######## block 1 ########
block_1/cell_classes.png
(1.5 px per um)
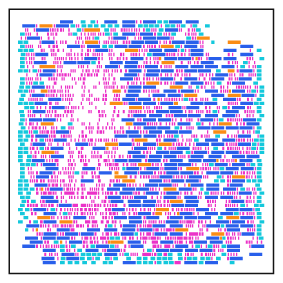

`config.mk`:
```
export PLATFORM = sky130hd
export DESIGN_NAME = instr_fetch
export DESIGN_NICKNAME = d
export VERILOG_FILES = /design/src/rtl/instr_fetch.sv
export SDC_FILE = /design/constraint.sdc
export NUM_CORES = 1
export LEC_CHECK = 0
export ABC_AREA = 1
export CAP_MARGIN = 5
export CORE_MARGIN = 5
export CORE_UTILIZATION = 58
export CTS_CLUSTER_SIZE = 20
export DETAILED_ROUTE_END_ITERATION = 10
export PLACE_DENSITY = 0.86
export SETUP_SLACK_MARGIN = 0.5
export SLEW_MARGIN = 10
export SYNTH_ARGS = -nofsm -noshare
export SYNTH_HDL_FRONTEND = slang
export SYNTH_SLANG_ARGS = --single-unit
export TNS_END_PERCENT = 20
```
`constraint.sdc`:
```
create_clock -name clk -period 27.3 [get_ports clk]
set_input_delay 8.19 -clock clk [delete_from_list [all_inputs] [get_ports clk]]
set_output_delay 8.19 -clock clk [all_outputs]
set_load 0.1 [all_outputs]
```
`src/rtl/instr_fetch.sv`:
```
// Instruction fetch front end: one outstanding imem read, 2-entry {instr, pc} buffer
// toward the parse stage, and redirect/flush handling for branches and exceptions.
`ifndef WORD
`define WORD 64
`endif
`ifndef INSTR_LEN
`define INSTR_LEN 32
`endif

module instr_fetch #(
   parameter logic [`WORD-1:0] RESET_PC = '0
) (
   input  logic                  clk,
   input  logic                  rst,
   output logic                  imem_req,
   output logic [`WORD-1:0]      imem_addr,
   input  logic                  imem_gnt,
   input  logic                  imem_rvalid,
   input  logic [`INSTR_LEN-1:0] imem_rdata,
   input  logic                  redirect_valid,
   input  logic [`WORD-1:0]      redirect_pc,
   output logic                  out_valid,
   input  logic                  out_ready,
   output logic [`INSTR_LEN-1:0] out_instr,
   output logic [`WORD-1:0]      out_pc
);

   typedef enum logic [1:0] {S_REQ, S_WAIT, S_DROP} state_t;

   typedef struct packed {
      logic [`INSTR_LEN-1:0] instr;
      logic [`WORD-1:0]      pc;
   } fetch_entry_t;

   state_t           state;
   logic [`WORD-1:0] fetch_pc;
   logic [`WORD-1:0] req_pc;
   logic [`WORD-1:0] redirect_base;
   fetch_entry_t     fifo_q [2];
   logic             rd_ptr;
   logic             wr_ptr;
   logic [1:0]       count;
   logic             push;
   logic             pop;

   assign redirect_base = {redirect_pc[`WORD-1:2], 2'b00};

   // rst gates the request so it stays low for the whole reset window
   assign imem_req  = !rst && (state == S_REQ) && (count < 2'd2) && !redirect_valid;
   assign imem_addr = fetch_pc;

   assign out_valid = (count != 2'd0);
   assign out_instr = fifo_q[rd_ptr].instr;
   assign out_pc    = fifo_q[rd_ptr].pc;

   assign pop  = out_valid && out_ready;
   assign push = (state == S_WAIT) && imem_rvalid && !redirect_valid;

   always_ff @(posedge clk or posedge rst) begin
      if (rst) begin
         state    <= S_REQ;
         fetch_pc <= RESET_PC;
         req_pc   <= '0;
      end else begin
         case (state)
            S_REQ: begin
               if (redirect_valid) begin
                  fetch_pc <= redirect_base;
               end else if (imem_req && imem_gnt) begin
                  req_pc   <= fetch_pc;
                  fetch_pc <= fetch_pc + `WORD'(4);
                  state    <= S_WAIT;
               end
            end
            S_WAIT: begin
               if (redirect_valid) begin
                  fetch_pc <= redirect_base;
                  state    <= imem_rvalid ? S_REQ : S_DROP;
               end else if (imem_rvalid) begin
                  state <= S_REQ;
               end
            end
            S_DROP: begin
               if (redirect_valid) fetch_pc <= redirect_base;
               if (imem_rvalid)    state    <= S_REQ;
            end
            default: state <= S_REQ;
         endcase
      end
   end

   // A pop coinciding with a redirect has already been consumed downstream
   always_ff @(posedge clk or posedge rst) begin
      if (rst) begin
         count     <= 2'd0;
         rd_ptr    <= 1'b0;
         wr_ptr    <= 1'b0;
         fifo_q[0] <= '0;
         fifo_q[1] <= '0;
      end else if (redirect_valid) begin
         count  <= 2'd0;
         rd_ptr <= 1'b0;
         wr_ptr <= 1'b0;
      end else begin
         if (push) begin
            fifo_q[wr_ptr] <= '{instr: imem_rdata, pc: req_pc};
            wr_ptr         <= ~wr_ptr;
         end
         if (pop) rd_ptr <= ~rd_ptr;
         count <= count + 2'(push) - 2'(pop);
      end
   end

endmodule

```
######## block 2 ########
### src/rtl/risk_order_sequencer.sv
// risk_order_sequencer: round-robin order sequencer with fat-finger, kill and rate-throttle risk checks
// Ports:
//   clk, rst                 system clock, synchronous active-high reset
//   req_valid/req_ready      per-requester order handshake (req_ready is a one-hot accept pulse)
//   req_price/req_qty        packed per-requester price (32b) and quantity (16b)
//   price_limit              fat-finger price ceiling, sampled in CHECK
//   kill, rearm              level kill switch; one-cycle pulse that leaves HALT
//   out_*                    approved order to the encoder (valid/ready)
//   rej_valid/rej_src/code   one-cycle reject report (1 price, 2 qty, 3 killed)
//   halted, throttled        status flags
// Optional: define RISK_SEQ_STATS_EN to add saturating stat_* counters as extra outputs.
module risk_order_sequencer #(
    parameter int unsigned N_REQ         = 4,
    parameter logic [15:0] MAX_QTY       = 16'd10000,
    parameter int unsigned WINDOW_CYCLES = 1000,
    parameter int unsigned MAX_ORDERS    = 8
) (
    input  logic                 clk,
    input  logic                 rst,
    input  logic [N_REQ-1:0]     req_valid,
    output logic [N_REQ-1:0]     req_ready,
    input  logic [32*N_REQ-1:0]  req_price,
    input  logic [16*N_REQ-1:0]  req_qty,
    input  logic [31:0]          price_limit,
    input  logic                 kill,
    input  logic                 rearm,
    output logic                 out_valid,
    input  logic                 out_ready,
    output logic [31:0]          out_price,
    output logic [15:0]          out_qty,
    output logic [2:0]           out_src,
    output logic                 rej_valid,
    output logic [2:0]           rej_src,
    output logic [1:0]           rej_code,
    output logic                 halted,
    output logic                 throttled
`ifdef RISK_SEQ_STATS_EN
    ,
    output logic [31:0]          stat_accepted,
    output logic [31:0]          stat_rej_price,
    output logic [31:0]          stat_rej_qty,
    output logic [31:0]          stat_killed
`endif
);
    typedef enum logic [1:0] {IDLE, CHECK, ISSUE, HALT} state_t;
    state_t state, nxt;
    logic [2:0] rr_ptr, gnt;
    logic gnt_any, grant, hs, wrap, rej_n;
    logic [1:0] code_n;
    logic [31:0] win_cnt, ord_cnt, h_price;
    logic [15:0] h_qty;
    logic [2:0] h_src;
    int j;

    assign out_valid = state == ISSUE;
    assign out_price = h_price;
    assign out_qty   = h_qty;
    assign out_src   = h_src;
    assign halted    = state == HALT;
    assign throttled = ord_cnt == MAX_ORDERS;
    assign hs        = out_valid && out_ready;
    assign wrap      = win_cnt == WINDOW_CYCLES - 1;
    assign grant     = state == IDLE && !rst && !kill && !throttled && gnt_any;
    assign req_ready = grant ? {{(N_REQ-1){1'b0}}, 1'b1} << gnt : '0;

    // first valid requester at or after rr_ptr, wrapping
    always_comb begin
        gnt = '0;
        gnt_any = 1'b0;
        j = 0;
        for (int i = 0; i < int'(N_REQ); i++) begin
            j = int'(rr_ptr) + i;
            j = j >= int'(N_REQ) ? j - int'(N_REQ) : j;
            if (!gnt_any && req_valid[j]) begin
                gnt = 3'(j);
                gnt_any = 1'b1;
            end
        end
    end

    // kill outranks every other decision; reject codes are registered so the
    // pulse lines up with the state (HALT/IDLE) the decision leads to
    always_comb begin
        nxt = state;
        rej_n = 1'b0;
        code_n = 2'd0;
        case (state)
            IDLE: nxt = kill ? HALT : grant ? CHECK : IDLE;
            CHECK: begin
                code_n = kill ? 2'd3 : h_price > price_limit ? 2'd1 :
                         (h_qty == 16'd0 || h_qty > MAX_QTY) ? 2'd2 : 2'd0;
                rej_n = code_n != 2'd0;
                nxt = (code_n == 2'd3 || code_n == 2'd1) ? HALT : rej_n ? IDLE : ISSUE;
            end
            ISSUE: begin
                rej_n = kill && !out_ready;
                code_n = rej_n ? 2'd3 : 2'd0;
                nxt = kill ? HALT : out_ready ? IDLE : ISSUE;
            end
            default: nxt = rearm && !kill ? IDLE : HALT;
        endcase
    end

    always_ff @(posedge clk) begin
        if (rst) begin
            state     <= IDLE;
            rr_ptr    <= '0;
            win_cnt   <= '0;
            ord_cnt   <= '0;
            h_price   <= '0;
            h_qty     <= '0;
            h_src     <= '0;
            rej_valid <= 1'b0;
            rej_src   <= '0;
            rej_code  <= '0;
        end else begin
            state     <= nxt;
            win_cnt   <= wrap ? '0 : win_cnt + 32'd1;
            // a handshake in the wrap cycle belongs to the new window
            ord_cnt   <= (wrap ? '0 : ord_cnt) + {31'd0, hs};
            rej_valid <= rej_n;
            rej_src   <= rej_n ? h_src : '0;
            rej_code  <= code_n;
            if (grant) begin
                h_price <= req_price[32*gnt +: 32];
                h_qty   <= req_qty[16*gnt +: 16];
                h_src   <= gnt;
                rr_ptr  <= gnt == 3'(N_REQ - 1) ? '0 : gnt + 3'd1;
            end
        end
    end

`ifdef RISK_SEQ_STATS_EN
    always_ff @(posedge clk) begin
        if (rst) begin
            stat_accepted  <= '0;
            stat_rej_price <= '0;
            stat_rej_qty   <= '0;
            stat_killed    <= '0;
        end else begin
            if (hs && stat_accepted != '1) stat_accepted <= stat_accepted + 32'd1;
            if (rej_valid && rej_code == 2'd1 && stat_rej_price != '1) stat_rej_price <= stat_rej_price + 32'd1;
            if (rej_valid && rej_code == 2'd2 && stat_rej_qty != '1) stat_rej_qty <= stat_rej_qty + 32'd1;
            if (rej_valid && rej_code == 2'd3 && stat_killed != '1) stat_killed <= stat_killed + 32'd1;
        end
    end
`endif
endmodule

### config.mk
export PLATFORM = sky130hd
export DESIGN_NAME = risk_order_sequencer
export DESIGN_NICKNAME = d
export VERILOG_FILES = /design/src/rtl/risk_order_sequencer.sv
export SDC_FILE = /design/constraint.sdc
export NUM_CORES = 1
export LEC_CHECK = 0
export ABC_CLOCK_PERIOD_IN_PS = 12150
export CAP_MARGIN = 20
export CORE_MARGIN = 1.5
export CORE_UTILIZATION = 40
export DETAILED_ROUTE_END_ITERATION = 10
export PLACE_DENSITY = 0.71
export SYNTH_ARGS = -nofsm -noshare
export SYNTH_HDL_FRONTEND = slang
export SYNTH_SLANG_ARGS = --single-unit
### constraint.sdc
create_clock -name clk -period 12.15 [get_ports clk]
set_input_delay 3.645 -clock clk [delete_from_list [all_inputs] [get_ports clk]]
set_output_delay 3.645 -clock clk [all_outputs]
set_load 0.01 [all_outputs]
######## block 3 ########
[src/rtl/irq_pkg.sv]
// Shared types and build defaults for the interrupt gateway.
package irq_pkg;

    typedef enum logic [1:0] {
        GW_IDLE   = 2'd0,
        GW_PEND   = 2'd1,
        GW_FLIGHT = 2'd2
    } gw_state_e;

    localparam int DEF_SYNC_STAGES    = 2;
    localparam int DEF_EDGE_CNT_WIDTH = 4;

endpackage

[src/rtl/irq_gateway_if.sv]
// Gateway bus: raw lines and modes in, completion strobe in, PLIC requests out.
interface irq_gateway_if #(
    parameter int NSOURCES     = 32,
    parameter int SRC_ID_WIDTH = 5
);
    logic [NSOURCES-1:0]     irq_raw_i;
    logic [NSOURCES-1:0]     edge_mode_i;
    logic                    complete_valid_i;
    logic [SRC_ID_WIDTH-1:0] complete_id_i;
    logic [NSOURCES-1:0]     req_o;
    logic [NSOURCES-1:0]     inflight_o;

    modport master (
        output irq_raw_i, edge_mode_i, complete_valid_i, complete_id_i,
        input  req_o, inflight_o
    );

    modport slave (
        input  irq_raw_i, edge_mode_i, complete_valid_i, complete_id_i,
        output req_o, inflight_o
    );
endinterface

[src/rtl/irq_gateway_cell.sv]
// One interrupt source: synchroniser, trigger rules, IDLE/PEND/FLIGHT FSM.
// With IRQ_EDGE_COUNT_EN each remembered edge is redelivered; otherwise edges collapse to one.
module irq_gateway_cell
    import irq_pkg::*;
#(
    parameter int SYNC_STAGES = DEF_SYNC_STAGES
`ifdef IRQ_EDGE_COUNT_EN
    , parameter int EDGE_CNT_WIDTH = DEF_EDGE_CNT_WIDTH
`endif
) (
    input  logic clk,
    input  logic rst,
    input  logic irq_raw,
    input  logic edge_mode,
    input  logic complete,
    output logic req,
    output logic inflight
);

    logic [SYNC_STAGES-1:0] sync_q;
    logic                   prev_q;
    gw_state_e              state_q;
    logic                   req_q;
    logic                   inflight_q;
    logic                   sync;
    logic                   edge_seen;
    logic                   stored;
    logic                   trig;
    logic                   busy;

    assign sync      = sync_q[SYNC_STAGES-1];
    assign edge_seen = edge_mode & sync & ~prev_q;
    assign busy      = (state_q != GW_IDLE);
    assign trig      = edge_mode ? (edge_seen | stored) : sync;
    assign req       = req_q;
    assign inflight  = inflight_q;

`ifdef IRQ_EDGE_COUNT_EN
    logic [EDGE_CNT_WIDTH-1:0] cnt_q;

    assign stored = (cnt_q != '0);

    // A fresh edge in IDLE is delivered directly; only a backlog delivery consumes a count.
    always_ff @(posedge clk) begin
        if (rst || !edge_mode) begin
            cnt_q <= '0;
        end else if (edge_seen && busy) begin
            if (cnt_q != '1) cnt_q <= cnt_q + 1'b1;
        end else if (!busy && !edge_seen && stored) begin
            cnt_q <= cnt_q - 1'b1;
        end
    end
`else
    logic sticky_q;

    assign stored = sticky_q;

    always_ff @(posedge clk) begin
        if (rst || !edge_mode) begin
            sticky_q <= 1'b0;
        end else if (edge_seen && busy) begin
            sticky_q <= 1'b1;
        end else if (!busy) begin
            sticky_q <= 1'b0;
        end
    end
`endif

    // NOTE: sequential state uses non-blocking assignments so every flop samples pre-edge values.
    always_ff @(posedge clk) begin
        if (rst) begin
            sync_q     <= '0;
            prev_q     <= 1'b0;
            state_q    <= GW_IDLE;
            req_q      <= 1'b0;
            inflight_q <= 1'b0;
        end else begin
            sync_q <= {sync_q[SYNC_STAGES-2:0], irq_raw};
            prev_q <= sync;
            req_q  <= 1'b0;
            unique case (state_q)
                GW_IDLE: begin
                    if (trig) begin
                        state_q <= GW_PEND;
                        req_q   <= 1'b1;
                    end
                end
                GW_PEND: begin
                    state_q    <= GW_FLIGHT;
                    inflight_q <= 1'b1;
                end
                GW_FLIGHT: begin
                    if (complete) begin
                        state_q    <= GW_IDLE;
                        inflight_q <= 1'b0;
                    end
                end
                default: begin
                    state_q    <= GW_IDLE;
                    inflight_q <= 1'b0;
                end
            endcase
        end
    end

endmodule

[src/rtl/irq_gateway.sv]
// Interrupt gateway upstream of the PLIC: one independent cell per source.
// Optional build macro IRQ_EDGE_COUNT_EN enables per-source edge counting.
module irq_gateway
    import irq_pkg::*;
#(
    parameter int NSOURCES     = 32,
    parameter int SRC_ID_WIDTH = 5,
    parameter int SYNC_STAGES  = DEF_SYNC_STAGES
`ifdef IRQ_EDGE_COUNT_EN
    , parameter int EDGE_CNT_WIDTH = DEF_EDGE_CNT_WIDTH
`endif
) (
    input  logic          clk_i,
    input  logic          rst_i,
    irq_gateway_if.slave  bus
);

    logic [NSOURCES-1:0] complete;
    logic [NSOURCES-1:0] req;
    logic [NSOURCES-1:0] inflight;

    // NOTE: default assignment first so the decode can never infer a latch.
    // IDs at or beyond NSOURCES match no bit and are therefore ignored.
    always_comb begin
        complete = '0;
        for (int i = 0; i < NSOURCES; i++) begin
            complete[i] = bus.complete_valid_i && (32'(bus.complete_id_i) == i);
        end
    end

    for (genvar i = 0; i < NSOURCES; i++) begin : g_cell
        irq_gateway_cell #(
            .SYNC_STAGES    (SYNC_STAGES)
`ifdef IRQ_EDGE_COUNT_EN
            , .EDGE_CNT_WIDTH (EDGE_CNT_WIDTH)
`endif
        ) u_cell (
            .clk       (clk_i),
            .rst       (rst_i),
            .irq_raw   (bus.irq_raw_i[i]),
            .edge_mode (bus.edge_mode_i[i]),
            .complete  (complete[i]),
            .req       (req[i]),
            .inflight  (inflight[i])
        );
    end

    assign bus.req_o      = req;
    assign bus.inflight_o = inflight;

endmodule

[src/flat_wrapper.sv]
// flat-port wrapper written by rule: the top's interface ports become plain ports
module irq_gateway_flat import irq_pkg::*;
#(
    parameter int NSOURCES     = 32,
    parameter int SRC_ID_WIDTH = 5,
    parameter int SYNC_STAGES  = DEF_SYNC_STAGES

)
  (clk_i, rst_i, bus_irq_raw_i, bus_edge_mode_i, bus_complete_valid_i, bus_complete_id_i, bus_req_o, bus_inflight_o);
  irq_gateway_if #(.NSOURCES(NSOURCES), .SRC_ID_WIDTH(SRC_ID_WIDTH)) bus_i ();
  input  logic clk_i;
  input  logic rst_i;
  input wire logic [$bits(bus_i.irq_raw_i)-1:0] bus_irq_raw_i;
  input wire logic [$bits(bus_i.edge_mode_i)-1:0] bus_edge_mode_i;
  input wire logic [$bits(bus_i.complete_valid_i)-1:0] bus_complete_valid_i;
  input wire logic [$bits(bus_i.complete_id_i)-1:0] bus_complete_id_i;
  output wire logic [$bits(bus_i.req_o)-1:0] bus_req_o;
  output wire logic [$bits(bus_i.inflight_o)-1:0] bus_inflight_o;
  assign bus_i.irq_raw_i = bus_irq_raw_i;
  assign bus_i.edge_mode_i = bus_edge_mode_i;
  assign bus_i.complete_valid_i = bus_complete_valid_i;
  assign bus_i.complete_id_i = bus_complete_id_i;
  assign bus_req_o = bus_i.req_o;
  assign bus_inflight_o = bus_i.inflight_o;
  irq_gateway #(.NSOURCES(NSOURCES), .SRC_ID_WIDTH(SRC_ID_WIDTH), .SYNC_STAGES(SYNC_STAGES)) u_core (.clk_i(clk_i), .rst_i(rst_i), .bus(bus_i));
endmodule
[config.mk]
export PLATFORM = sky130hd
export DESIGN_NAME = irq_gateway_flat
export DESIGN_NICKNAME = d
export VERILOG_FILES = /design/src/rtl/irq_pkg.sv /design/src/rtl/irq_gateway_if.sv /design/src/rtl/irq_gateway_cell.sv /design/src/rtl/irq_gateway.sv /design/src/flat_wrapper.sv
export SDC_FILE = /design/constraint.sdc
export NUM_CORES = 1
export LEC_CHECK = 0
export ABC_AREA = 1
export CORE_ASPECT_RATIO = 1.4
export CORE_MARGIN = 1.5
export CORE_UTILIZATION = 25
export DETAILED_ROUTE_END_ITERATION = 10
export SKIP_LAST_GASP = 1
export SLEW_MARGIN = 20
export SYNTH_ARGS = -nofsm -noshare
export SYNTH_HDL_FRONTEND = slang
export SYNTH_HIERARCHICAL = 1
export SYNTH_SLANG_ARGS = --single-unit
export TNS_END_PERCENT = 30
[constraint.sdc]
create_clock -name clk_i -period 1.05 [get_ports clk_i]
set_input_delay 0.105 -clock clk_i [delete_from_list [all_inputs] [get_ports clk_i]]
set_output_delay 0.105 -clock clk_i [all_outputs]
set_load 0.005 [all_outputs]
######## block 4 ########
$ cat src/rtl/microwave_pkg.sv
// rtl/microwave_pkg.sv - shared microwave control types and timing constants
package microwave_pkg;

    // Button event classifier FSM states
    typedef enum logic [1:0] {
        ST_IDLE      = 2'd0,
        ST_PRESSED   = 2'd1,
        ST_LONG_HELD = 2'd2
    } btn_state_t;

    // Clock cycles per 1 ms tick at 100 MHz; also used by the cook timer
    localparam int TICK_1MS_CYCLES = 100_000;

endpackage

$ cat src/rtl/tick_gen.sv
// rtl/tick_gen.sv - free-running tick prescaler with synchronous clear
module tick_gen
    import microwave_pkg::*;
#(
    parameter int TICK_CYCLES = TICK_1MS_CYCLES
) (
    input  logic clk,
    input  logic rst,
    input  logic clr,
    output logic tick
);

    localparam int CW = (TICK_CYCLES > 1) ? $clog2(TICK_CYCLES) : 1;
    localparam logic [CW-1:0] LAST = CW'(TICK_CYCLES - 1);

    logic [CW-1:0] r_cnt;

    // Count 0..TICK_CYCLES-1; clr restarts the period so the next tick is a full period away
    always_ff @(posedge clk or negedge rst) begin
        if (!rst) begin
            r_cnt <= '0;
        end else if (clr || r_cnt == LAST) begin
            r_cnt <= '0;
        end else begin
            r_cnt <= r_cnt + 1'b1;
        end
    end

    assign tick = !clr && (r_cnt == LAST);

endmodule

$ cat src/rtl/btn_event_classifier.sv
// rtl/btn_event_classifier.sv - debounced button level to press/short/long/repeat pulses
module btn_event_classifier
    import microwave_pkg::*;
#(
    parameter int TICK_CYCLES  = TICK_1MS_CYCLES,
    parameter int LONG_TICKS   = 1000,
    parameter int REPEAT_TICKS = 200
) (
    input  logic clk,
    input  logic rst,
    input  logic i_btn,
    output logic o_press,
    output logic o_short,
    output logic o_long,
    output logic o_repeat,
    output logic o_held
);

    localparam int HW = $clog2(LONG_TICKS + 1);
    localparam int RW = $clog2(REPEAT_TICKS + 1);
    localparam logic [HW-1:0] HOLD_LAST = HW'(LONG_TICKS - 1);
    localparam logic [RW-1:0] REP_LAST  = RW'(REPEAT_TICKS - 1);

    btn_state_t    r_state, w_state_nxt;
    logic          r_btn_d;
    logic [HW-1:0] r_hold_cnt, w_hold_nxt;
    logic [RW-1:0] r_rep_cnt, w_rep_nxt;
    logic          r_press, r_short, r_long, r_repeat, r_held;
    logic          w_press_nxt, w_short_nxt, w_long_nxt, w_repeat_nxt;
    logic          w_press_edge, w_release_edge, w_tick;

    assign w_press_edge   = i_btn && !r_btn_d;
    assign w_release_edge = !i_btn && r_btn_d;

    tick_gen #(
        .TICK_CYCLES(TICK_CYCLES)
    ) u_tick_gen (
        .clk (clk),
        .rst (rst),
        .clr (w_press_edge),
        .tick(w_tick)
    );

    // State, counters, edge history and registered pulse outputs
    always_ff @(posedge clk or negedge rst) begin
        if (!rst) begin
            r_state    <= ST_IDLE;
            r_btn_d    <= 1'b1;
            r_hold_cnt <= '0;
            r_rep_cnt  <= '0;
            r_press    <= 1'b0;
            r_short    <= 1'b0;
            r_long     <= 1'b0;
            r_repeat   <= 1'b0;
            r_held     <= 1'b0;
        end else begin
            r_state    <= w_state_nxt;
            r_btn_d    <= i_btn;
            r_hold_cnt <= w_hold_nxt;
            r_rep_cnt  <= w_rep_nxt;
            r_press    <= w_press_nxt;
            r_short    <= w_short_nxt;
            r_long     <= w_long_nxt;
            r_repeat   <= w_repeat_nxt;
            r_held     <= (w_state_nxt != ST_IDLE);
        end
    end

    // Next-state and pulse decode; release is checked before ticks so it wins any race
    always_comb begin
        w_state_nxt  = r_state;
        w_hold_nxt   = r_hold_cnt;
        w_rep_nxt    = r_rep_cnt;
        w_press_nxt  = 1'b0;
        w_short_nxt  = 1'b0;
        w_long_nxt   = 1'b0;
        w_repeat_nxt = 1'b0;
        case (r_state)
            ST_IDLE: begin
                if (w_press_edge) begin
                    w_press_nxt = 1'b1;
                    w_hold_nxt  = '0;
                    w_state_nxt = ST_PRESSED;
                end
            end
            ST_PRESSED: begin
                if (w_release_edge) begin
                    w_short_nxt = 1'b1;
                    w_state_nxt = ST_IDLE;
                end else if (w_tick) begin
                    w_hold_nxt = r_hold_cnt + 1'b1;
                    if (r_hold_cnt == HOLD_LAST) begin
                        w_long_nxt  = 1'b1;
                        w_rep_nxt   = '0;
                        w_state_nxt = ST_LONG_HELD;
                    end
                end
            end
            ST_LONG_HELD: begin
                if (w_release_edge) begin
                    w_state_nxt = ST_IDLE;
                end else if (w_tick) begin
                    if (r_rep_cnt == REP_LAST) begin
                        w_repeat_nxt = 1'b1;
                        w_rep_nxt    = '0;
                    end else begin
                        w_rep_nxt = r_rep_cnt + 1'b1;
                    end
                end
            end
            default: begin
                w_state_nxt = ST_IDLE;
            end
        endcase
    end

    assign o_press  = r_press;
    assign o_short  = r_short;
    assign o_long   = r_long;
    assign o_repeat = r_repeat;
    assign o_held   = r_held;

endmodule

$ cat config.mk
export PLATFORM = sky130hd
export DESIGN_NAME = btn_event_classifier
export DESIGN_NICKNAME = d
export VERILOG_FILES = /design/src/rtl/microwave_pkg.sv /design/src/rtl/tick_gen.sv /design/src/rtl/btn_event_classifier.sv
export SDC_FILE = /design/constraint.sdc
export NUM_CORES = 1
export LEC_CHECK = 0
export CORE_UTILIZATION = 60
export CTS_BUF_LIST = sky130_fd_sc_hd__clkbuf_8
export DETAILED_ROUTE_END_ITERATION = 10
export DONT_BUFFER_PORTS = 1
export HOLD_SLACK_MARGIN = 0.15
export PLACE_DENSITY_LB_ADDON = 0.12
export SKIP_CTS_REPAIR_TIMING = 1
export SYNTH_ARGS = -nofsm -noshare
export SYNTH_HDL_FRONTEND = slang
export SYNTH_SLANG_ARGS = --single-unit
$ cat constraint.sdc
create_clock -name clk -period 3.19 [get_ports clk]
set_input_delay 0.319 -clock clk [delete_from_list [all_inputs] [get_ports clk]]
set_output_delay 0.319 -clock clk [all_outputs]
set_load 0.01 [all_outputs]
block_3/cell_classes.png
(1 px per um)
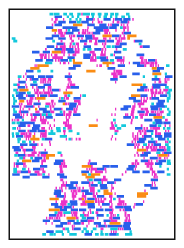
Orange is clock drivers and dummy loads, cells 47, share of their area 8.3%. Cyan is other buffers and delay cells, cells 177, share of their area 13%. Blue is flip-flops, cells 256, share of their area 45%. Magenta is all other logic, cells 929, share of their area 34%.
Layout Cell Area excl Fill: 12210 um2
core area: 35810 um2
Core Rows: 82
fraction of area in registers: 42.39%
post-layout utilization of the core: 34.10%

==> impl_metrics.tcl, block 3 <==
# flow metrics
set metrics [dict create \
    run_status "complete, but fails checks" \
    violations "setup timing" \
    setup.worst_path.class "reg2out" \
    start_kind "flip-flop" \
    layout_setup_ws_ps -60.96 \
    hold_end "u_core/g_cell[18].u_cell/sync_q[0]" \
    ys_ff 256 \
    clock_tree.htree_level_count 1 \
    area_share_clock_buf_inv_pct 7.911 \
    finalSetupViolCount 52 \
    pin_count_of_the_biggest_net_entering_global_routing 44 \
    clk_path_buf_depth 3 \
    r2r.worst_path.cells 4 \
    cts_hold_buf 1 \
    ioPinCount 136 \
    route.final.wire_length_mm 20.24 \
    drc_errors 0 \
]
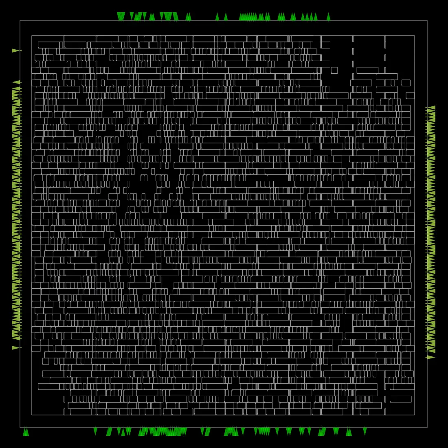
block_1/final_placement.png
fraction of area in registers: 40.90%
sequential cell count: 318

About block_1/cell_classes.png:
Magenta is all other logic, cells 1725, share of their area 39%. Blue is flip-flops, cells 318, share of their area 42%. Orange is clock drivers and dummy loads, cells 57, share of their area 5.5%. Cyan is other buffers and delay cells, cells 266, share of their area 14%.
Layout Cell Area excl Fill: 19460 um2
Core Rows: 60

==> impl_metrics.tcl, block 1 <==
# flow metrics
set metrics [dict create \
    pin_count_of_the_biggest_net_entering_global_routing 159 \
    nonClockBufferCount 266 \
    dr.max_layer_used "met4" \
    area.combinational_um2 6591 \
    ioPinCount 264 \
    drt_iter0_markers 1742 \
    syn_to_final_growth_pct 22.95 \
    diodes_inserted 0 \
    cts_resized 0 \
    hold_violations 0 \
    number_of_antenna_violations_at_the_first_check_in_global_routing 0 \
    worstPathRequired_ps 19110 \
    remaining_max_slew_budget_at_the_tightest_pin_pct 24.16 \
    finalNetCount 2454 \
    grtUsageMet3_pct 5.712 \
    destination_of_the_worst_register_to_register_timing_path "imem_addr[29]" \
    timing.critical_path.cells "clkdlybuf4s50_1 > nor4_1 > clkdlybuf4s50_1" \
    vias 14820 \
    run_status "completed" \
    layout_setup_ws_ps 8780 \
    drc_errors 0 \
]
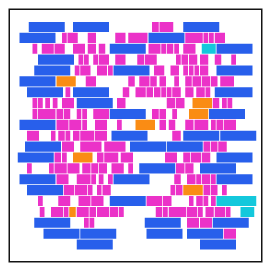
block_4/cell_classes.png
(4 px per um)
Magenta is all other logic, cells 185, share of their area 48%. Orange is clock drivers and dummy loads, cells 7, share of their area 3.7%. Cyan is other buffers and delay cells, cells 3, share of their area 2.0%. Blue is flip-flops, cells 43, share of their area 46%.
fraction of area in registers: 44.94%
core area: 3442 um2
Core Rows: 21
Layout Cell Area excl Fill: 2397 um2
post-layout utilization of the core: 69.65%

==> impl_metrics.tcl, block 4 <==
# flow metrics
set metrics [dict create \
    grt_first_pass_wirelength_mm 7.928 \
    report.final.slew_viol_count 0 \
    wire_per_inst_um 15.96 \
    ant_nets 0 \
    clock_tree.htree_level_count 2 \
    fin_crit_sh_pct 68.64 \
    post-route-min-period_ps 2190 \
    dpl-instance-area_um2 2262 \
    globalRouteTotalUtil_pct 25.95 \
    syn_to_final_growth_pct 8.371 \
    run_status "completed" \
    layout_setup_ws_ps 1000 \
    dr.max_layer_used "met4" \
    grt-ovfl-total 0 \
    tool_warnings 26 \
    hold_end "o_held" \
    max_area_cell_class "combinational gates" \
]
block_2/clock_map.png
(2 px per um)
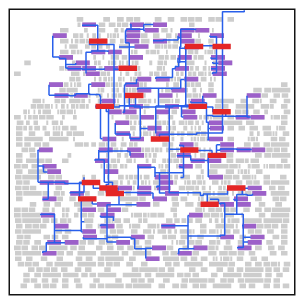
Red is cells driving clock nets, count 17. Purple is flip-flops, count 126. Blue is clock wires, length 1630 um.
There are 18 routed clock nets.
Post-Route Skew: 9.406 ps
clk latency late pin: 420 ps

==> impl_metrics.tcl, block 2 <==
# flow metrics
set metrics [dict create \
    run_status "completed" \
    synthArstFlopShare_pct 0 \
    hold_violations 0 \
    destination_of_the_worst_register_to_register_timing_path "out_price[23]" \
    hold_slack_ps 460.5 \
    grt-ovfl-total 0 \
    chip_area_um2 20170 \
    synth-area-yosys_um2 7732 \
    critPathBufInv 3 \
    placed_instances 1278 \
    gp_congestion 0.8854 \
    met1_layer_wirelength_in_the_final_routing_mm 10.51 \
    comb_cells 540 \
    finalNetCount 1315 \
    worst_path_max_delay_cell "clkdlybuf4s50_1" \
    post_synth_most_frequent_cells "dfxtp_1 (126), nor2_1 (70), a32o_1 (48), inv_1 (48), mux4_1 (46)" \
]

######## block 5 ########
block_5/final_placement.png
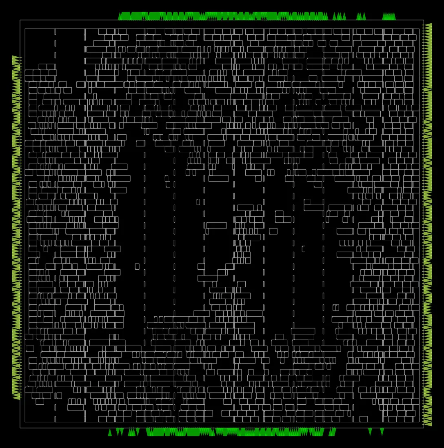

==> config.mk <==
export PLATFORM = sky130hd
export DESIGN_NAME = muldiv_ctrl
export DESIGN_NICKNAME = d
export VERILOG_FILES = /design/src/rtl/muldiv_ctrl.sv
export SDC_FILE = /design/constraint.sdc
export NUM_CORES = 1
export LEC_CHECK = 0
export CAP_MARGIN = 20
export CORE_AREA = 2 2 185 187
export CTS_CLUSTER_SIZE = 40
export DETAILED_ROUTE_END_ITERATION = 6
export DIE_AREA = 0 0 187 189
export GPL_TIMING_DRIVEN = 0
export SYNTH_ARGS = -nofsm -noshare
export SYNTH_HDL_FRONTEND = slang
export SYNTH_SLANG_ARGS = --single-unit
==> constraint.sdc <==
create_clock -name clk -period 2.55 [get_ports clk]
set_input_delay 0.255 -clock clk [delete_from_list [all_inputs] [get_ports clk]]
set_output_delay 0.255 -clock clk [all_outputs]
set_load 0.005 [all_outputs]
==> src/rtl/muldiv_ctrl.sv <==
// muldiv_ctrl: sequencer for the iterative RV64M multiply/divide datapath.
// Optional MULDIV_FASTRESP_EN returns the result in the finishing RUN cycle.
module muldiv_ctrl #(
  parameter int XLEN  = 64,
  parameter int CNT_W = 7
) (
  input  logic             clk,
  input  logic             reset,
  input  logic             req_valid,
  output logic             req_ready,
  input  logic [2:0]       req_op,
  input  logic             req_word,
  input  logic [XLEN-1:0]  req_a,
  input  logic [XLEN-1:0]  req_b,
  input  logic             flush,
  output logic             resp_valid,
  input  logic             resp_ready,
  output logic [XLEN-1:0]  resp_data,
  output logic [XLEN-1:0]  dp_a,
  output logic [XLEN-1:0]  dp_b,
  output logic             dp_sign,
  output logic             dp_mul_div,
  output logic             dp_width,
  output logic [CNT_W-1:0] dp_cnt,
  output logic             dp_reseted,
  input  logic [XLEN-1:0]  dp_out,
  input  logic [XLEN-1:0]  dp_r,
  input  logic             dp_finished
);

  typedef enum logic [1:0] {
    IDLE,
    LOAD,
    RUN,
    DONE
  } state_t;

  state_t state, state_d;

  logic [2:0]       lat_op;
  logic             lat_word;
  logic [XLEN-1:0]  lat_a, lat_b;
  logic [CNT_W-1:0] cnt, cnt_d;
  logic [XLEN-1:0]  data, data_d;
  logic [XLEN-1:0]  sel, result;
  logic             accept, unsup;

  assign accept = (state == IDLE) && req_valid && !flush;
  assign unsup  = !req_op[2] && (req_op[1:0] != 2'b00);

  assign sel    = (lat_op[2:1] == 2'b11) ? dp_r : dp_out;
  assign result = lat_word ? {{(XLEN-32){sel[31]}}, sel[31:0]} : sel;

  // W operands ride in the upper half of the datapath
  assign dp_a = lat_word ? {lat_a[31:0], {(XLEN-32){1'b0}}} : lat_a;
  assign dp_b = lat_word ? {lat_b[31:0], {(XLEN-32){1'b0}}} : lat_b;
  assign dp_sign = (lat_op == 3'b000) || (lat_op == 3'b100) ||
                   (lat_op == 3'b110);
  assign dp_mul_div = lat_op[2];
  assign dp_width   = lat_word;
  assign dp_cnt     = cnt;
  assign dp_reseted = (state == RUN);
  assign req_ready  = (state == IDLE);

`ifdef MULDIV_FASTRESP_EN
  assign resp_valid = (state == DONE) ||
                      ((state == RUN) && dp_finished && !flush);
  assign resp_data  = (state == RUN) ? result : data;
`else
  assign resp_valid = (state == DONE);
  assign resp_data  = data;
`endif

  always_comb begin
    state_d = state;
    cnt_d   = cnt;
    data_d  = data;
    unique case (state)
      IDLE: begin
        if (accept) begin
          cnt_d = '0;
          if (unsup) begin
            state_d = DONE;
            data_d  = '0;
          end else begin
            state_d = LOAD;
          end
        end
      end
      LOAD: begin
        cnt_d   = '0;
        state_d = flush ? IDLE : RUN;
      end
      RUN: begin
        if (flush) begin
          state_d = IDLE;
          cnt_d   = '0;
        end else if (dp_finished) begin
          data_d = result;
`ifdef MULDIV_FASTRESP_EN
          state_d = resp_ready ? IDLE : DONE;
`else
          state_d = DONE;
`endif
        end else begin
          cnt_d = cnt + CNT_W'(1);
        end
      end
      DONE: begin
        if (flush) begin
          state_d = IDLE;
          cnt_d   = '0;
        end else if (resp_ready) begin
          state_d = IDLE;
        end
      end
      default: begin
        state_d = IDLE;
      end
    endcase
  end

  always_ff @(posedge clk) begin
    if (reset) begin
      state <= IDLE;
    end else begin
      state <= state_d;
    end
  end

  always_ff @(posedge clk) begin
    if (reset) begin
      lat_op   <= '0;
      lat_word <= 1'b0;
      lat_a    <= '0;
      lat_b    <= '0;
      cnt      <= '0;
      data     <= '0;
    end else begin
      cnt  <= cnt_d;
      data <= data_d;
      if (accept) begin
        lat_op   <= req_op;
        lat_word <= req_word;
        lat_a    <= req_a;
        lat_b    <= req_b;
      end
    end
  end

endmodule

######## block 6 ########
**src/rtl/status_vector_reader.sv**
```systemverilog
// Drains a status vector one entry at a time into a 2-entry skid FIFO with a valid/ready output.
// Optional discard mode (flush_i port, FLUSH state) is compiled in with STATUS_READER_FLUSH_EN.
module status_vector_reader #(
  parameter int unsigned WIDTH = 4,
  parameter int unsigned CNT_W = 16
) (
  input  logic             clk_i,
  input  logic             rsn_i,
  input  logic             vec_valid_i,
  input  logic [WIDTH-1:0] vec_value_i,
  input  logic             vec_full_i,
  output logic             vec_pull_o,
  output logic [WIDTH-1:0] data_o,
  output logic             valid_o,
  input  logic             ready_i,
  output logic             full_seen_o,
  input  logic             clear_i,
  output logic [CNT_W-1:0] count_o
`ifdef STATUS_READER_FLUSH_EN
  ,
  input  logic             flush_i
`endif
);

`ifdef STATUS_READER_FLUSH_EN
  typedef enum logic [1:0] {StIdle, StStream, StFlush} state_e;
`else
  typedef enum logic [1:0] {StIdle, StStream} state_e;
`endif

  state_e           state_q, state_d;
  logic [WIDTH-1:0] mem_q [2];
  logic             wr_ptr_q, rd_ptr_q;
  logic [1:0]       occ_q, occ_d;
  logic [CNT_W-1:0] count_q;
  logic             full_seen_q;
  logic             flush;
  logic             pull;
  logic             store;
  logic             xfer;

`ifdef STATUS_READER_FLUSH_EN
  assign flush = flush_i;
`else
  assign flush = 1'b0;
`endif

  always_comb begin
    xfer = (occ_q != 2'd0) && ready_i;
    pull = 1'b0;
    case (state_q)
      StStream: pull = vec_valid_i && ((occ_q != 2'd2) || xfer);
`ifdef STATUS_READER_FLUSH_EN
      StFlush:  pull = vec_valid_i;
`endif
      default:  pull = 1'b0;
    endcase
    // Entries pulled in FLUSH, or on the edge that enters it, are dropped.
    store = pull && (state_q == StStream) && !flush;

    occ_d = occ_q;
    if (flush) begin
      occ_d = 2'd0;
    end else if (store && !xfer) begin
      occ_d = occ_q + 2'd1;
    end else if (!store && xfer) begin
      occ_d = occ_q - 2'd1;
    end

    state_d = state_q;
    case (state_q)
      StIdle: begin
        if (vec_valid_i || (occ_q != 2'd0)) state_d = StStream;
      end
      StStream: begin
        if (!vec_valid_i && (occ_d == 2'd0)) state_d = StIdle;
      end
`ifdef STATUS_READER_FLUSH_EN
      StFlush: begin
        if (!flush_i && !vec_valid_i) state_d = StIdle;
      end
`endif
      default: state_d = StIdle;
    endcase
`ifdef STATUS_READER_FLUSH_EN
    if (flush_i) state_d = StFlush;
`endif
  end

  always_ff @(posedge clk_i or negedge rsn_i) begin
    if (!rsn_i) begin
      state_q     <= StIdle;
      occ_q       <= 2'd0;
      wr_ptr_q    <= 1'b0;
      rd_ptr_q    <= 1'b0;
      mem_q[0]    <= '0;
      mem_q[1]    <= '0;
      count_q     <= '0;
      full_seen_q <= 1'b0;
    end else begin
      state_q <= state_d;
      occ_q   <= occ_d;
      if (flush) begin
        wr_ptr_q <= 1'b0;
        rd_ptr_q <= 1'b0;
      end else begin
        if (store) begin
          mem_q[wr_ptr_q] <= vec_value_i;
          wr_ptr_q        <= ~wr_ptr_q;
        end
        if (xfer) rd_ptr_q <= ~rd_ptr_q;
      end
      // Clear has priority over both increment and the full flag set.
      if (clear_i) begin
        count_q <= '0;
      end else if (xfer && (count_q != {CNT_W{1'b1}})) begin
        count_q <= count_q + 1'b1;
      end
      if (clear_i) begin
        full_seen_q <= 1'b0;
      end else if (vec_full_i) begin
        full_seen_q <= 1'b1;
      end
    end
  end

  assign vec_pull_o  = pull;
  assign valid_o     = (occ_q != 2'd0);
  assign data_o      = valid_o ? mem_q[rd_ptr_q] : '0;
  assign count_o     = count_q;
  assign full_seen_o = full_seen_q;

endmodule

```
**config.mk**
```make
export PLATFORM = sky130hd
export DESIGN_NAME = status_vector_reader
export DESIGN_NICKNAME = d
export VERILOG_FILES = /design/src/rtl/status_vector_reader.sv
export SDC_FILE = /design/constraint.sdc
export NUM_CORES = 1
export LEC_CHECK = 0
export ABC_AREA = 1
export CAP_MARGIN = 25
export CORE_UTILIZATION = 40
export CTS_BUF_LIST = sky130_fd_sc_hd__clkbuf_8
export DETAILED_ROUTE_END_ITERATION = 8
export HOLD_SLACK_MARGIN = 0.05
export PLACE_DENSITY = 0.63
export SYNTH_ARGS = -nofsm -noshare
export SYNTH_HDL_FRONTEND = slang
export SYNTH_SLANG_ARGS = --single-unit
```
**constraint.sdc**
```tcl
create_clock -name clk_i -period 1.8 [get_ports clk_i]
set_clock_uncertainty 0.1 [all_clocks]
set_input_delay 0.27 -clock clk_i [delete_from_list [all_inputs] [get_ports clk_i]]
set_output_delay 0.27 -clock clk_i [all_outputs]
set_load 0.01 [all_outputs]
```
######## block 7 ########
--- src/rtl/nios2_c_onchip_wr_pkg.sv ---
// Shared definitions for the on-chip memory stream writer.
// Holds the FSM state type and the widths used by the top, the packer
// and the bus interface. No ports.
package nios2_c_onchip_wr_pkg;

  localparam int ADDR_W    = 17;
  localparam int CNT_W     = 19;
  localparam int DATA_W    = 32;
  localparam int BE_W      = 4;
  localparam int MEM_WORDS = 75000;

  typedef enum logic [1:0] {
    IDLE  = 2'd0,
    FILL  = 2'd1,
    WRITE = 2'd2,
    DONE  = 2'd3
  } state_t;

endpackage

--- src/rtl/nios2_c_onchip_stream_writer_if.sv ---
// Stream-in and memory-write-port bundle for the stream writer.
// Signals: in_valid/in_data/in_ready (byte stream), m_address,
// m_byteenable, m_chipselect, m_write, m_writedata, m_grant (memory port).
// master: the loader (drives in_ready and m_*). slave: stream source,
// memory and arbiter side.
interface nios2_c_onchip_stream_writer_if;
  import nios2_c_onchip_wr_pkg::*;

  logic              in_valid;
  logic [7:0]        in_data;
  logic              in_ready;
  logic [ADDR_W-1:0] m_address;
  logic [BE_W-1:0]   m_byteenable;
  logic              m_chipselect;
  logic              m_write;
  logic [DATA_W-1:0] m_writedata;
  logic              m_grant;

  modport master (
    input  in_valid, in_data, m_grant,
    output in_ready, m_address, m_byteenable, m_chipselect, m_write,
           m_writedata
  );

  modport slave (
    output in_valid, in_data, m_grant,
    input  in_ready, m_address, m_byteenable, m_chipselect, m_write,
           m_writedata
  );

endinterface

--- src/rtl/nios2_c_byte_packer.sv ---
// Little-endian byte-to-word packer.
// Ports: clk, reset (async, active-high); load stores in_data into the
// current lane; clear empties the buffer after a word is written.
// data_nxt/be_nxt give the word as it will look after this cycle's load,
// so the caller can capture a finished word on the same edge.
// full is high while the next byte goes into lane 3.
module nios2_c_byte_packer
  import nios2_c_onchip_wr_pkg::*;
(
  input  logic              clk,
  input  logic              reset,
  input  logic              load,
  input  logic              clear,
  input  logic [7:0]        in_data,
  output logic [DATA_W-1:0] data_nxt,
  output logic [BE_W-1:0]   be_nxt,
  output logic              full
);

  logic [1:0]        lane_q;
  logic [DATA_W-1:0] data_q;
  logic [BE_W-1:0]   be_q;

  always_comb begin
    data_nxt = data_q;
    be_nxt   = be_q;
    if (load) begin
      data_nxt[{lane_q, 3'b000} +: 8] = in_data;
      be_nxt[lane_q]                  = 1'b1;
    end
  end

  assign full = (lane_q == 2'd3);

  always_ff @(posedge clk or posedge reset) begin
    if (reset) begin
      lane_q <= 2'd0;
      data_q <= '0;
      be_q   <= '0;
    end else if (clear) begin
      lane_q <= 2'd0;
      data_q <= '0;
      be_q   <= '0;
    end else if (load) begin
      lane_q <= lane_q + 2'd1;
      data_q <= data_nxt;
      be_q   <= be_nxt;
    end
  end

endmodule

--- src/rtl/nios2_c_onchip_stream_writer.sv ---
// Byte-stream loader for the on-chip program/data memory.
// Packs a software-started job of byte_count bytes into 32-bit words and
// writes them from base_addr upward, one word per arbiter grant.
// Ports: clk, reset (async, active-high), start/base_addr/byte_count (job
// request), bus (stream in + memory write port, master side), busy, done
// (one-cycle end pulse), error (sticky range error), checksum.
// Option macro ONCHIP_WR_CHECKSUM_EN: builds the running word-sum
// accumulator; without it checksum is tied to zero.
module nios2_c_onchip_stream_writer
  import nios2_c_onchip_wr_pkg::*;
#(
  parameter int MEM_WORDS = nios2_c_onchip_wr_pkg::MEM_WORDS
) (
  input  logic                                 clk,
  input  logic                                 reset,
  input  logic                                 start,
  input  logic [ADDR_W-1:0]                    base_addr,
  input  logic [CNT_W-1:0]                     byte_count,
  nios2_c_onchip_stream_writer_if.master       bus,
  output logic                                 busy,
  output logic                                 done,
  output logic                                 error,
  output logic [DATA_W-1:0]                    checksum
);

  // One bit wider than the byte count so base + words cannot overflow.
  localparam int RC_W = CNT_W + 1;

  state_t            state_q;
  logic [CNT_W-1:0]  remaining_q;
  logic              xfer;
  logic              last_byte;
  logic              granted;
  logic [DATA_W-1:0] data_nxt;
  logic [BE_W-1:0]   be_nxt;
  logic              lane_full;
  logic [RC_W-1:0]   words_needed;
  logic [RC_W-1:0]   range_end;
  logic              range_err;

  assign words_needed = (RC_W'(byte_count) + RC_W'(3)) >> 2;
  assign range_end    = RC_W'(base_addr) + words_needed;
  assign range_err    = (range_end > RC_W'(MEM_WORDS));

  assign xfer      = bus.in_valid & bus.in_ready;
  assign last_byte = lane_full | (remaining_q == CNT_W'(1));
  // m_write is only ever high in WRITE, so this marks the completing edge.
  assign granted   = bus.m_write & bus.m_grant;

  nios2_c_byte_packer u_packer (
    .clk      (clk),
    .reset    (reset),
    .load     (xfer),
    .clear    (granted),
    .in_data  (bus.in_data),
    .data_nxt (data_nxt),
    .be_nxt   (be_nxt),
    .full     (lane_full)
  );

  always_ff @(posedge clk or posedge reset) begin
    if (reset) begin
      state_q          <= IDLE;
      remaining_q      <= '0;
      bus.in_ready     <= 1'b0;
      bus.m_address    <= '0;
      bus.m_byteenable <= '0;
      bus.m_chipselect <= 1'b0;
      bus.m_write      <= 1'b0;
      bus.m_writedata  <= '0;
      busy             <= 1'b0;
      done             <= 1'b0;
      error            <= 1'b0;
    end else begin
      case (state_q)
        IDLE: begin
          if (start) begin
            bus.m_address <= base_addr;
            remaining_q   <= byte_count;
            error         <= 1'b0;
            busy          <= 1'b1;
            if (byte_count == '0) begin
              state_q <= DONE;
              done    <= 1'b1;
            end else if (range_err) begin
              error   <= 1'b1;
              state_q <= DONE;
              done    <= 1'b1;
            end else begin
              state_q      <= FILL;
              bus.in_ready <= 1'b1;
            end
          end
        end
        FILL: begin
          if (xfer) begin
            remaining_q <= remaining_q - CNT_W'(1);
            if (last_byte) begin
              // Capture the finished word; it stays put until granted.
              state_q          <= WRITE;
              bus.in_ready     <= 1'b0;
              bus.m_chipselect <= 1'b1;
              bus.m_write      <= 1'b1;
              bus.m_writedata  <= data_nxt;
              bus.m_byteenable <= be_nxt;
            end
          end
        end
        WRITE: begin
          if (bus.m_grant) begin
            bus.m_address    <= bus.m_address + ADDR_W'(1);
            bus.m_chipselect <= 1'b0;
            bus.m_write      <= 1'b0;
            if (remaining_q != '0) begin
              state_q      <= FILL;
              bus.in_ready <= 1'b1;
            end else begin
              state_q <= DONE;
              done    <= 1'b1;
            end
          end
        end
        DONE: begin
          done    <= 1'b0;
          busy    <= 1'b0;
          state_q <= IDLE;
        end
        default: state_q <= IDLE;
      endcase
    end
  end

`ifdef ONCHIP_WR_CHECKSUM_EN
  logic [DATA_W-1:0] checksum_q;

  // Expand byte enables to a bit mask so disabled lanes add as zero.
  function automatic logic [DATA_W-1:0] lane_mask(input logic [BE_W-1:0] be);
    logic [DATA_W-1:0] m;
    m = '0;
    for (int i = 0; i < BE_W; i++) begin
      m[i*8 +: 8] = {8{be[i]}};
    end
    return m;
  endfunction

  always_ff @(posedge clk or posedge reset) begin
    if (reset) begin
      checksum_q <= '0;
    end else if ((state_q == IDLE) && start) begin
      checksum_q <= '0;
    end else if (granted) begin
      checksum_q <= checksum_q + (bus.m_writedata & lane_mask(bus.m_byteenable));
    end
  end

  assign checksum = checksum_q;
`else
  assign checksum = '0;
`endif

endmodule

--- src/flat_wrapper.sv ---
// flat-port wrapper written by rule: the top's interface ports become plain ports
module nios2_c_onchip_stream_writer_flat import nios2_c_onchip_wr_pkg::*;
#(
  parameter int MEM_WORDS = nios2_c_onchip_wr_pkg::MEM_WORDS
)
  (clk, reset, start, base_addr, byte_count, busy, done, error, checksum, bus_in_valid, bus_in_data, bus_m_grant, bus_in_ready, bus_m_address, bus_m_byteenable, bus_m_chipselect, bus_m_write, bus_m_writedata);
  nios2_c_onchip_stream_writer_if bus_i ();
  input  logic clk;
  input  logic reset;
  input  logic start;
  input  logic [ADDR_W-1:0] base_addr;
  input  logic [CNT_W-1:0] byte_count;
  output logic busy;
  output logic done;
  output logic error;
  output logic [DATA_W-1:0] checksum;
  input wire logic [$bits(bus_i.in_valid)-1:0] bus_in_valid;
  input wire logic [$bits(bus_i.in_data)-1:0] bus_in_data;
  input wire logic [$bits(bus_i.m_grant)-1:0] bus_m_grant;
  output wire logic [$bits(bus_i.in_ready)-1:0] bus_in_ready;
  output wire logic [$bits(bus_i.m_address)-1:0] bus_m_address;
  output wire logic [$bits(bus_i.m_byteenable)-1:0] bus_m_byteenable;
  output wire logic [$bits(bus_i.m_chipselect)-1:0] bus_m_chipselect;
  output wire logic [$bits(bus_i.m_write)-1:0] bus_m_write;
  output wire logic [$bits(bus_i.m_writedata)-1:0] bus_m_writedata;
  assign bus_i.in_valid = bus_in_valid;
  assign bus_i.in_data = bus_in_data;
  assign bus_i.m_grant = bus_m_grant;
  assign bus_in_ready = bus_i.in_ready;
  assign bus_m_address = bus_i.m_address;
  assign bus_m_byteenable = bus_i.m_byteenable;
  assign bus_m_chipselect = bus_i.m_chipselect;
  assign bus_m_write = bus_i.m_write;
  assign bus_m_writedata = bus_i.m_writedata;
  nios2_c_onchip_stream_writer #(.MEM_WORDS(MEM_WORDS)) u_core (.clk(clk), .reset(reset), .start(start), .base_addr(base_addr), .byte_count(byte_count), .bus(bus_i), .busy(busy), .done(done), .error(error), .checksum(checksum));
endmodule
--- config.mk ---
export PLATFORM = sky130hd
export DESIGN_NAME = nios2_c_onchip_stream_writer_flat
export DESIGN_NICKNAME = d
export VERILOG_FILES = /design/src/rtl/nios2_c_onchip_wr_pkg.sv /design/src/rtl/nios2_c_onchip_stream_writer_if.sv /design/src/rtl/nios2_c_byte_packer.sv /design/src/rtl/nios2_c_onchip_stream_writer.sv /design/src/flat_wrapper.sv
export SDC_FILE = /design/constraint.sdc
export NUM_CORES = 1
export LEC_CHECK = 0
export CAP_MARGIN = 20
export CORE_ASPECT_RATIO = 0.7
export CORE_MARGIN = 2
export CORE_UTILIZATION = 48
export DETAILED_ROUTE_END_ITERATION = 8
export GPL_ROUTABILITY_DRIVEN = 1
export PLACE_DENSITY_LB_ADDON = 0.1
export SETUP_SLACK_MARGIN = 0.02
export SLEW_MARGIN = 40
export SYNTH_ARGS = -nofsm -noshare
export SYNTH_HDL_FRONTEND = slang
export SYNTH_SLANG_ARGS = --single-unit
export TNS_END_PERCENT = 100
--- constraint.sdc ---
create_clock -name clk -period 3.85 [get_ports clk]
set_clock_uncertainty 0.1 [all_clocks]
set_input_delay 0.9625 -clock clk [delete_from_list [all_inputs] [get_ports clk]]
set_output_delay 0.9625 -clock clk [all_outputs]
set_load 0.03 [all_outputs]
######## block 8 ########
### src/rtl/fft_cal_pkg.sv
// Shared types and constants for the FFT bin-pair alignment block.
package fft_cal_pkg;
  localparam int NFFT_DEFAULT = 2048;
  localparam int SAMPLE_W     = 24;
  localparam int BIN_W        = 48;

  typedef enum logic [1:0] {IDLE, FRAME, GAP} state_t;

  function automatic logic signed [SAMPLE_W-1:0] bin_re(input logic [BIN_W-1:0] b);
    return b[SAMPLE_W-1:0];
  endfunction

  function automatic logic signed [SAMPLE_W-1:0] bin_im(input logic [BIN_W-1:0] b);
    return b[BIN_W-1:SAMPLE_W];
  endfunction
endpackage

### src/rtl/fft_pair_align_if.sv
// AXI-stream style channel carrying one complex FFT bin per beat.
interface fft_pair_align_if;
  import fft_cal_pkg::*;
  logic [BIN_W-1:0] tdata;
  logic             tvalid;
  logic             tlast;
  logic             tready;

  modport master (output tdata, output tvalid, output tlast, input tready);
  modport slave  (input tdata, input tvalid, input tlast, output tready);
endinterface

### src/rtl/sync_fifo.sv
// Single-clock FIFO with registered full/empty and fall-through read data.
module sync_fifo #(
  parameter int WIDTH = 49,
  parameter int DEPTH = 16
) (
  input  logic             clk,
  input  logic             rst,
  input  logic             push,
  input  logic [WIDTH-1:0] din,
  input  logic             pop,
  output logic [WIDTH-1:0] dout,
  output logic             full,
  output logic             empty
);
  localparam int AW = $clog2(DEPTH);

  logic [WIDTH-1:0] r_mem [DEPTH];
  logic [AW-1:0]    r_wr, r_rd;
  logic [AW:0]      r_cnt, w_cnt_nxt;
  logic             r_full, r_empty;
  logic             w_push, w_pop;

  // A full FIFO still accepts a write when a read frees the slot in the same cycle.
  assign w_pop  = pop && !r_empty;
  assign w_push = push && (!r_full || w_pop);

  always_comb begin
    w_cnt_nxt = r_cnt;
    if (w_push && !w_pop)      w_cnt_nxt = r_cnt + (AW+1)'(1);
    else if (w_pop && !w_push) w_cnt_nxt = r_cnt - (AW+1)'(1);
  end

  always_ff @(posedge clk) begin
    if (w_push) r_mem[r_wr] <= din;
  end

  always_ff @(posedge clk or posedge rst) begin
    if (rst) begin
      r_wr    <= '0;
      r_rd    <= '0;
      r_cnt   <= '0;
      r_full  <= 1'b0;
      r_empty <= 1'b1;
    end else begin
      if (w_push) r_wr <= r_wr + AW'(1);
      if (w_pop)  r_rd <= r_rd + AW'(1);
      r_cnt   <= w_cnt_nxt;
      r_full  <= (w_cnt_nxt == (AW+1)'(DEPTH));
      r_empty <= (w_cnt_nxt == '0);
    end
  end

  assign dout  = r_mem[r_rd];
  assign full  = r_full;
  assign empty = r_empty;
endmodule

### src/rtl/fft_pair_align.sv
// Pairs reference (x) and measured (y) FFT bins into frame-indexed outputs.
// Optional build macro FFT_ALIGN_ERR_CNT_EN adds a saturating err_cnt output.
module fft_pair_align
  import fft_cal_pkg::*;
#(
  parameter  int NFFT       = NFFT_DEFAULT,
  parameter  int FIFO_DEPTH = 16,
  localparam int IDX_W      = $clog2(NFFT)
) (
  input  logic                       clk,
  input  logic                       rst,
  fft_pair_align_if.slave            x_s,
  fft_pair_align_if.slave            y_s,
  output logic signed [SAMPLE_W-1:0] x_re,
  output logic signed [SAMPLE_W-1:0] x_im,
  output logic signed [SAMPLE_W-1:0] y_re,
  output logic signed [SAMPLE_W-1:0] y_im,
  output logic                       pair_valid,
  output logic [IDX_W-1:0]           bin_idx,
  output logic                       fft_out_valid,
`ifdef FFT_ALIGN_ERR_CNT_EN
  output logic [15:0]                err_cnt,
`endif
  output logic                       align_err
);
  logic [BIN_W:0] w_x_dout, w_y_dout;
  logic           w_x_full, w_y_full, w_x_empty, w_y_empty;
  logic           w_x_push, w_y_push, w_pop;
  logic           w_last_bin, w_any_last, w_err;

  state_t                     r_state;
  logic [IDX_W-1:0]           r_cnt;
  logic [IDX_W-1:0]           r_bin_idx_p1;
  logic                       r_vld_p1, r_fov_p1, r_err_p1;
  logic signed [SAMPLE_W-1:0] r_x_re_p1, r_x_im_p1, r_y_re_p1, r_y_im_p1;

  assign x_s.tready = !w_x_full;
  assign y_s.tready = !w_y_full;
  assign w_x_push   = x_s.tvalid && !w_x_full;
  assign w_y_push   = y_s.tvalid && !w_y_full;

  sync_fifo #(.WIDTH(BIN_W+1), .DEPTH(FIFO_DEPTH)) u_x_fifo (
    .clk(clk), .rst(rst), .push(w_x_push), .din({x_s.tlast, x_s.tdata}),
    .pop(w_pop), .dout(w_x_dout), .full(w_x_full), .empty(w_x_empty)
  );

  sync_fifo #(.WIDTH(BIN_W+1), .DEPTH(FIFO_DEPTH)) u_y_fifo (
    .clk(clk), .rst(rst), .push(w_y_push), .din({y_s.tlast, y_s.tdata}),
    .pop(w_pop), .dout(w_y_dout), .full(w_y_full), .empty(w_y_empty)
  );

  // p0: pop decision and tlast consistency on the FIFO heads
  assign w_pop      = !w_x_empty && !w_y_empty && (r_state != GAP);
  assign w_last_bin = (r_cnt == IDX_W'(NFFT-1));
  assign w_any_last = w_x_dout[BIN_W] || w_y_dout[BIN_W];
  assign w_err      = w_last_bin ? !(w_x_dout[BIN_W] && w_y_dout[BIN_W]) : w_any_last;

  // p1: registered pair, index and frame envelope
  always_ff @(posedge clk or posedge rst) begin
    if (rst) begin
      r_state      <= IDLE;
      r_cnt        <= '0;
      r_bin_idx_p1 <= '0;
      r_vld_p1     <= 1'b0;
      r_fov_p1     <= 1'b0;
      r_err_p1     <= 1'b0;
      r_x_re_p1    <= '0;
      r_x_im_p1    <= '0;
      r_y_re_p1    <= '0;
      r_y_im_p1    <= '0;
    end else begin
      r_vld_p1 <= w_pop;
      r_err_p1 <= w_pop && w_err;
      case (r_state)
        GAP: begin
          r_state      <= IDLE;
          r_fov_p1     <= 1'b0;
          r_bin_idx_p1 <= '0;
        end
        default: begin
          if (w_pop) begin
            r_bin_idx_p1 <= r_cnt;
            r_fov_p1     <= 1'b1;
            r_x_re_p1    <= bin_re(w_x_dout[BIN_W-1:0]);
            r_x_im_p1    <= bin_im(w_x_dout[BIN_W-1:0]);
            r_y_re_p1    <= bin_re(w_y_dout[BIN_W-1:0]);
            r_y_im_p1    <= bin_im(w_y_dout[BIN_W-1:0]);
            // Any tlast resyncs the frame; otherwise the frame closes at NFFT-1.
            if (w_last_bin || w_any_last) begin
              r_state <= GAP;
              r_cnt   <= '0;
            end else begin
              r_state <= FRAME;
              r_cnt   <= r_cnt + IDX_W'(1);
            end
          end
        end
      endcase
    end
  end

`ifdef FFT_ALIGN_ERR_CNT_EN
  function automatic logic [15:0] sat_inc(input logic [15:0] v);
    return (v == 16'hFFFF) ? v : v + 16'd1;
  endfunction

  always_ff @(posedge clk or posedge rst) begin
    if (rst)                err_cnt <= '0;
    else if (w_pop && w_err) err_cnt <= sat_inc(err_cnt);
  end
`endif

  assign x_re          = r_x_re_p1;
  assign x_im          = r_x_im_p1;
  assign y_re          = r_y_re_p1;
  assign y_im          = r_y_im_p1;
  assign pair_valid    = r_vld_p1;
  assign bin_idx       = r_bin_idx_p1;
  assign fft_out_valid = r_fov_p1;
  assign align_err     = r_err_p1;
endmodule

### src/flat_wrapper.sv
// flat-port wrapper written by rule: the top's interface ports become plain ports
module fft_pair_align_flat import fft_cal_pkg::*;
#(
  parameter  int NFFT       = NFFT_DEFAULT,
  parameter  int FIFO_DEPTH = 16,
  localparam int IDX_W      = $clog2(NFFT)
)
  (clk, rst, x_re, x_im, y_re, y_im, pair_valid, bin_idx, fft_out_valid, align_err, x_s_tdata, x_s_tvalid, x_s_tlast, x_s_tready, y_s_tdata, y_s_tvalid, y_s_tlast, y_s_tready);
  fft_pair_align_if x_s_i ();
  fft_pair_align_if y_s_i ();
  input  logic clk;
  input  logic rst;
  output logic signed [SAMPLE_W-1:0] x_re;
  output logic signed [SAMPLE_W-1:0] x_im;
  output logic signed [SAMPLE_W-1:0] y_re;
  output logic signed [SAMPLE_W-1:0] y_im;
  output logic pair_valid;
  output logic [IDX_W-1:0] bin_idx;
  output logic fft_out_valid;
  output logic align_err;
  input wire logic [$bits(x_s_i.tdata)-1:0] x_s_tdata;
  input wire logic [$bits(x_s_i.tvalid)-1:0] x_s_tvalid;
  input wire logic [$bits(x_s_i.tlast)-1:0] x_s_tlast;
  output wire logic [$bits(x_s_i.tready)-1:0] x_s_tready;
  input wire logic [$bits(y_s_i.tdata)-1:0] y_s_tdata;
  input wire logic [$bits(y_s_i.tvalid)-1:0] y_s_tvalid;
  input wire logic [$bits(y_s_i.tlast)-1:0] y_s_tlast;
  output wire logic [$bits(y_s_i.tready)-1:0] y_s_tready;
  assign x_s_i.tdata = x_s_tdata;
  assign x_s_i.tvalid = x_s_tvalid;
  assign x_s_i.tlast = x_s_tlast;
  assign x_s_tready = x_s_i.tready;
  assign y_s_i.tdata = y_s_tdata;
  assign y_s_i.tvalid = y_s_tvalid;
  assign y_s_i.tlast = y_s_tlast;
  assign y_s_tready = y_s_i.tready;
  fft_pair_align #(.NFFT(NFFT), .FIFO_DEPTH(FIFO_DEPTH)) u_core (.clk(clk), .rst(rst), .x_s(x_s_i), .y_s(y_s_i), .x_re(x_re), .x_im(x_im), .y_re(y_re), .y_im(y_im), .pair_valid(pair_valid), .bin_idx(bin_idx), .fft_out_valid(fft_out_valid), .align_err(align_err));
endmodule
### config.mk
export PLATFORM = sky130hd
export DESIGN_NAME = fft_pair_align_flat
export DESIGN_NICKNAME = d
export VERILOG_FILES = /design/src/rtl/fft_cal_pkg.sv /design/src/rtl/fft_pair_align_if.sv /design/src/rtl/sync_fifo.sv /design/src/rtl/fft_pair_align.sv /design/src/flat_wrapper.sv
export SDC_FILE = /design/constraint.sdc
export NUM_CORES = 2
export LEC_CHECK = 0
export ABC_AREA = 1
export CORE_ASPECT_RATIO = 0.9
export CORE_UTILIZATION = 37
export CTS_BUF_LIST = sky130_fd_sc_hd__clkbuf_8
export CTS_CLUSTER_SIZE = 25
export DETAILED_ROUTE_END_ITERATION = 8
export GPL_ROUTABILITY_DRIVEN = 0
export SLEW_MARGIN = 20
export SYNTH_ARGS = -nofsm -noshare
export SYNTH_HDL_FRONTEND = slang
export SYNTH_SLANG_ARGS = --single-unit
### constraint.sdc
create_clock -name clk -period 7 [get_ports clk]
set_input_delay 1.05 -clock clk [delete_from_list [all_inputs] [get_ports clk]]
set_output_delay 1.05 -clock clk [all_outputs]
set_load 0.1 [all_outputs]
block_6/final_placement.png
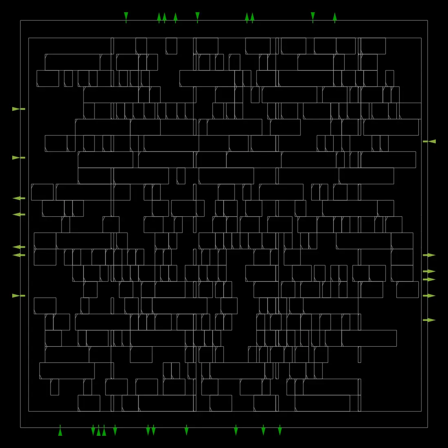
core area: 4115 um2
final instance count without filler cells: 346
sequential cell count: 30

==> impl_metrics.tcl, block 6 <==
# flow metrics
set metrics [dict create \
    run_status "completed" \
    synth-seq-area-share_pct 42.80 \
    postSynthAreaPerCell_um2 7.497 \
    vias 1721 \
    top_power_group "combinational logic" \
    clock_tree.root_cell "clkbuf_8" \
    count_of_buffers_added_by_post_cts_timing_repair_for_setup 1 \
    hold_slack_ps 285.1 \
    grt_first_pass_wirelength_mm 6.617 \
    cts_resized 22 \
    top_cells_by_area "dfrtp_1 (43%), nand2_1 (17%), nor2_1 (6.4%)" \
    syn_nets 247 \
    yosys.area_share.simple_pct 39.23 \
    seq_power_share_pct 36.3 \
    share_of_the_synthesized_area_in_the_top_cell_type_pct 42.80 \
    seqAreaFraction_pct 30.99 \
    timing.fmax_mhz 582.5 \
    grt_busiest_layer "met2" \
    remaining_max_slew_budget_at_the_tightest_pin_pct 73.94 \
    gp_congestion 0.8943 \
    power.combinational.fraction_pct 44.2 \
    chip_area_um2 4654 \
    layout_cell_area_excl_fill_um2 2422 \
]
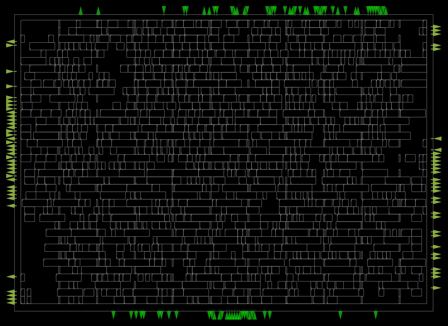
block_7/final_placement.png
Core Rows: 38
core area: 15310 um2

==> impl_metrics.tcl, block 7 <==
# flow metrics
set metrics [dict create \
    run_status "completed" \
    die_height_um 108.1 \
    clk-power_w 0.00148 \
    sequential_cell_total 117 \
    tap_cells 200 \
    placed_instances 1227 \
    stdcell_count 1272 \
    worst-path-stages 16 \
    vias 7249 \
    post-route-min-period_ps 3848 \
    critical_path.reg2reg.startpoint "u_core.remaining_q[11]" \
    leakage_nw 4.287 \
    route.detailed.vias_per_inst 5.699 \
    met2_length_mm 8.999 \
    cts_buffers 17 \
    grt_busiest_layer "met1" \
    cap_violations 0 \
    ys_types 67 \
    proportion_of_power_drawn_by_the_clock_network_pct 20.7 \
    report.final.slew_viol_count 0 \
    comb_area_share_pct 43.69 \
]
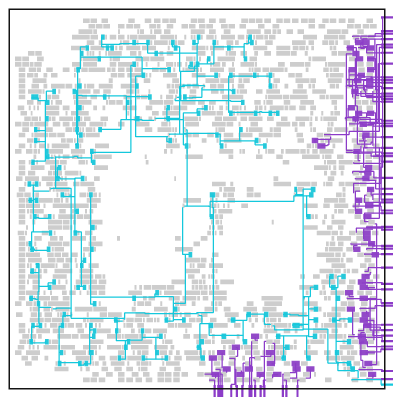
block_5/port_nets.png
(2 px per um)
Cyan is reset, direction input, end cells 169, wire 2310 um. Purple is dp_r, direction input, end cells 65, wire 1760 um.
number of buffers added on ports: 470
number of top-level pins: 471

## Picture notes: block_5/final_placement.png
final instance count without filler cells: 2076
core area: 33280 um2
sequential cell count: 205

==> impl_metrics.tcl, block 5 <==
# flow metrics
set metrics [dict create \
    inv_count 4 \
    die_height_um 189 \
    met2_length_mm 18.76 \
    fillCellCount 3247 \
    final_cell_mix "clkdlybuf4s50_1 (470), nand2_1 (271), dfxtp_1 (204), a21oi_1 (140), mux2_2 (96)" \
    tool_warnings 26 \
    wire_per_inst_um 18.37 \
    vias 9536 \
    worst-path-stages 4 \
    die_w_um 187 \
    run_status "completed" \
    clk_path_buf_depth 3 \
    power.switching_w 0.002348 \
    synth-seq-area-share_pct 44.32 \
    hold_path_startpoint "req_b[30]" \
]
block_8/cell_classes.png
(1 px per um)
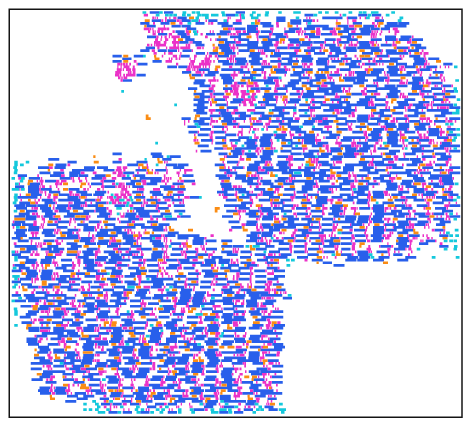
Cyan is other buffers and delay cells, cells 273, share of their area 3.5%. Blue is flip-flops, cells 1721, share of their area 69%. Orange is clock drivers and dummy loads, cells 514, share of their area 7.1%. Magenta is all other logic, cells 2983, share of their area 20%.
post-layout utilization of the core: 42.48%
fraction of area in registers: 66.35%
Layout Cell Area excl Fill: 76780 um2
Core Rows: 148

==> impl_metrics.tcl, block 8 <==
# flow metrics
set metrics [dict create \
    drc_errors 14 \
    power_sequential_w 0.0134 \
    run_status "complete, but fails checks" \
    top_cells_by_area "edfxtp_1 (70%), o21ai_0 (5.7%), dfrtp_1 (5.6%)" \
    violations "DRC" \
    final_layout_size_suffix_gt1_share_pct 8.887 \
    grt-ovfl-total 0 \
    dr.pass1.iters 7 \
    hold_path_startpoint "u_core.y_im[2]" \
    tap_cells 2400 \
    worst_margin_slew_ps 1231 \
    critPathCapture "u_core.x_re[9]" \
    core_um2 180700 \
    final_common_cell "edfxtp_1" \
    dr.max_layer_used "met5" \
    die_w_um 451.4 \
    synth-seq-area-share_pct 75.72 \
    destination_of_the_worst_register_to_register_timing_path "u_core.x_re[9]" \
]

## Gallery

Routed clock nets over the placement.
panel A
(1.5 px per um)
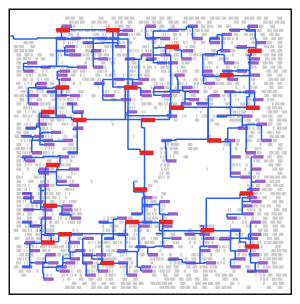
panel B
(4 px per um)
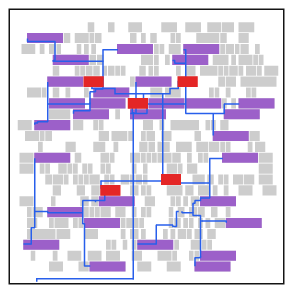
panel C
(2 px per um)
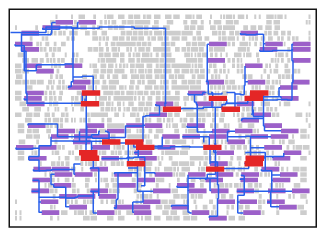
panel D
(1 px per um)
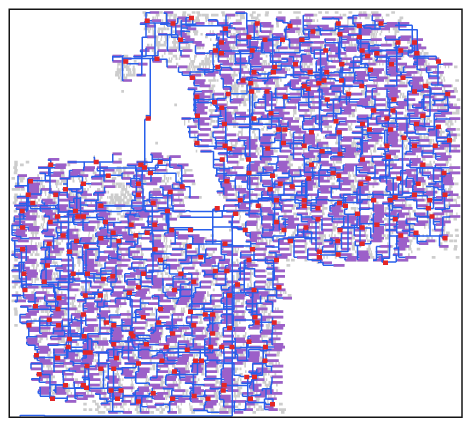
Of these, largest die: panel D
Of these, smallest die: panel B
- panel A = block 5
- panel D = block 8
- panel B = block 6
- panel C = block 7


######## block 9 ########
block_9/clock_map.png
(2 px per um)
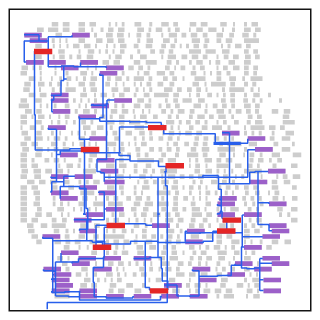

## src/rtl/fetch_ctrl_if.sv

```systemverilog
// Signal bundle between the fetch controller and its neighbours: hazard unit,
// branch/jump resolution, instruction memory and the PC / IF-ID registers.
// The master side is the fetch controller itself.
interface fetch_ctrl_if;
  logic        start_i;
  logic [31:0] pc_i;
  logic        hazard_i;
  logic        branch_taken_i;
  logic [31:0] branch_target_i;
  logic        jump_i;
  logic [31:0] jump_target_i;
  logic        imem_ack_i;
  logic        imem_req_o;
  logic [31:0] next_pc_o;
  logic        pc_we_o;
  logic        if_id_we_o;
  logic        if_id_flush_o;
  logic        err_o;
  logic [31:0] stall_cnt_o;

  modport master (
    input  start_i, pc_i, hazard_i, branch_taken_i, branch_target_i,
           jump_i, jump_target_i, imem_ack_i,
    output imem_req_o, next_pc_o, pc_we_o, if_id_we_o, if_id_flush_o,
           err_o, stall_cnt_o
  );

  modport slave (
    output start_i, pc_i, hazard_i, branch_taken_i, branch_target_i,
           jump_i, jump_target_i, imem_ack_i,
    input  imem_req_o, next_pc_o, pc_we_o, if_id_we_o, if_id_flush_o,
           err_o, stall_cnt_o
  );
endinterface

```

## src/rtl/fetch_ctrl.sv

```systemverilog
// Fetch controller: one-shot boot, then per-cycle selection of the next PC
// (sequential, branch or jump), load-use stalls, instruction-memory wait
// handling with a timeout that parks the block in a sticky error state.
// Redirects that arrive while memory has not acknowledged are parked in a
// single pending slot; the oldest one wins and is applied on the first ack.
module fetch_ctrl #(
  parameter logic [31:0] RESET_PC = 32'h0000_0000,
  parameter logic [31:0] PC_STEP  = 32'd4,
  parameter int unsigned MAX_WAIT = 16
) (
  input  logic          clk_i,
  input  logic          rst_i,
  fetch_ctrl_if.master  bus
);

  typedef enum logic [1:0] {
    IDLE  = 2'd0,
    BOOT  = 2'd1,
    RUN   = 2'd2,
    ERROR = 2'd3
  } state_t;

  localparam logic [7:0] WAIT_LIMIT = 8'(MAX_WAIT);

  state_t      state;
  logic        pend_valid;
  logic [31:0] pend_target;
  logic [7:0]  wait_cnt;
  logic [31:0] stall_cnt;
  logic        err;

  logic        new_valid;
  logic [31:0] new_target;
  logic        redir_valid;
  logic [31:0] redir_target;
  logic        timeout;

  logic        imem_req;
  logic [31:0] next_pc;
  logic        pc_we;
  logic        if_id_we;
  logic        if_id_flush;

  // Pick this cycle's redirect (branch is older than jump) and let an already
  // pending target take precedence over anything younger.
  always_comb begin
    new_valid    = bus.branch_taken_i | bus.jump_i;
    new_target   = bus.branch_taken_i ? bus.branch_target_i : bus.jump_target_i;
    redir_valid  = pend_valid | new_valid;
    redir_target = pend_valid ? pend_target : new_target;
    timeout      = (wait_cnt + 8'd1) == WAIT_LIMIT;
  end

  // Decode the PC / IF-ID controls from state, inputs and the pending slot.
  always_comb begin
    imem_req    = 1'b0;
    next_pc     = bus.pc_i;
    pc_we       = 1'b0;
    if_id_we    = 1'b0;
    if_id_flush = 1'b0;
    if (!rst_i) begin
      next_pc = RESET_PC;
    end else begin
      case (state)
        BOOT: begin
          next_pc     = RESET_PC;
          pc_we       = 1'b1;
          if_id_flush = 1'b1;
        end
        RUN: begin
          imem_req = 1'b1;
          if (!bus.imem_ack_i) begin
            if_id_flush = 1'b1;
          end else if (redir_valid) begin
            next_pc     = redir_target;
            pc_we       = 1'b1;
            if_id_flush = 1'b1;
          end else if (!bus.hazard_i) begin
            next_pc  = bus.pc_i + PC_STEP;
            pc_we    = 1'b1;
            if_id_we = 1'b1;
          end
        end
        ERROR: begin
          if_id_flush = 1'b1;
        end
        default: begin
        end
      endcase
    end
  end

  // State, pending redirect, wait/stall counters and the sticky error flag.
  always_ff @(posedge clk_i or negedge rst_i) begin
    if (!rst_i) begin
      state       <= IDLE;
      pend_valid  <= 1'b0;
      pend_target <= '0;
      wait_cnt    <= '0;
      stall_cnt   <= '0;
      err         <= 1'b0;
    end else begin
      case (state)
        IDLE: begin
          if (bus.start_i) state <= BOOT;
        end
        BOOT: begin
          state <= RUN;
        end
        RUN: begin
          if (!pc_we && (stall_cnt != 32'hFFFF_FFFF)) stall_cnt <= stall_cnt + 32'd1;
          if (!bus.imem_ack_i) begin
            if (!pend_valid && new_valid) begin
              pend_valid  <= 1'b1;
              pend_target <= new_target;
            end
            wait_cnt <= wait_cnt + 8'd1;
            if (timeout) begin
              state <= ERROR;
              err   <= 1'b1;
            end
          end else begin
            pend_valid <= 1'b0;
            wait_cnt   <= '0;
          end
        end
        ERROR: begin
          err <= 1'b1;
        end
        default: begin
          state <= IDLE;
        end
      endcase
    end
  end

  assign bus.imem_req_o    = imem_req;
  assign bus.next_pc_o     = next_pc;
  assign bus.pc_we_o       = pc_we;
  assign bus.if_id_we_o    = if_id_we;
  assign bus.if_id_flush_o = if_id_flush;
  assign bus.err_o         = err;
  assign bus.stall_cnt_o   = stall_cnt;

endmodule

```

## src/flat_wrapper.sv

```systemverilog
// flat-port wrapper written by rule: the top's interface ports become plain ports
module fetch_ctrl_flat 
#(
  parameter logic [31:0] RESET_PC = 32'h0000_0000,
  parameter logic [31:0] PC_STEP  = 32'd4,
  parameter int unsigned MAX_WAIT = 16
)
  (clk_i, rst_i, bus_start_i, bus_pc_i, bus_hazard_i, bus_branch_taken_i, bus_branch_target_i, bus_jump_i, bus_jump_target_i, bus_imem_ack_i, bus_imem_req_o, bus_next_pc_o, bus_pc_we_o, bus_if_id_we_o, bus_if_id_flush_o, bus_err_o, bus_stall_cnt_o);
  fetch_ctrl_if bus_i ();
  input  logic clk_i;
  input  logic rst_i;
  input wire logic [$bits(bus_i.start_i)-1:0] bus_start_i;
  input wire logic [$bits(bus_i.pc_i)-1:0] bus_pc_i;
  input wire logic [$bits(bus_i.hazard_i)-1:0] bus_hazard_i;
  input wire logic [$bits(bus_i.branch_taken_i)-1:0] bus_branch_taken_i;
  input wire logic [$bits(bus_i.branch_target_i)-1:0] bus_branch_target_i;
  input wire logic [$bits(bus_i.jump_i)-1:0] bus_jump_i;
  input wire logic [$bits(bus_i.jump_target_i)-1:0] bus_jump_target_i;
  input wire logic [$bits(bus_i.imem_ack_i)-1:0] bus_imem_ack_i;
  output wire logic [$bits(bus_i.imem_req_o)-1:0] bus_imem_req_o;
  output wire logic [$bits(bus_i.next_pc_o)-1:0] bus_next_pc_o;
  output wire logic [$bits(bus_i.pc_we_o)-1:0] bus_pc_we_o;
  output wire logic [$bits(bus_i.if_id_we_o)-1:0] bus_if_id_we_o;
  output wire logic [$bits(bus_i.if_id_flush_o)-1:0] bus_if_id_flush_o;
  output wire logic [$bits(bus_i.err_o)-1:0] bus_err_o;
  output wire logic [$bits(bus_i.stall_cnt_o)-1:0] bus_stall_cnt_o;
  assign bus_i.start_i = bus_start_i;
  assign bus_i.pc_i = bus_pc_i;
  assign bus_i.hazard_i = bus_hazard_i;
  assign bus_i.branch_taken_i = bus_branch_taken_i;
  assign bus_i.branch_target_i = bus_branch_target_i;
  assign bus_i.jump_i = bus_jump_i;
  assign bus_i.jump_target_i = bus_jump_target_i;
  assign bus_i.imem_ack_i = bus_imem_ack_i;
  assign bus_imem_req_o = bus_i.imem_req_o;
  assign bus_next_pc_o = bus_i.next_pc_o;
  assign bus_pc_we_o = bus_i.pc_we_o;
  assign bus_if_id_we_o = bus_i.if_id_we_o;
  assign bus_if_id_flush_o = bus_i.if_id_flush_o;
  assign bus_err_o = bus_i.err_o;
  assign bus_stall_cnt_o = bus_i.stall_cnt_o;
  fetch_ctrl #(.RESET_PC(RESET_PC), .PC_STEP(PC_STEP), .MAX_WAIT(MAX_WAIT)) u_core (.clk_i(clk_i), .rst_i(rst_i), .bus(bus_i));
endmodule
```

## config.mk

```make
export PLATFORM = sky130hd
export DESIGN_NAME = fetch_ctrl_flat
export DESIGN_NICKNAME = d
export VERILOG_FILES = /design/src/rtl/fetch_ctrl_if.sv /design/src/rtl/fetch_ctrl.sv /design/src/flat_wrapper.sv
export SDC_FILE = /design/constraint.sdc
export NUM_CORES = 1
export LEC_CHECK = 0
export ABC_CLOCK_PERIOD_IN_PS = 3800
export CELL_PAD_IN_SITES_DETAIL_PLACEMENT = 2
export CELL_PAD_IN_SITES_GLOBAL_PLACEMENT = 2
export CORE_MARGIN = 4
export CORE_UTILIZATION = 29
export DETAILED_ROUTE_END_ITERATION = 10
export PLACE_DENSITY = 0.95
export SETUP_SLACK_MARGIN = 0.3
export SKIP_LAST_GASP = 1
export SLEW_MARGIN = 20
export SYNTH_ARGS = -nofsm -noshare
export SYNTH_HDL_FRONTEND = slang
export SYNTH_SLANG_ARGS = --single-unit
```

## constraint.sdc

```tcl
create_clock -name clk_i -period 3.8 [get_ports clk_i]
set_input_delay 0.76 -clock clk_i [delete_from_list [all_inputs] [get_ports clk_i]]
set_output_delay 0.76 -clock clk_i [all_outputs]
set_load 0.02 [all_outputs]
```

######## block 10 ########
`config.mk`:
```
export PLATFORM = sky130hd
export DESIGN_NAME = deserializer
export DESIGN_NICKNAME = d
export VERILOG_FILES = /design/src/rtl/deser_pkg.sv /design/src/rtl/deser_counter.sv /design/src/rtl/deserializer.sv
export SDC_FILE = /design/constraint.sdc
export NUM_CORES = 1
export LEC_CHECK = 0
export CORE_AREA = 2 2 74 76
export CTS_CLUSTER_DIAMETER = 120
export DETAILED_ROUTE_END_ITERATION = 16
export DIE_AREA = 0 0 76 78
export PLACE_DENSITY = 0.74
export SETUP_SLACK_MARGIN = 0.3
export SYNTH_ARGS = -nofsm -noshare
export SYNTH_HDL_FRONTEND = slang
export SYNTH_SLANG_ARGS = --single-unit
```
`constraint.sdc`:
```
create_clock -name clk_i -period 3.29 [get_ports clk_i]
set_input_delay 0.4935 -clock clk_i [delete_from_list [all_inputs] [get_ports clk_i]]
set_output_delay 0.4935 -clock clk_i [all_outputs]
set_load 0.1 [all_outputs]
```
`src/rtl/deser_pkg.sv`:
```
// Shared definitions for the deserializer slice.
//   MAX_WIDTH    : widest word the block assembles (16 bits)
//   CNT_W        : width of the bit counter and of the data_mod encoding
//   deser_state_t: receive FSM states
//   clamp_mod    : maps a raw data_mod value onto a legal word length 1..16
package deser_pkg;

    localparam int unsigned MAX_WIDTH = 16;
    localparam int unsigned CNT_W     = 5;

    typedef enum logic {
        IDLE,
        SHIFT
    } deser_state_t;

    // 0 and anything above MAX_WIDTH select a full-width word.
    function automatic logic [CNT_W-1:0] clamp_mod(input logic [CNT_W-1:0] m);
        if (m == '0 || m > CNT_W'(MAX_WIDTH)) begin
            return CNT_W'(MAX_WIDTH);
        end
        return m;
    endfunction

endpackage

```
`src/rtl/deser_counter.sv`:
```
// Up-counter with synchronous clear, enable and terminal-count detect.
//   clk_i, rst_i : clock, synchronous active-high reset
//   clr_i        : restart from zero (an enable in the same cycle counts 1)
//   en_i         : count this cycle
//   limit_i      : terminal value
//   cnt_o        : current count
//   tc_o         : this cycle's increment reaches limit_i; the counter
//                  wraps to zero on that edge
module deser_counter
    import deser_pkg::*;
#(
    parameter int unsigned W = CNT_W
) (
    input  logic         clk_i,
    input  logic         rst_i,
    input  logic         clr_i,
    input  logic         en_i,
    input  logic [W-1:0] limit_i,
    output logic [W-1:0] cnt_o,
    output logic         tc_o
);

    logic [W-1:0] cnt_q;
    logic [W-1:0] cnt_nxt;

    always_comb begin
        cnt_nxt = (clr_i ? '0 : cnt_q) + W'(en_i);
    end

    // Compare on the incremented value so the terminal edge is known in
    // the same cycle the last event is sampled.
    assign tc_o  = en_i && (cnt_nxt == limit_i);
    assign cnt_o = cnt_q;

    always_ff @(posedge clk_i) begin
        if (rst_i) begin
            cnt_q <= '0;
        end else if (tc_o) begin
            cnt_q <= '0;
        end else begin
            cnt_q <= cnt_nxt;
        end
    end

endmodule

```
`src/rtl/deserializer.sv`:
```
// Reassembles an MSB-first serial stream into left-aligned words of 1..16 bits.
//   TIMEOUT        : idle cycles tolerated inside a word before abort (0 = never)
//   clk_i, rst_i   : clock, synchronous active-high reset
//   ser_data_i     : serial bit, MSB first
//   ser_data_val_i : qualifies ser_data_i; gaps allowed mid-word
//   data_mod_i     : word length, latched at the first bit of each word
//   data_o         : last completed word, left-aligned, unused LSBs zero
//   data_val_o     : one-cycle pulse when data_o updates
//   busy_o         : a word is partially received
//   err_o          : one-cycle pulse when a partial word times out
module deserializer
    import deser_pkg::*;
#(
    parameter int unsigned TIMEOUT = 8
) (
    input  logic                 clk_i,
    input  logic                 rst_i,
    input  logic                 ser_data_i,
    input  logic                 ser_data_val_i,
    input  logic [CNT_W-1:0]     data_mod_i,
    output logic [MAX_WIDTH-1:0] data_o,
    output logic                 data_val_o,
    output logic                 busy_o,
    output logic                 err_o
);

    localparam int unsigned IDLE_W = (TIMEOUT > 1) ? $clog2(TIMEOUT + 1) : 1;
    localparam bit          TO_EN  = (TIMEOUT != 0);

    deser_state_t         state_q, state_nxt;
    logic                 in_idle;
    logic [CNT_W-1:0]     n_q, n_eff, bit_cnt, cur;
    logic                 done, abort;
    logic                 idle_en, idle_clr;
    logic [IDLE_W-1:0]    idle_cnt_unused;
    logic [MAX_WIDTH-1:0] shreg_q, shreg_nxt, word_nxt;

    assign in_idle = (state_q == IDLE);

    // In IDLE the length comes straight from the port so a 1-bit word can
    // complete on its only sample; afterwards the latched value is used.
    assign n_eff = in_idle ? clamp_mod(data_mod_i) : n_q;

    deser_counter #(.W(CNT_W)) u_bit_cnt (
        .clk_i   (clk_i),
        .rst_i   (rst_i),
        .clr_i   (in_idle),
        .en_i    (ser_data_val_i),
        .limit_i (n_eff),
        .cnt_o   (bit_cnt),
        .tc_o    (done)
    );

    assign idle_clr = in_idle || ser_data_val_i;
    assign idle_en  = TO_EN && !in_idle && !ser_data_val_i;

    deser_counter #(.W(IDLE_W)) u_idle_cnt (
        .clk_i   (clk_i),
        .rst_i   (rst_i),
        .clr_i   (idle_clr),
        .en_i    (idle_en),
        .limit_i (IDLE_W'(TIMEOUT)),
        .cnt_o   (idle_cnt_unused),
        .tc_o    (abort)
    );

    // State register
    always_ff @(posedge clk_i) begin
        if (rst_i) begin
            state_q <= IDLE;
        end else begin
            state_q <= state_nxt;
        end
    end

    // Next-state logic
    always_comb begin
        state_nxt = state_q;
        unique case (state_q)
            IDLE: begin
                if (ser_data_val_i && !done) begin
                    state_nxt = SHIFT;
                end
            end
            SHIFT: begin
                if (done || abort) begin
                    state_nxt = IDLE;
                end
            end
            default: state_nxt = IDLE;
        endcase
    end

    // Assembly datapath: each new bit is ORed in below the ones already
    // held, since the register is cleared at the start of every word.
    always_comb begin
        cur       = in_idle ? '0 : bit_cnt;
        shreg_nxt = in_idle ? '0 : shreg_q;
        if (ser_data_val_i) begin
            shreg_nxt = shreg_nxt | ({ser_data_i, {(MAX_WIDTH-1){1'b0}}} >> cur);
        end
        word_nxt = shreg_nxt & ({MAX_WIDTH{1'b1}} << (CNT_W'(MAX_WIDTH) - n_eff));
    end

    always_ff @(posedge clk_i) begin
        if (rst_i) begin
            shreg_q    <= '0;
            n_q        <= '0;
            data_o     <= '0;
            data_val_o <= 1'b0;
            err_o      <= 1'b0;
        end else begin
            shreg_q    <= shreg_nxt;
            data_val_o <= done;
            err_o      <= abort;
            if (in_idle && ser_data_val_i) begin
                n_q <= n_eff;
            end
            if (done) begin
                data_o <= word_nxt;
            end
        end
    end

    assign busy_o = (state_q == SHIFT);

endmodule

```
######## block 11 ########
**config.mk**
```make
export PLATFORM = sky130hd
export DESIGN_NAME = awgn_clt_gen
export DESIGN_NICKNAME = d
export VERILOG_FILES = /design/src/rtl/awgn_clt_gen.sv
export SDC_FILE = /design/constraint.sdc
export NUM_CORES = 1
export LEC_CHECK = 0
export CAP_MARGIN = 40
export CORE_AREA = 3 3 144 146
export DETAILED_ROUTE_END_ITERATION = 8
export DIE_AREA = 0 0 147 149
export GPL_ROUTABILITY_DRIVEN = 0
export PLACE_DENSITY_LB_ADDON = 0.08
export SETUP_SLACK_MARGIN = 0.2
export SLEW_MARGIN = 30
export SYNTH_ARGS = -nofsm -noshare
export SYNTH_HDL_FRONTEND = slang
export SYNTH_SLANG_ARGS = --single-unit
```
**constraint.sdc**
```tcl
create_clock -name clk -period 8.8 [get_ports clk]
set_clock_uncertainty 0.05 [all_clocks]
set_input_delay 2.2 -clock clk [delete_from_list [all_inputs] [get_ports clk]]
set_output_delay 2.2 -clock clk [all_outputs]
set_load 0.005 [all_outputs]
```
**src/rtl/awgn_clt_gen.sv**
```systemverilog
// Multi-channel AWGN source: per-channel Galois LFSR uniforms summed over SUM_TERMS draws
// (central limit), centred, gain-shifted and saturated, with a valid/ready output stage.
module awgn_clt_gen #(
  parameter int NUM_CH    = 2,
  parameter int OUT_W     = 16,
  parameter int U_W       = 12,
  parameter int SUM_TERMS = 8
) (
  input  logic                     clk,
  input  logic                     reset,
  input  logic                     enable,
  input  logic                     seed_load,
  input  logic [31:0]              seed,
  input  logic [2:0]               scale_shift,
  input  logic                     out_ready,
  output logic                     out_valid,
  output logic [NUM_CH*OUT_W-1:0]  x,
  output logic [NUM_CH-1:0]        sat
);

  localparam int LOG2_T = $clog2(SUM_TERMS);
  localparam int ACC_W  = U_W + LOG2_T;
  localparam int CEN_W  = ACC_W + 1;
  localparam int G_W    = CEN_W + 7;
  localparam int CMP_W  = ((G_W > OUT_W) ? G_W : OUT_W) + 1;
  localparam int CNT_W  = (LOG2_T > 0) ? LOG2_T : 1;

  localparam logic [31:0] GOLDEN   = 32'h9E37_79B9;
  localparam logic [31:0] RST_BASE = 32'hACE1_0001;
  localparam logic [31:0] POLY     = 32'h8020_0003;
  localparam logic [CEN_W-1:0] MID = CEN_W'(64'(SUM_TERMS) << (U_W - 1));
  localparam logic signed [CMP_W-1:0] X_MAX = $signed({{(CMP_W-OUT_W+1){1'b0}}, {(OUT_W-1){1'b1}}});
  localparam logic signed [CMP_W-1:0] X_MIN = $signed({{(CMP_W-OUT_W+1){1'b1}}, {(OUT_W-1){1'b0}}});

  typedef enum logic [1:0] {IDLE, ACCUM, HOLD} state_t;

  state_t           state_q, state_d;
  logic [CNT_W-1:0] cnt_q, cnt_d;
  logic             valid_q, valid_d;
  logic             clr_acc;
  logic             run;
  logic             conv;
  logic             last_term;

  assign last_term = (cnt_q == CNT_W'(SUM_TERMS - 1));
  assign out_valid = valid_q;

  always_comb begin
    state_d = state_q;
    cnt_d   = cnt_q;
    valid_d = valid_q;
    clr_acc = 1'b0;
    run     = 1'b0;
    conv    = 1'b0;
    if (seed_load) begin
      state_d = IDLE;
      cnt_d   = '0;
      valid_d = 1'b0;
      clr_acc = 1'b1;
    end else begin
      case (state_q)
        IDLE: begin
          cnt_d   = '0;
          clr_acc = 1'b1;
          if (enable) state_d = ACCUM;
        end
        ACCUM: begin
          if (!enable) begin
            // Abort: the partial sum is discarded and the LFSRs keep their position.
            state_d = IDLE;
            cnt_d   = '0;
            clr_acc = 1'b1;
          end else begin
            run   = 1'b1;
            cnt_d = cnt_q + CNT_W'(1);
            if (last_term) begin
              conv    = 1'b1;
              valid_d = 1'b1;
              state_d = HOLD;
              cnt_d   = '0;
              clr_acc = 1'b1;
            end
          end
        end
        HOLD: begin
          if (valid_q && out_ready) begin
            valid_d = 1'b0;
            state_d = enable ? ACCUM : IDLE;
            cnt_d   = '0;
            clr_acc = 1'b1;
          end
        end
        default: begin
          state_d = IDLE;
          cnt_d   = '0;
          valid_d = 1'b0;
          clr_acc = 1'b1;
        end
      endcase
    end
  end

  always_ff @(posedge clk or posedge reset) begin
    if (reset) begin
      state_q <= IDLE;
      cnt_q   <= '0;
      valid_q <= 1'b0;
    end else begin
      state_q <= state_d;
      cnt_q   <= cnt_d;
      valid_q <= valid_d;
    end
  end

  for (genvar gi = 0; gi < NUM_CH; gi++) begin : g_ch
    localparam logic [31:0] CH_K = 32'(gi) * GOLDEN;

    logic [31:0]              lfsr_q, lfsr_d;
    logic [ACC_W-1:0]         acc_q, acc_d;
    logic [OUT_W-1:0]         x_ch_q;
    logic                     sat_ch_q;
    logic [31:0]              seed_mix;
    logic [31:0]              lfsr_step;
    logic [U_W-1:0]           u;
    logic [ACC_W-1:0]         sum;
    logic signed [CEN_W-1:0]  cen;
    logic signed [G_W-1:0]    g;
    logic signed [CMP_W-1:0]  g_w;
    logic [OUT_W-1:0]         x_d;
    logic                     sat_d;

    assign seed_mix  = seed ^ CH_K;
    assign lfsr_step = {1'b0, lfsr_q[31:1]} ^ (lfsr_q[0] ? POLY : 32'h0);
    assign u         = lfsr_q[31 -: U_W];
    assign sum       = acc_q + ACC_W'(u);
    assign cen       = $signed({1'b0, sum}) - $signed(MID);
    assign g         = $signed({{7{cen[CEN_W-1]}}, cen}) <<< scale_shift;
    assign g_w       = $signed({{(CMP_W-G_W){g[G_W-1]}}, g});

    always_comb begin
      x_d   = g_w[OUT_W-1:0];
      sat_d = 1'b0;
      if (g_w > X_MAX) begin
        x_d   = {1'b0, {(OUT_W-1){1'b1}}};
        sat_d = 1'b1;
      end else if (g_w < X_MIN) begin
        x_d   = {1'b1, {(OUT_W-1){1'b0}}};
        sat_d = 1'b1;
      end
    end

    always_comb begin
      lfsr_d = lfsr_q;
      acc_d  = acc_q;
      if (seed_load) begin
        // An all-zero LFSR would lock up, so a zero seed maps to 1.
        lfsr_d = (seed_mix == 32'h0) ? 32'h1 : seed_mix;
      end else if (run) begin
        lfsr_d = lfsr_step;
      end
      if (clr_acc) acc_d = '0;
      else if (run) acc_d = sum;
    end

    always_ff @(posedge clk or posedge reset) begin
      if (reset) begin
        lfsr_q   <= RST_BASE ^ CH_K;
        acc_q    <= '0;
        x_ch_q   <= '0;
        sat_ch_q <= 1'b0;
      end else begin
        lfsr_q <= lfsr_d;
        acc_q  <= acc_d;
        if (conv) begin
          x_ch_q   <= x_d;
          sat_ch_q <= sat_d;
        end
      end
    end

    assign x[gi*OUT_W +: OUT_W] = x_ch_q;
    assign sat[gi]              = sat_ch_q;
  end

endmodule
```
block_11/clock_map.png
(2 px per um)
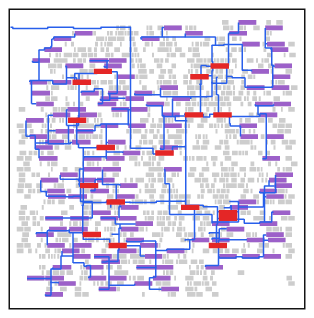
Purple is flip-flops, count 134. Red is cells driving clock nets, count 17. Blue is clock wires, length 2040 um.
Position of the flops: spread over the die.
Clock group: 0.000733 W
proportion of power drawn by the clock network: 33.3%
clk latency late pin: 420 ps

==> impl_metrics.tcl, block 11 <==
# flow metrics
set metrics [dict create \
    crit_family "buffers and inverters" \
    ant_nets 0 \
    met2_usage_pct 32.59 \
    final_common_cell "nand2_1" \
    synthArstFlopShare_pct 100.0 \
    synth.area.mux_share_pct 9.003 \
    sequential_cell_total 134 \
    comb_area_share_pct 48.65 \
    p_int_w 0.001390 \
    rsz0062_at_grt "false" \
    comb_cell_power_w 0.000721 \
    nonClockBufferCount 90 \
    route.final.wire_length_mm 23.00 \
    adder_share_pct 4.775 \
    final_layout_size_suffix_gt1_share_pct 10.87 \
    reg2reg_setup_slack_ps 4800 \
    placed_instances 1278 \
    fillCellCount 1870 \
    hold_slack_ps 428.3 \
    top_power_group "sequential cells" \
    cpPeakStageDelay_ps 600 \
    portBuffers 74 \
    synth-area-yosys_um2 8700 \
    yosys.area_share.simple_pct 16.90 \
    run_status "completed" \
    r2r.worst_path.cells 12 \
    start_kind "input port" \
    flop_cell "dfrtp_1" \
]
block_10/clock_map.png
(4 px per um)
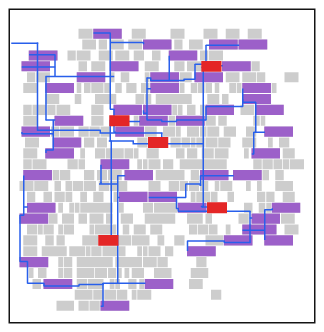
Red is cells driving clock nets, count 5. Blue is clock wires, length 581 um. Purple is flip-flops, count 49.
There are 6 routed clock nets.
Clock group: 0.000356 W
proportion of power drawn by the clock network: 29.1%

==> impl_metrics.tcl, block 10 <==
# flow metrics
set metrics [dict create \
    layout_cell_area_excl_fill_um2 3194 \
    post-route-min-period_ps 2888 \
    destination_of_the_worst_register_to_register_timing_path "data_o[13]" \
    placed_instances 377 \
    hold_end "u_idle_cnt.cnt_o[0]" \
    synthArstFlopShare_pct 0 \
    met1_layer_wirelength_in_the_final_routing_mm 2.772 \
    global_route.usage.met1_pct 27.22 \
    synth.cell_area_um2 2567 \
    most_common_cell "dfxtp_1" \
    fillCellCount 429 \
    run_status "completed" \
    setup.worst_path.class "in2reg" \
    final-seq-area_um2 984.7 \
    dr.pass1.iters 5 \
    cts.clk_slew.worst_paths_ps 90 \
    report.power.total_w 0.001223 \
    hold_path_startpoint "u_idle_cnt.cnt_o[0]" \
    adder_share_pct 2.924 \
    ys_types 58 \
    number_of_antenna_violations_at_the_first_check_in_global_routing 0 \
    power_sequential_w 0.000622 \
    hold_violations 0 \
    critPathCapture "data_o[4]" \
    comb_cell_power_w 0.000245 \
    drt_iter0_markers 196 \
    inv_count 6 \
    portBuffers 27 \
]
block_9/cell_classes.png
(2 px per um)
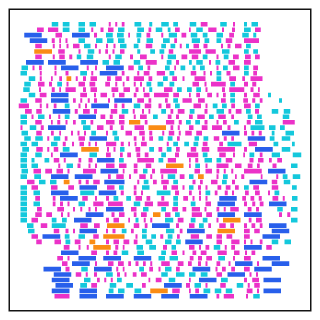
Orange is clock drivers and dummy loads, cells 16, share of their area 3.5%. Blue is flip-flops, cells 76, share of their area 21%. Magenta is all other logic, cells 611, share of their area 47%. Cyan is other buffers and delay cells, cells 287, share of their area 29%.
Layout Cell Area excl Fill: 9365 um2
fraction of area in registers: 20.35%
post-layout utilization of the core: 47.65%
Core Rows: 51
core area: 19650 um2

Notes on block_9/clock_map.png above:
Blue is clock wires, length 1780 um. Red is cells driving clock nets, count 9. Purple is flip-flops, count 76.
Position of the flops: spread over the die. There are 10 routed clock nets.
proportion of power drawn by the clock network: 45.0%
Post-Route Skew: 22.68 ps

==> impl_metrics.tcl, block 9 <==
# flow metrics
set metrics [dict create \
    clockBufferCount 9 \
    worstPathArrival_ps 2980 \
    power.switching_w 0.0007569 \
    setup.worst_path.class "reg2out" \
    cts_sinks 76 \
    power_sequential_w 0.000809 \
    worst_hold_path_type "in2async" \
    run_status "completed" \
    post-route-min-period_ps 3742 \
    cts_buffers 9 \
    ys_ff 76 \
    power_switching_share_pct 32.98 \
    critPathCapture "bus_next_pc_o[8]" \
    grt_busiest_layer "met2" \
    start_kind "flip-flop" \
    hold_violations 0 \
    portBuffers 171 \
    area_share_clock_buf_inv_pct 3.380 \
]

==> notes/layouts.md <==
Pictures saved along the way, in no particular order.

Sequential cells coloured by netlist name.
Plate I
(2 px per um)
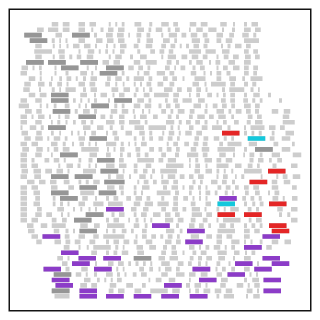
Plate II
(2 px per um)
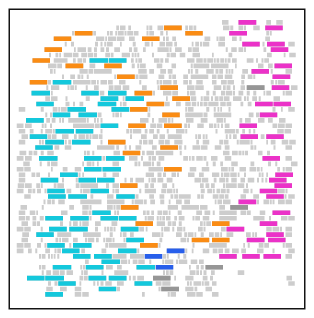
Plate III
(4 px per um)
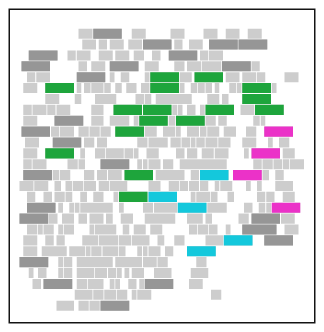
| from | picture |
|---|---|
| block 10 | Plate III |
| block 9 | Plate I |
| block 11 | Plate II |
Of these, fewest sequential cells: Plate III

Key to Plate II:
Orange is g_ch.acc_q, placed flops 30. Cyan is g_ch.lfsr_q, placed flops 64. Magenta is g_ch.x_ch_q, placed flops 32, where a column on the right. Blue is cnt_q, placed flops 3.
Another 5 sequential cells are not coloured.


######## block 12 ########
block_12/final_placement.png
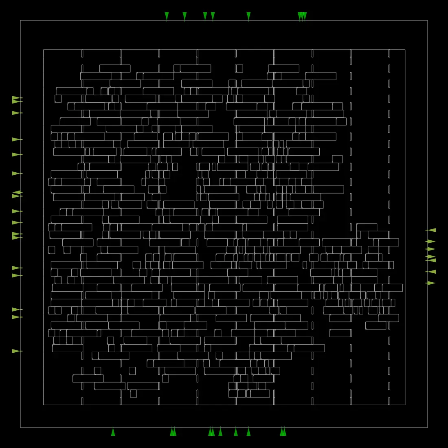

--- src/rtl/led_panel_driver.sv ---
// rtl/led_panel_driver.sv - free-running shift/latch/address scan driver with double-buffered 2-row store
// Optional post-latch dwell state enabled by defining ROW_HOLD_EN.
module led_panel_driver #(
   parameter int COLS        = 32,
   parameter int CLK_DIV     = 2,
   parameter int HOLD_CYCLES = 64
) (
   input  logic            clkin,
   input  logic            rstin,
   input  logic            wr_en,
   input  logic            wr_row,
   input  logic [COLS-1:0] wr_data,
   input  logic            swap_req,
   output logic            R1,
   output logic            A,
   output logic            clk,
   output logic            lat,
   output logic            frame_done
);

   localparam int BW      = $clog2(COLS);
   localparam int CNT_MAX = (HOLD_CYCLES > 2*CLK_DIV) ? HOLD_CYCLES : 2*CLK_DIV;
   localparam int CW      = $clog2(CNT_MAX + 1);

   localparam logic [CW-1:0] SH_HIGH = CW'(CLK_DIV);
   localparam logic [CW-1:0] SH_LAST = CW'(2*CLK_DIV - 1);
   localparam logic [CW-1:0] LT_LAST = CW'(CLK_DIV - 1);
`ifdef ROW_HOLD_EN
   localparam logic [CW-1:0] HD_LAST = CW'(HOLD_CYCLES - 1);
`endif
   localparam logic [BW-1:0] BIT_TOP = BW'(COLS - 1);

`ifdef ROW_HOLD_EN
   typedef enum logic [1:0] {S_SHIFT, S_LATCH, S_HOLD} state_t;
`else
   typedef enum logic [1:0] {S_SHIFT, S_LATCH} state_t;
`endif

   state_t          r_state, w_state_nxt;
   logic [CW-1:0]   r_cnt, w_cnt_nxt;
   logic [BW-1:0]   r_bit, w_bit_nxt;
   logic            r_row, w_row_nxt;
   logic            w_row_end;
   logic            w_frame_end;
   logic [COLS-1:0] r_buf [2][2];
   logic            r_sel;
   logic            r_pend;
   logic            r_clk, r_lat, r_a;

   always_comb begin
      w_state_nxt = r_state;
      w_cnt_nxt   = r_cnt + CW'(1);
      w_bit_nxt   = r_bit;
      w_row_nxt   = r_row;
      w_row_end   = 1'b0;
      case (r_state)
         S_SHIFT: begin
            if (r_cnt == SH_LAST) begin
               w_cnt_nxt = '0;
               if (r_bit == '0) w_state_nxt = S_LATCH;
               else             w_bit_nxt   = r_bit - BW'(1);
            end
         end
         S_LATCH: begin
            if (r_cnt == LT_LAST) begin
               w_cnt_nxt = '0;
`ifdef ROW_HOLD_EN
               w_state_nxt = S_HOLD;
`else
               w_state_nxt = S_SHIFT;
               w_row_nxt   = ~r_row;
               w_bit_nxt   = BIT_TOP;
               w_row_end   = 1'b1;
`endif
            end
         end
`ifdef ROW_HOLD_EN
         S_HOLD: begin
            if (r_cnt == HD_LAST) begin
               w_cnt_nxt   = '0;
               w_state_nxt = S_SHIFT;
               w_row_nxt   = ~r_row;
               w_bit_nxt   = BIT_TOP;
               w_row_end   = 1'b1;
            end
         end
`endif
         default: w_state_nxt = S_SHIFT;
      endcase
   end

   assign w_frame_end = w_row_end & r_row;

   always_ff @(posedge clkin) begin
      if (rstin) begin
         r_state <= S_SHIFT;
         r_cnt   <= '0;
         r_bit   <= BIT_TOP;
         r_row   <= 1'b0;
         r_sel   <= 1'b0;
         r_pend  <= 1'b0;
         r_clk   <= 1'b0;
         r_lat   <= 1'b0;
         r_a     <= 1'b0;
         for (int i = 0; i < 2; i++)
            for (int j = 0; j < 2; j++)
               r_buf[i][j] <= '0;
      end else begin
         r_state <= w_state_nxt;
         r_cnt   <= w_cnt_nxt;
         r_bit   <= w_bit_nxt;
         r_row   <= w_row_nxt;
         // Board pins are registered from the next-state decode so they never glitch.
         r_clk   <= (w_state_nxt == S_SHIFT) && (w_cnt_nxt >= SH_HIGH);
         r_lat   <= (w_state_nxt == S_LATCH);
         if (w_state_nxt == S_LATCH) r_a <= w_row_nxt;
         if (wr_en) r_buf[~r_sel][wr_row] <= wr_data;
         if (w_frame_end) begin
            if (r_pend | swap_req) r_sel <= ~r_sel;
            r_pend <= 1'b0;
         end else if (swap_req) begin
            r_pend <= 1'b1;
         end
      end
   end

   assign R1         = r_buf[r_sel][r_row][r_bit];
   assign A          = r_a;
   assign clk        = r_clk;
   assign lat        = r_lat;
   assign frame_done = w_frame_end;

endmodule
--- config.mk ---
export PLATFORM = sky130hd
export DESIGN_NAME = led_panel_driver
export DESIGN_NICKNAME = d
export VERILOG_FILES = /design/src/rtl/led_panel_driver.sv
export SDC_FILE = /design/constraint.sdc
export NUM_CORES = 1
export LEC_CHECK = 0
export CORE_MARGIN = 8
export CORE_UTILIZATION = 40
export CTS_CLUSTER_DIAMETER = 40
export CTS_CLUSTER_SIZE = 24
export DETAILED_ROUTE_END_ITERATION = 12
export DONT_BUFFER_PORTS = 1
export SYNTH_ARGS = -nofsm -noshare
export SYNTH_HDL_FRONTEND = slang
export SYNTH_SLANG_ARGS = --single-unit
--- constraint.sdc ---
create_clock -name clkin -period 3.3 [get_ports clkin]
set_input_delay 0.66 -clock clkin [delete_from_list [all_inputs] [get_ports clkin]]
set_output_delay 0.66 -clock clkin [all_outputs]
set_load 0.01 [all_outputs]
######## block 13 ########
File: src/rtl/simon_serial_ctrl.sv
// Sequencing controller for the bit-serial SIMON 128/128 core.
// Steps the datapath through plaintext load, key load, the encryption run and done.
module simon_serial_ctrl #(
    parameter int WORD_BITS = 64,
    parameter int ROUNDS    = 68,
    parameter int LOAD_BITS = 128
) (
    input  logic       clk,
    input  logic       resetP,
    input  logic       start,
    input  logic       abort,
    input  logic       din,
    input  logic       din_valid,
    output logic       din_ready,
    input  logic [6:0] round_counter,
    output logic [1:0] data_rdy,
    output logic [5:0] bit_counter,
    output logic       busy,
    output logic       ct_valid,
    input  logic       ct_ack,
    output logic       err
);

    localparam int RUN_CYCLES = ROUNDS * WORD_BITS;

    localparam logic [5:0]  BIT_LAST  = 6'(WORD_BITS - 1);
    localparam logic [6:0]  LOAD_LAST = 7'(LOAD_BITS - 1);
    localparam logic [12:0] RUN_LAST  = 13'(RUN_CYCLES - 1);
    localparam logic [6:0]  RC_FINAL  = 7'(ROUNDS - 1);

    typedef enum logic [2:0] {
        IDLE,
        LOAD_PT,
        LOAD_KEY,
        RUN,
        DONE
    } state_t;

    state_t      state;
    state_t      state_next;
    logic [6:0]  load_cnt;
    logic [6:0]  load_cnt_next;
    logic [12:0] run_cnt;
    logic [12:0] run_cnt_next;
    logic [5:0]  bit_next;
    logic [5:0]  bit_inc;
    logic        err_next;
    logic        busy_next;
    logic        ct_valid_next;

    // din goes straight to the datapath shifters; the controller only gates it.
    logic unused_din;
    assign unused_din = din;

    assign bit_inc = (bit_counter == BIT_LAST) ? 6'd0 : bit_counter + 6'd1;

    always_ff @(posedge clk or negedge resetP) begin
        if (!resetP) begin
            state       <= IDLE;
            load_cnt    <= '0;
            run_cnt     <= '0;
            bit_counter <= '0;
            err         <= 1'b0;
            busy        <= 1'b0;
            ct_valid    <= 1'b0;
        end else begin
            state       <= state_next;
            load_cnt    <= load_cnt_next;
            run_cnt     <= run_cnt_next;
            bit_counter <= bit_next;
            err         <= err_next;
            busy        <= busy_next;
            ct_valid    <= ct_valid_next;
        end
    end

    always_comb begin
        state_next    = state;
        load_cnt_next = load_cnt;
        run_cnt_next  = run_cnt;
        bit_next      = bit_counter;
        err_next      = err;

        if (abort) begin
            state_next    = IDLE;
            load_cnt_next = '0;
            run_cnt_next  = '0;
            bit_next      = '0;
        end else begin
            case (state)
                IDLE: begin
                    if (start) begin
                        state_next    = LOAD_PT;
                        err_next      = 1'b0;
                        load_cnt_next = '0;
                        run_cnt_next  = '0;
                        bit_next      = '0;
                    end
                end
                LOAD_PT, LOAD_KEY: begin
                    if (din_valid) begin
                        if (load_cnt == LOAD_LAST) begin
                            state_next    = (state == LOAD_PT) ? LOAD_KEY : RUN;
                            load_cnt_next = '0;
                            run_cnt_next  = '0;
                            bit_next      = '0;
                        end else begin
                            load_cnt_next = load_cnt + 7'd1;
                            bit_next      = bit_inc;
                        end
                    end
                end
                RUN: begin
                    bit_next = bit_inc;
                    // The key schedule must have reached its final round exactly as we finish.
                    if (run_cnt == RUN_LAST) begin
                        if (round_counter != RC_FINAL) begin
                            err_next = 1'b1;
                        end
                        state_next   = DONE;
                        run_cnt_next = '0;
                    end else begin
                        run_cnt_next = run_cnt + 13'd1;
                    end
                end
                DONE: begin
                    if (ct_ack) begin
                        state_next = IDLE;
                    end
                end
                default: begin
                    state_next    = IDLE;
                    load_cnt_next = '0;
                    run_cnt_next  = '0;
                    bit_next      = '0;
                end
            endcase
        end

        busy_next     = (state_next == LOAD_PT) || (state_next == LOAD_KEY) ||
                        (state_next == RUN);
        ct_valid_next = (state_next == DONE);
    end

    // A stalled load cycle presents data_rdy=0 so the shifters freeze with the counters.
    always_comb begin
        data_rdy  = 2'd0;
        din_ready = 1'b0;
        case (state)
            LOAD_PT: begin
                din_ready = 1'b1;
                data_rdy  = din_valid ? 2'd1 : 2'd0;
            end
            LOAD_KEY: begin
                din_ready = 1'b1;
                data_rdy  = din_valid ? 2'd2 : 2'd0;
            end
            RUN: begin
                data_rdy = 2'd3;
            end
            default: begin
                data_rdy  = 2'd0;
                din_ready = 1'b0;
            end
        endcase
    end

endmodule

File: config.mk
export PLATFORM = sky130hd
export DESIGN_NAME = simon_serial_ctrl
export DESIGN_NICKNAME = d
export VERILOG_FILES = /design/src/rtl/simon_serial_ctrl.sv
export SDC_FILE = /design/constraint.sdc
export NUM_CORES = 1
export LEC_CHECK = 0
export CAP_MARGIN = 20
export CORE_ASPECT_RATIO = 0.6
export CORE_MARGIN = 5
export CORE_UTILIZATION = 58
export DETAILED_ROUTE_END_ITERATION = 12
export PLACE_DENSITY = 0.86
export SYNTH_ARGS = -nofsm -noshare
export SYNTH_HDL_FRONTEND = slang
export SYNTH_SLANG_ARGS = --single-unit
File: constraint.sdc
create_clock -name clk -period 3.8 [get_ports clk]
set_input_delay 1.14 -clock clk [delete_from_list [all_inputs] [get_ports clk]]
set_output_delay 1.14 -clock clk [all_outputs]
set_load 0.01 [all_outputs]

==> gallery <==
Sequential cells coloured by netlist name.
image #1
(2 px per um)
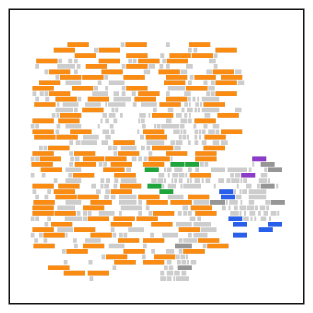
image #2
(3 px per um)
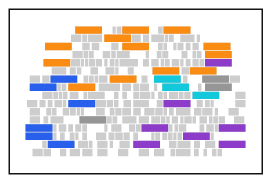
For block 12, see image #1.
For block 13, see image #2.
Of these, most cells: image #1

Key to image #1:
Blue is r_cnt, placed flops 7, where south-east. Purple is r_state, placed flops 2. Green is r_bit, placed flops 5, where centre. Orange is r_buf, placed flops 128.
Another 7 sequential cells are not coloured.

block_12/clock_map.png
(2 px per um)
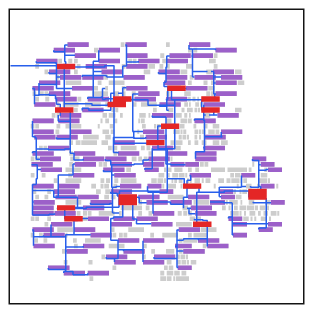
Purple is flip-flops, count 149. Blue is clock wires, length 1760 um. Red is cells driving clock nets, count 17.
There are 18 routed clock nets.
Post-Route Skew: 6.744 ps
proportion of power drawn by the clock network: 43.8%
clk latency late pin: 420 ps
Clock group: 0.00182 W

## Picture notes: block_12/final_placement.png
final instance count without filler cells: 726
num tapcells: 220
Fillers: 1458
Core Rows: 47

==> impl_metrics.tcl, block 12 <==
# flow metrics
set metrics [dict create \
    run_status "completed" \
    dr_wl_met3_um 878 \
    rsz0062_at_grt "false" \
    inv_count 6 \
    timing.critical_path.cells "buf_12 > mux4_2 > mux4_2 > nand2_1 > nand3_1 > o32a_1" \
    comb_cells 304 \
    ys_ff 149 \
    setup_total_negative_slack_ps 0 \
    route.final.wire_length_mm 14.52 \
    worstPathRequired_ps 2640 \
    critical_path.reg2reg.startpoint "r_bit[1]" \
    flop_cell "edfxtp_1" \
    reg2reg_setup_slack_ps 1150 \
    report.final.slew_viol_count 0 \
    cp-end-kind "output port" \
    worst_path_max_delay_cell "mux4_2" \
    destination_of_the_worst_register_to_register_timing_path "A" \
    synth.logic.top_family "simple AND/OR/NAND/NOR gates" \
]
block_13/cell_classes.png
(3 px per um)
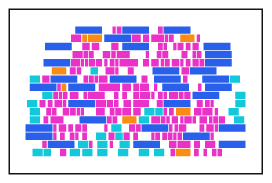
Orange is clock drivers and dummy loads, cells 8, share of their area 4.2%. Cyan is other buffers and delay cells, cells 28, share of their area 12%. Blue is flip-flops, cells 32, share of their area 36%. Magenta is all other logic, cells 171, share of their area 47%.
core area: 3203 um2
post-layout utilization of the core: 70.31%

block_13/clock_map.png
(3 px per um)
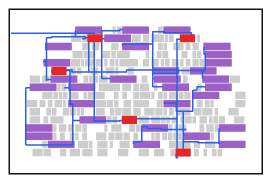
Blue is clock wires, length 479 um. Purple is flip-flops, count 32. Red is cells driving clock nets, count 5.
There are 6 routed clock nets.
proportion of power drawn by the clock network: 38.4%
Post-Route Skew: 6.527 ps
Clock group: 0.000276 W
clk latency late pin: 300 ps

==> impl_metrics.tcl, block 13 <==
# flow metrics
set metrics [dict create \
    layout_setup_ws_ps 298.6 \
    clockBufferCount 6 \
    leakage_nw 0.9919 \
    postSynthAreaPerCell_um2 8.911 \
    core_util_floorplan_pct 59.26 \
    vdd_drop_max_mv 0.2138 \
    worst_margin_slew_ps 825.0 \
    hold_end "run_cnt[0]" \
    cp-end-kind "output port" \
    run_status "completed" \
    flop_cell "dfrtp_1" \
    stdcell_count 284 \
    registers.top_by_ff_count "run_cnt" \
    worst_hold_path_type "reg2reg" \
    cts_buffers 5 \
    critPathLaunch "din_valid" \
    cts_resized 0 \
    synth-seq-area-share_pct 42.19 \
    dpl-instance-area_um2 2160 \
    synth.area.mux_share_pct 0.5274 \
]

######## block 14 ########
block_14/port_nets.png
(10 px per um)
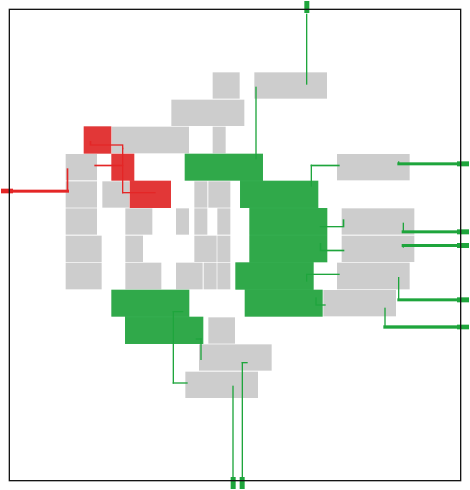
block_14/final_placement.png
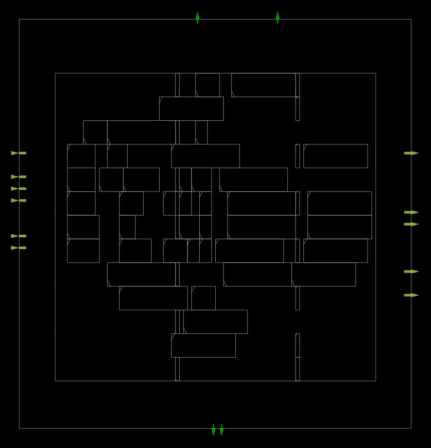
## src/rtl/decoder_3_to_8_bh.sv

```systemverilog
// Registered 3-to-8 decoder with enable and selectable output polarity.
// Each output line is its own cell so the register can never hold a multi-hot code.

module decoder_3_to_8_bh_bit #(
  parameter int unsigned IDX            = 0,
  parameter bit          OUT_ACTIVE_LOW = 1'b0
) (
  input  logic       clk,
  input  logic       rst,
  input  logic [2:0] a_i,
  input  logic       e_i,
  output logic       y_o
);
  logic y_d, y_q;

  // An unknown code with e low falls through to the inactive level.
  always_comb begin
    y_d = OUT_ACTIVE_LOW;
    if (e_i && (a_i == 3'(IDX))) y_d = ~OUT_ACTIVE_LOW;
  end

  always_ff @(posedge clk) begin
    if (rst) y_q <= OUT_ACTIVE_LOW;
    else     y_q <= y_d;
  end

  assign y_o = y_q;
endmodule

module decoder_3_to_8_bh #(
  parameter bit OUT_ACTIVE_LOW = 1'b0
) (
  input  logic       clk,
  input  logic       rst,
  input  logic [2:0] a,
  input  logic       e,
  output logic [7:0] y,
  output logic       y_valid
);
  logic y_valid_q;

  for (genvar i = 0; i < 8; i++) begin : g_bit
    decoder_3_to_8_bh_bit #(
      .IDX            (i),
      .OUT_ACTIVE_LOW (OUT_ACTIVE_LOW)
    ) u_bit (
      .clk (clk),
      .rst (rst),
      .a_i (a),
      .e_i (e),
      .y_o (y[i])
    );
  end

  always_ff @(posedge clk) begin
    if (rst) y_valid_q <= 1'b0;
    else     y_valid_q <= e;
  end

  assign y_valid = y_valid_q;
endmodule

```

## config.mk

```make
export PLATFORM = sky130hd
export DESIGN_NAME = decoder_3_to_8_bh
export DESIGN_NICKNAME = d
export VERILOG_FILES = /design/src/rtl/decoder_3_to_8_bh.sv
export SDC_FILE = /design/constraint.sdc
export NUM_CORES = 1
export LEC_CHECK = 0
export CORE_AREA = 4 4 41 43
export CTS_CLUSTER_DIAMETER = 80
export DETAILED_ROUTE_END_ITERATION = 12
export DIE_AREA = 0 0 45 47
export GPL_ROUTABILITY_DRIVEN = 0
export PLACE_DENSITY = 0.62
export SLEW_MARGIN = 20
export SYNTH_ARGS = -nofsm -noshare
export SYNTH_HDL_FRONTEND = slang
export SYNTH_SLANG_ARGS = --single-unit
```

## constraint.sdc

```tcl
create_clock -name clk -period 1.3 [get_ports clk]
set_clock_uncertainty 0.2 [all_clocks]
set_input_delay 0.39 -clock clk [delete_from_list [all_inputs] [get_ports clk]]
set_output_delay 0.39 -clock clk [all_outputs]
set_load 0.1 [all_outputs]
```

==> impl_metrics.tcl <==
# flow metrics
set metrics [dict create \
    die_w_um 45 \
    comb_cell_power_w 0.0000999 \
    min_delay_path_depth 2 \
    layout_cell_area_excl_fill_um2 556.8 \
    comb_cells 14 \
    remaining_max_slew_budget_at_the_tightest_pin_pct 88.43 \
    worst_hold_path_type "in2reg" \
    synth-edff-count 0 \
    worst-path-stages 1 \
    seq_power_share_pct 48.7 \
    chip_area_um2 2115 \
    post-route-min-period_ps 1349 \
    dpl-instance-area_um2 524.3 \
    finalSetupViolCount 9 \
    run_status "complete, but fails checks" \
    report.power.total_w 0.0005898 \
    cap_violations 0 \
    power.switching_w 0.0001475 \
    met2_usage_pct 7.627 \
    clock_tree.root_cell "clkbuf_4" \
    comb_area_share_pct 14.16 \
    proportion_of_power_drawn_by_the_clock_network_pct 34.3 \
    largest_register_ffs 8 \
    final-seq-area_um2 191.4 \
    violations "setup timing" \
    route.detailed.vias_per_inst 3.793 \
    met2_length_um 198 \
    yosys.area_share.simple_pct 24.71 \
    layout_setup_ws_ps -48.79 \
]
## Picture notes: block_14/port_nets.png
Red is rst, direction input, end cells 3, wire 21.8 um. Green is y, direction output, end cells 8, wire 97.6 um.
number of top-level pins: 15
number of buffers added on ports: 14

## Picture notes: block_14/final_placement.png
final instance count without filler cells: 58
core area: 1301 um2
fraction of area in registers: 34.38%
num tapcells: 15



==> notes/layouts.md <==
Pictures saved along the way, in no particular order.

Port wiring.
(a)
(3 px per um)
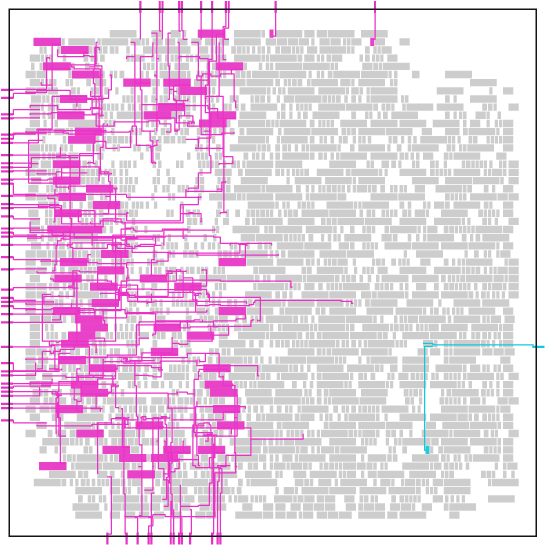
(b)
(3 px per um)
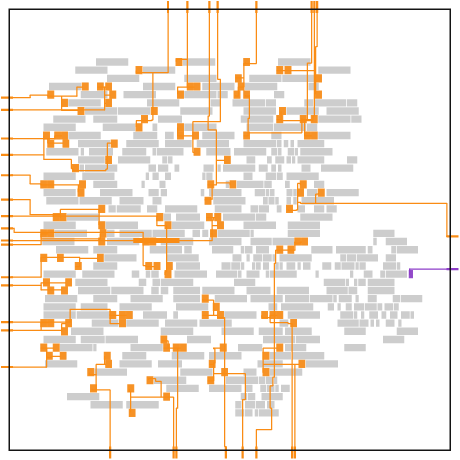
(c)
(6 px per um)
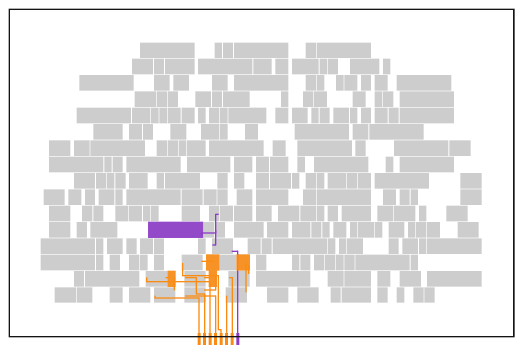
(d)
(6 px per um)
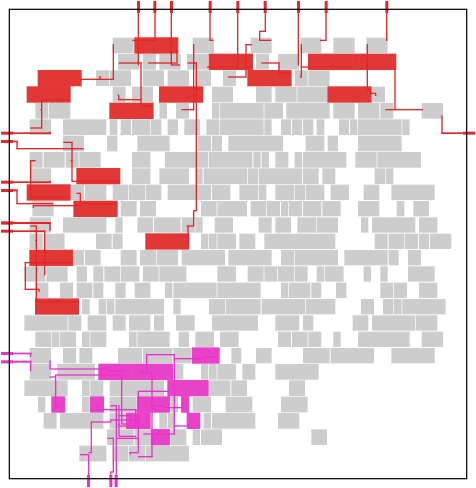
(e)
(8 px per um)
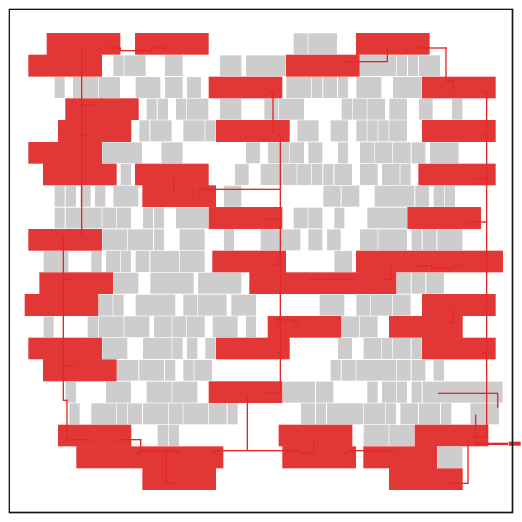
(f)
(6 px per um)
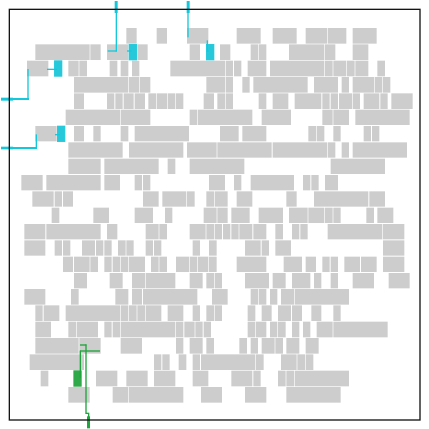
Of these, most cells: (a)
Of these, smallest die: (e)
block 12: (b)
block 6: (f)
block 13: (c)
block 4: (e)
block 1: (a)
block 10: (d)

Key to (f):
Cyan is vec_value_i, direction input, end cells 4, wire 30.5 um. Green is vec_full_i, direction input, end cells 1, wire 21.1 um.


## Gallery

Port wiring.
picture 1
(3 px per um)
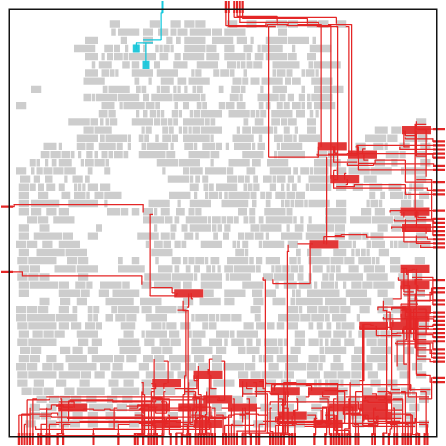
picture 2
(3 px per um)
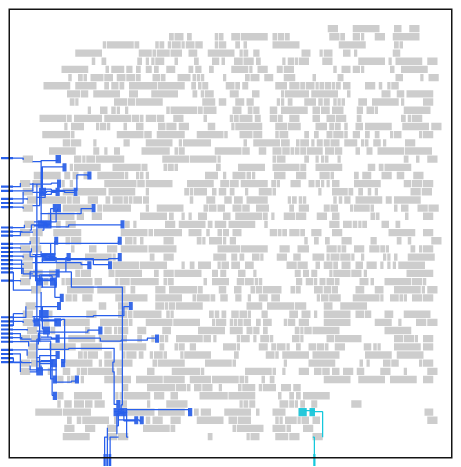
picture 3
(3 px per um)
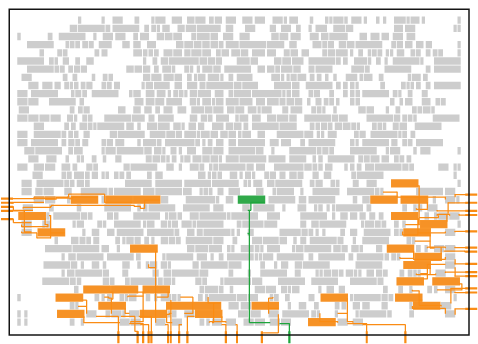
picture 4
(3 px per um)
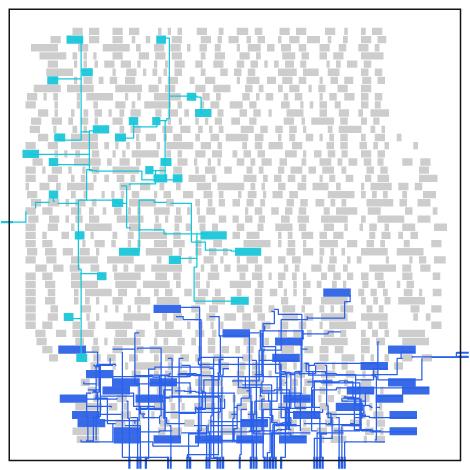
picture 5
(1 px per um)
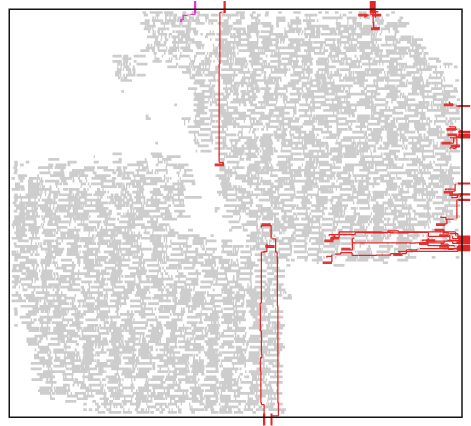
picture 6
(2 px per um)
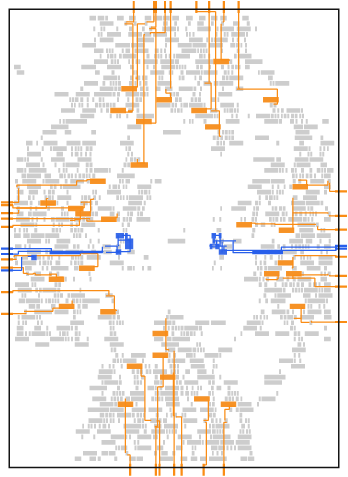
Picture 2 comes from block 11.
Picture 5 comes from block 8.
Picture 4 comes from block 9.
Picture 1 comes from block 2.
Picture 3 comes from block 7.
Picture 6 comes from block 3.

Key to picture 3:
Orange is bus_m_writedata, direction output, end cells 32, wire 752 um. Green is bus_m_write, direction output, end cells 1, wire 59.8 um.

Power and IR drop assume default switching activity.
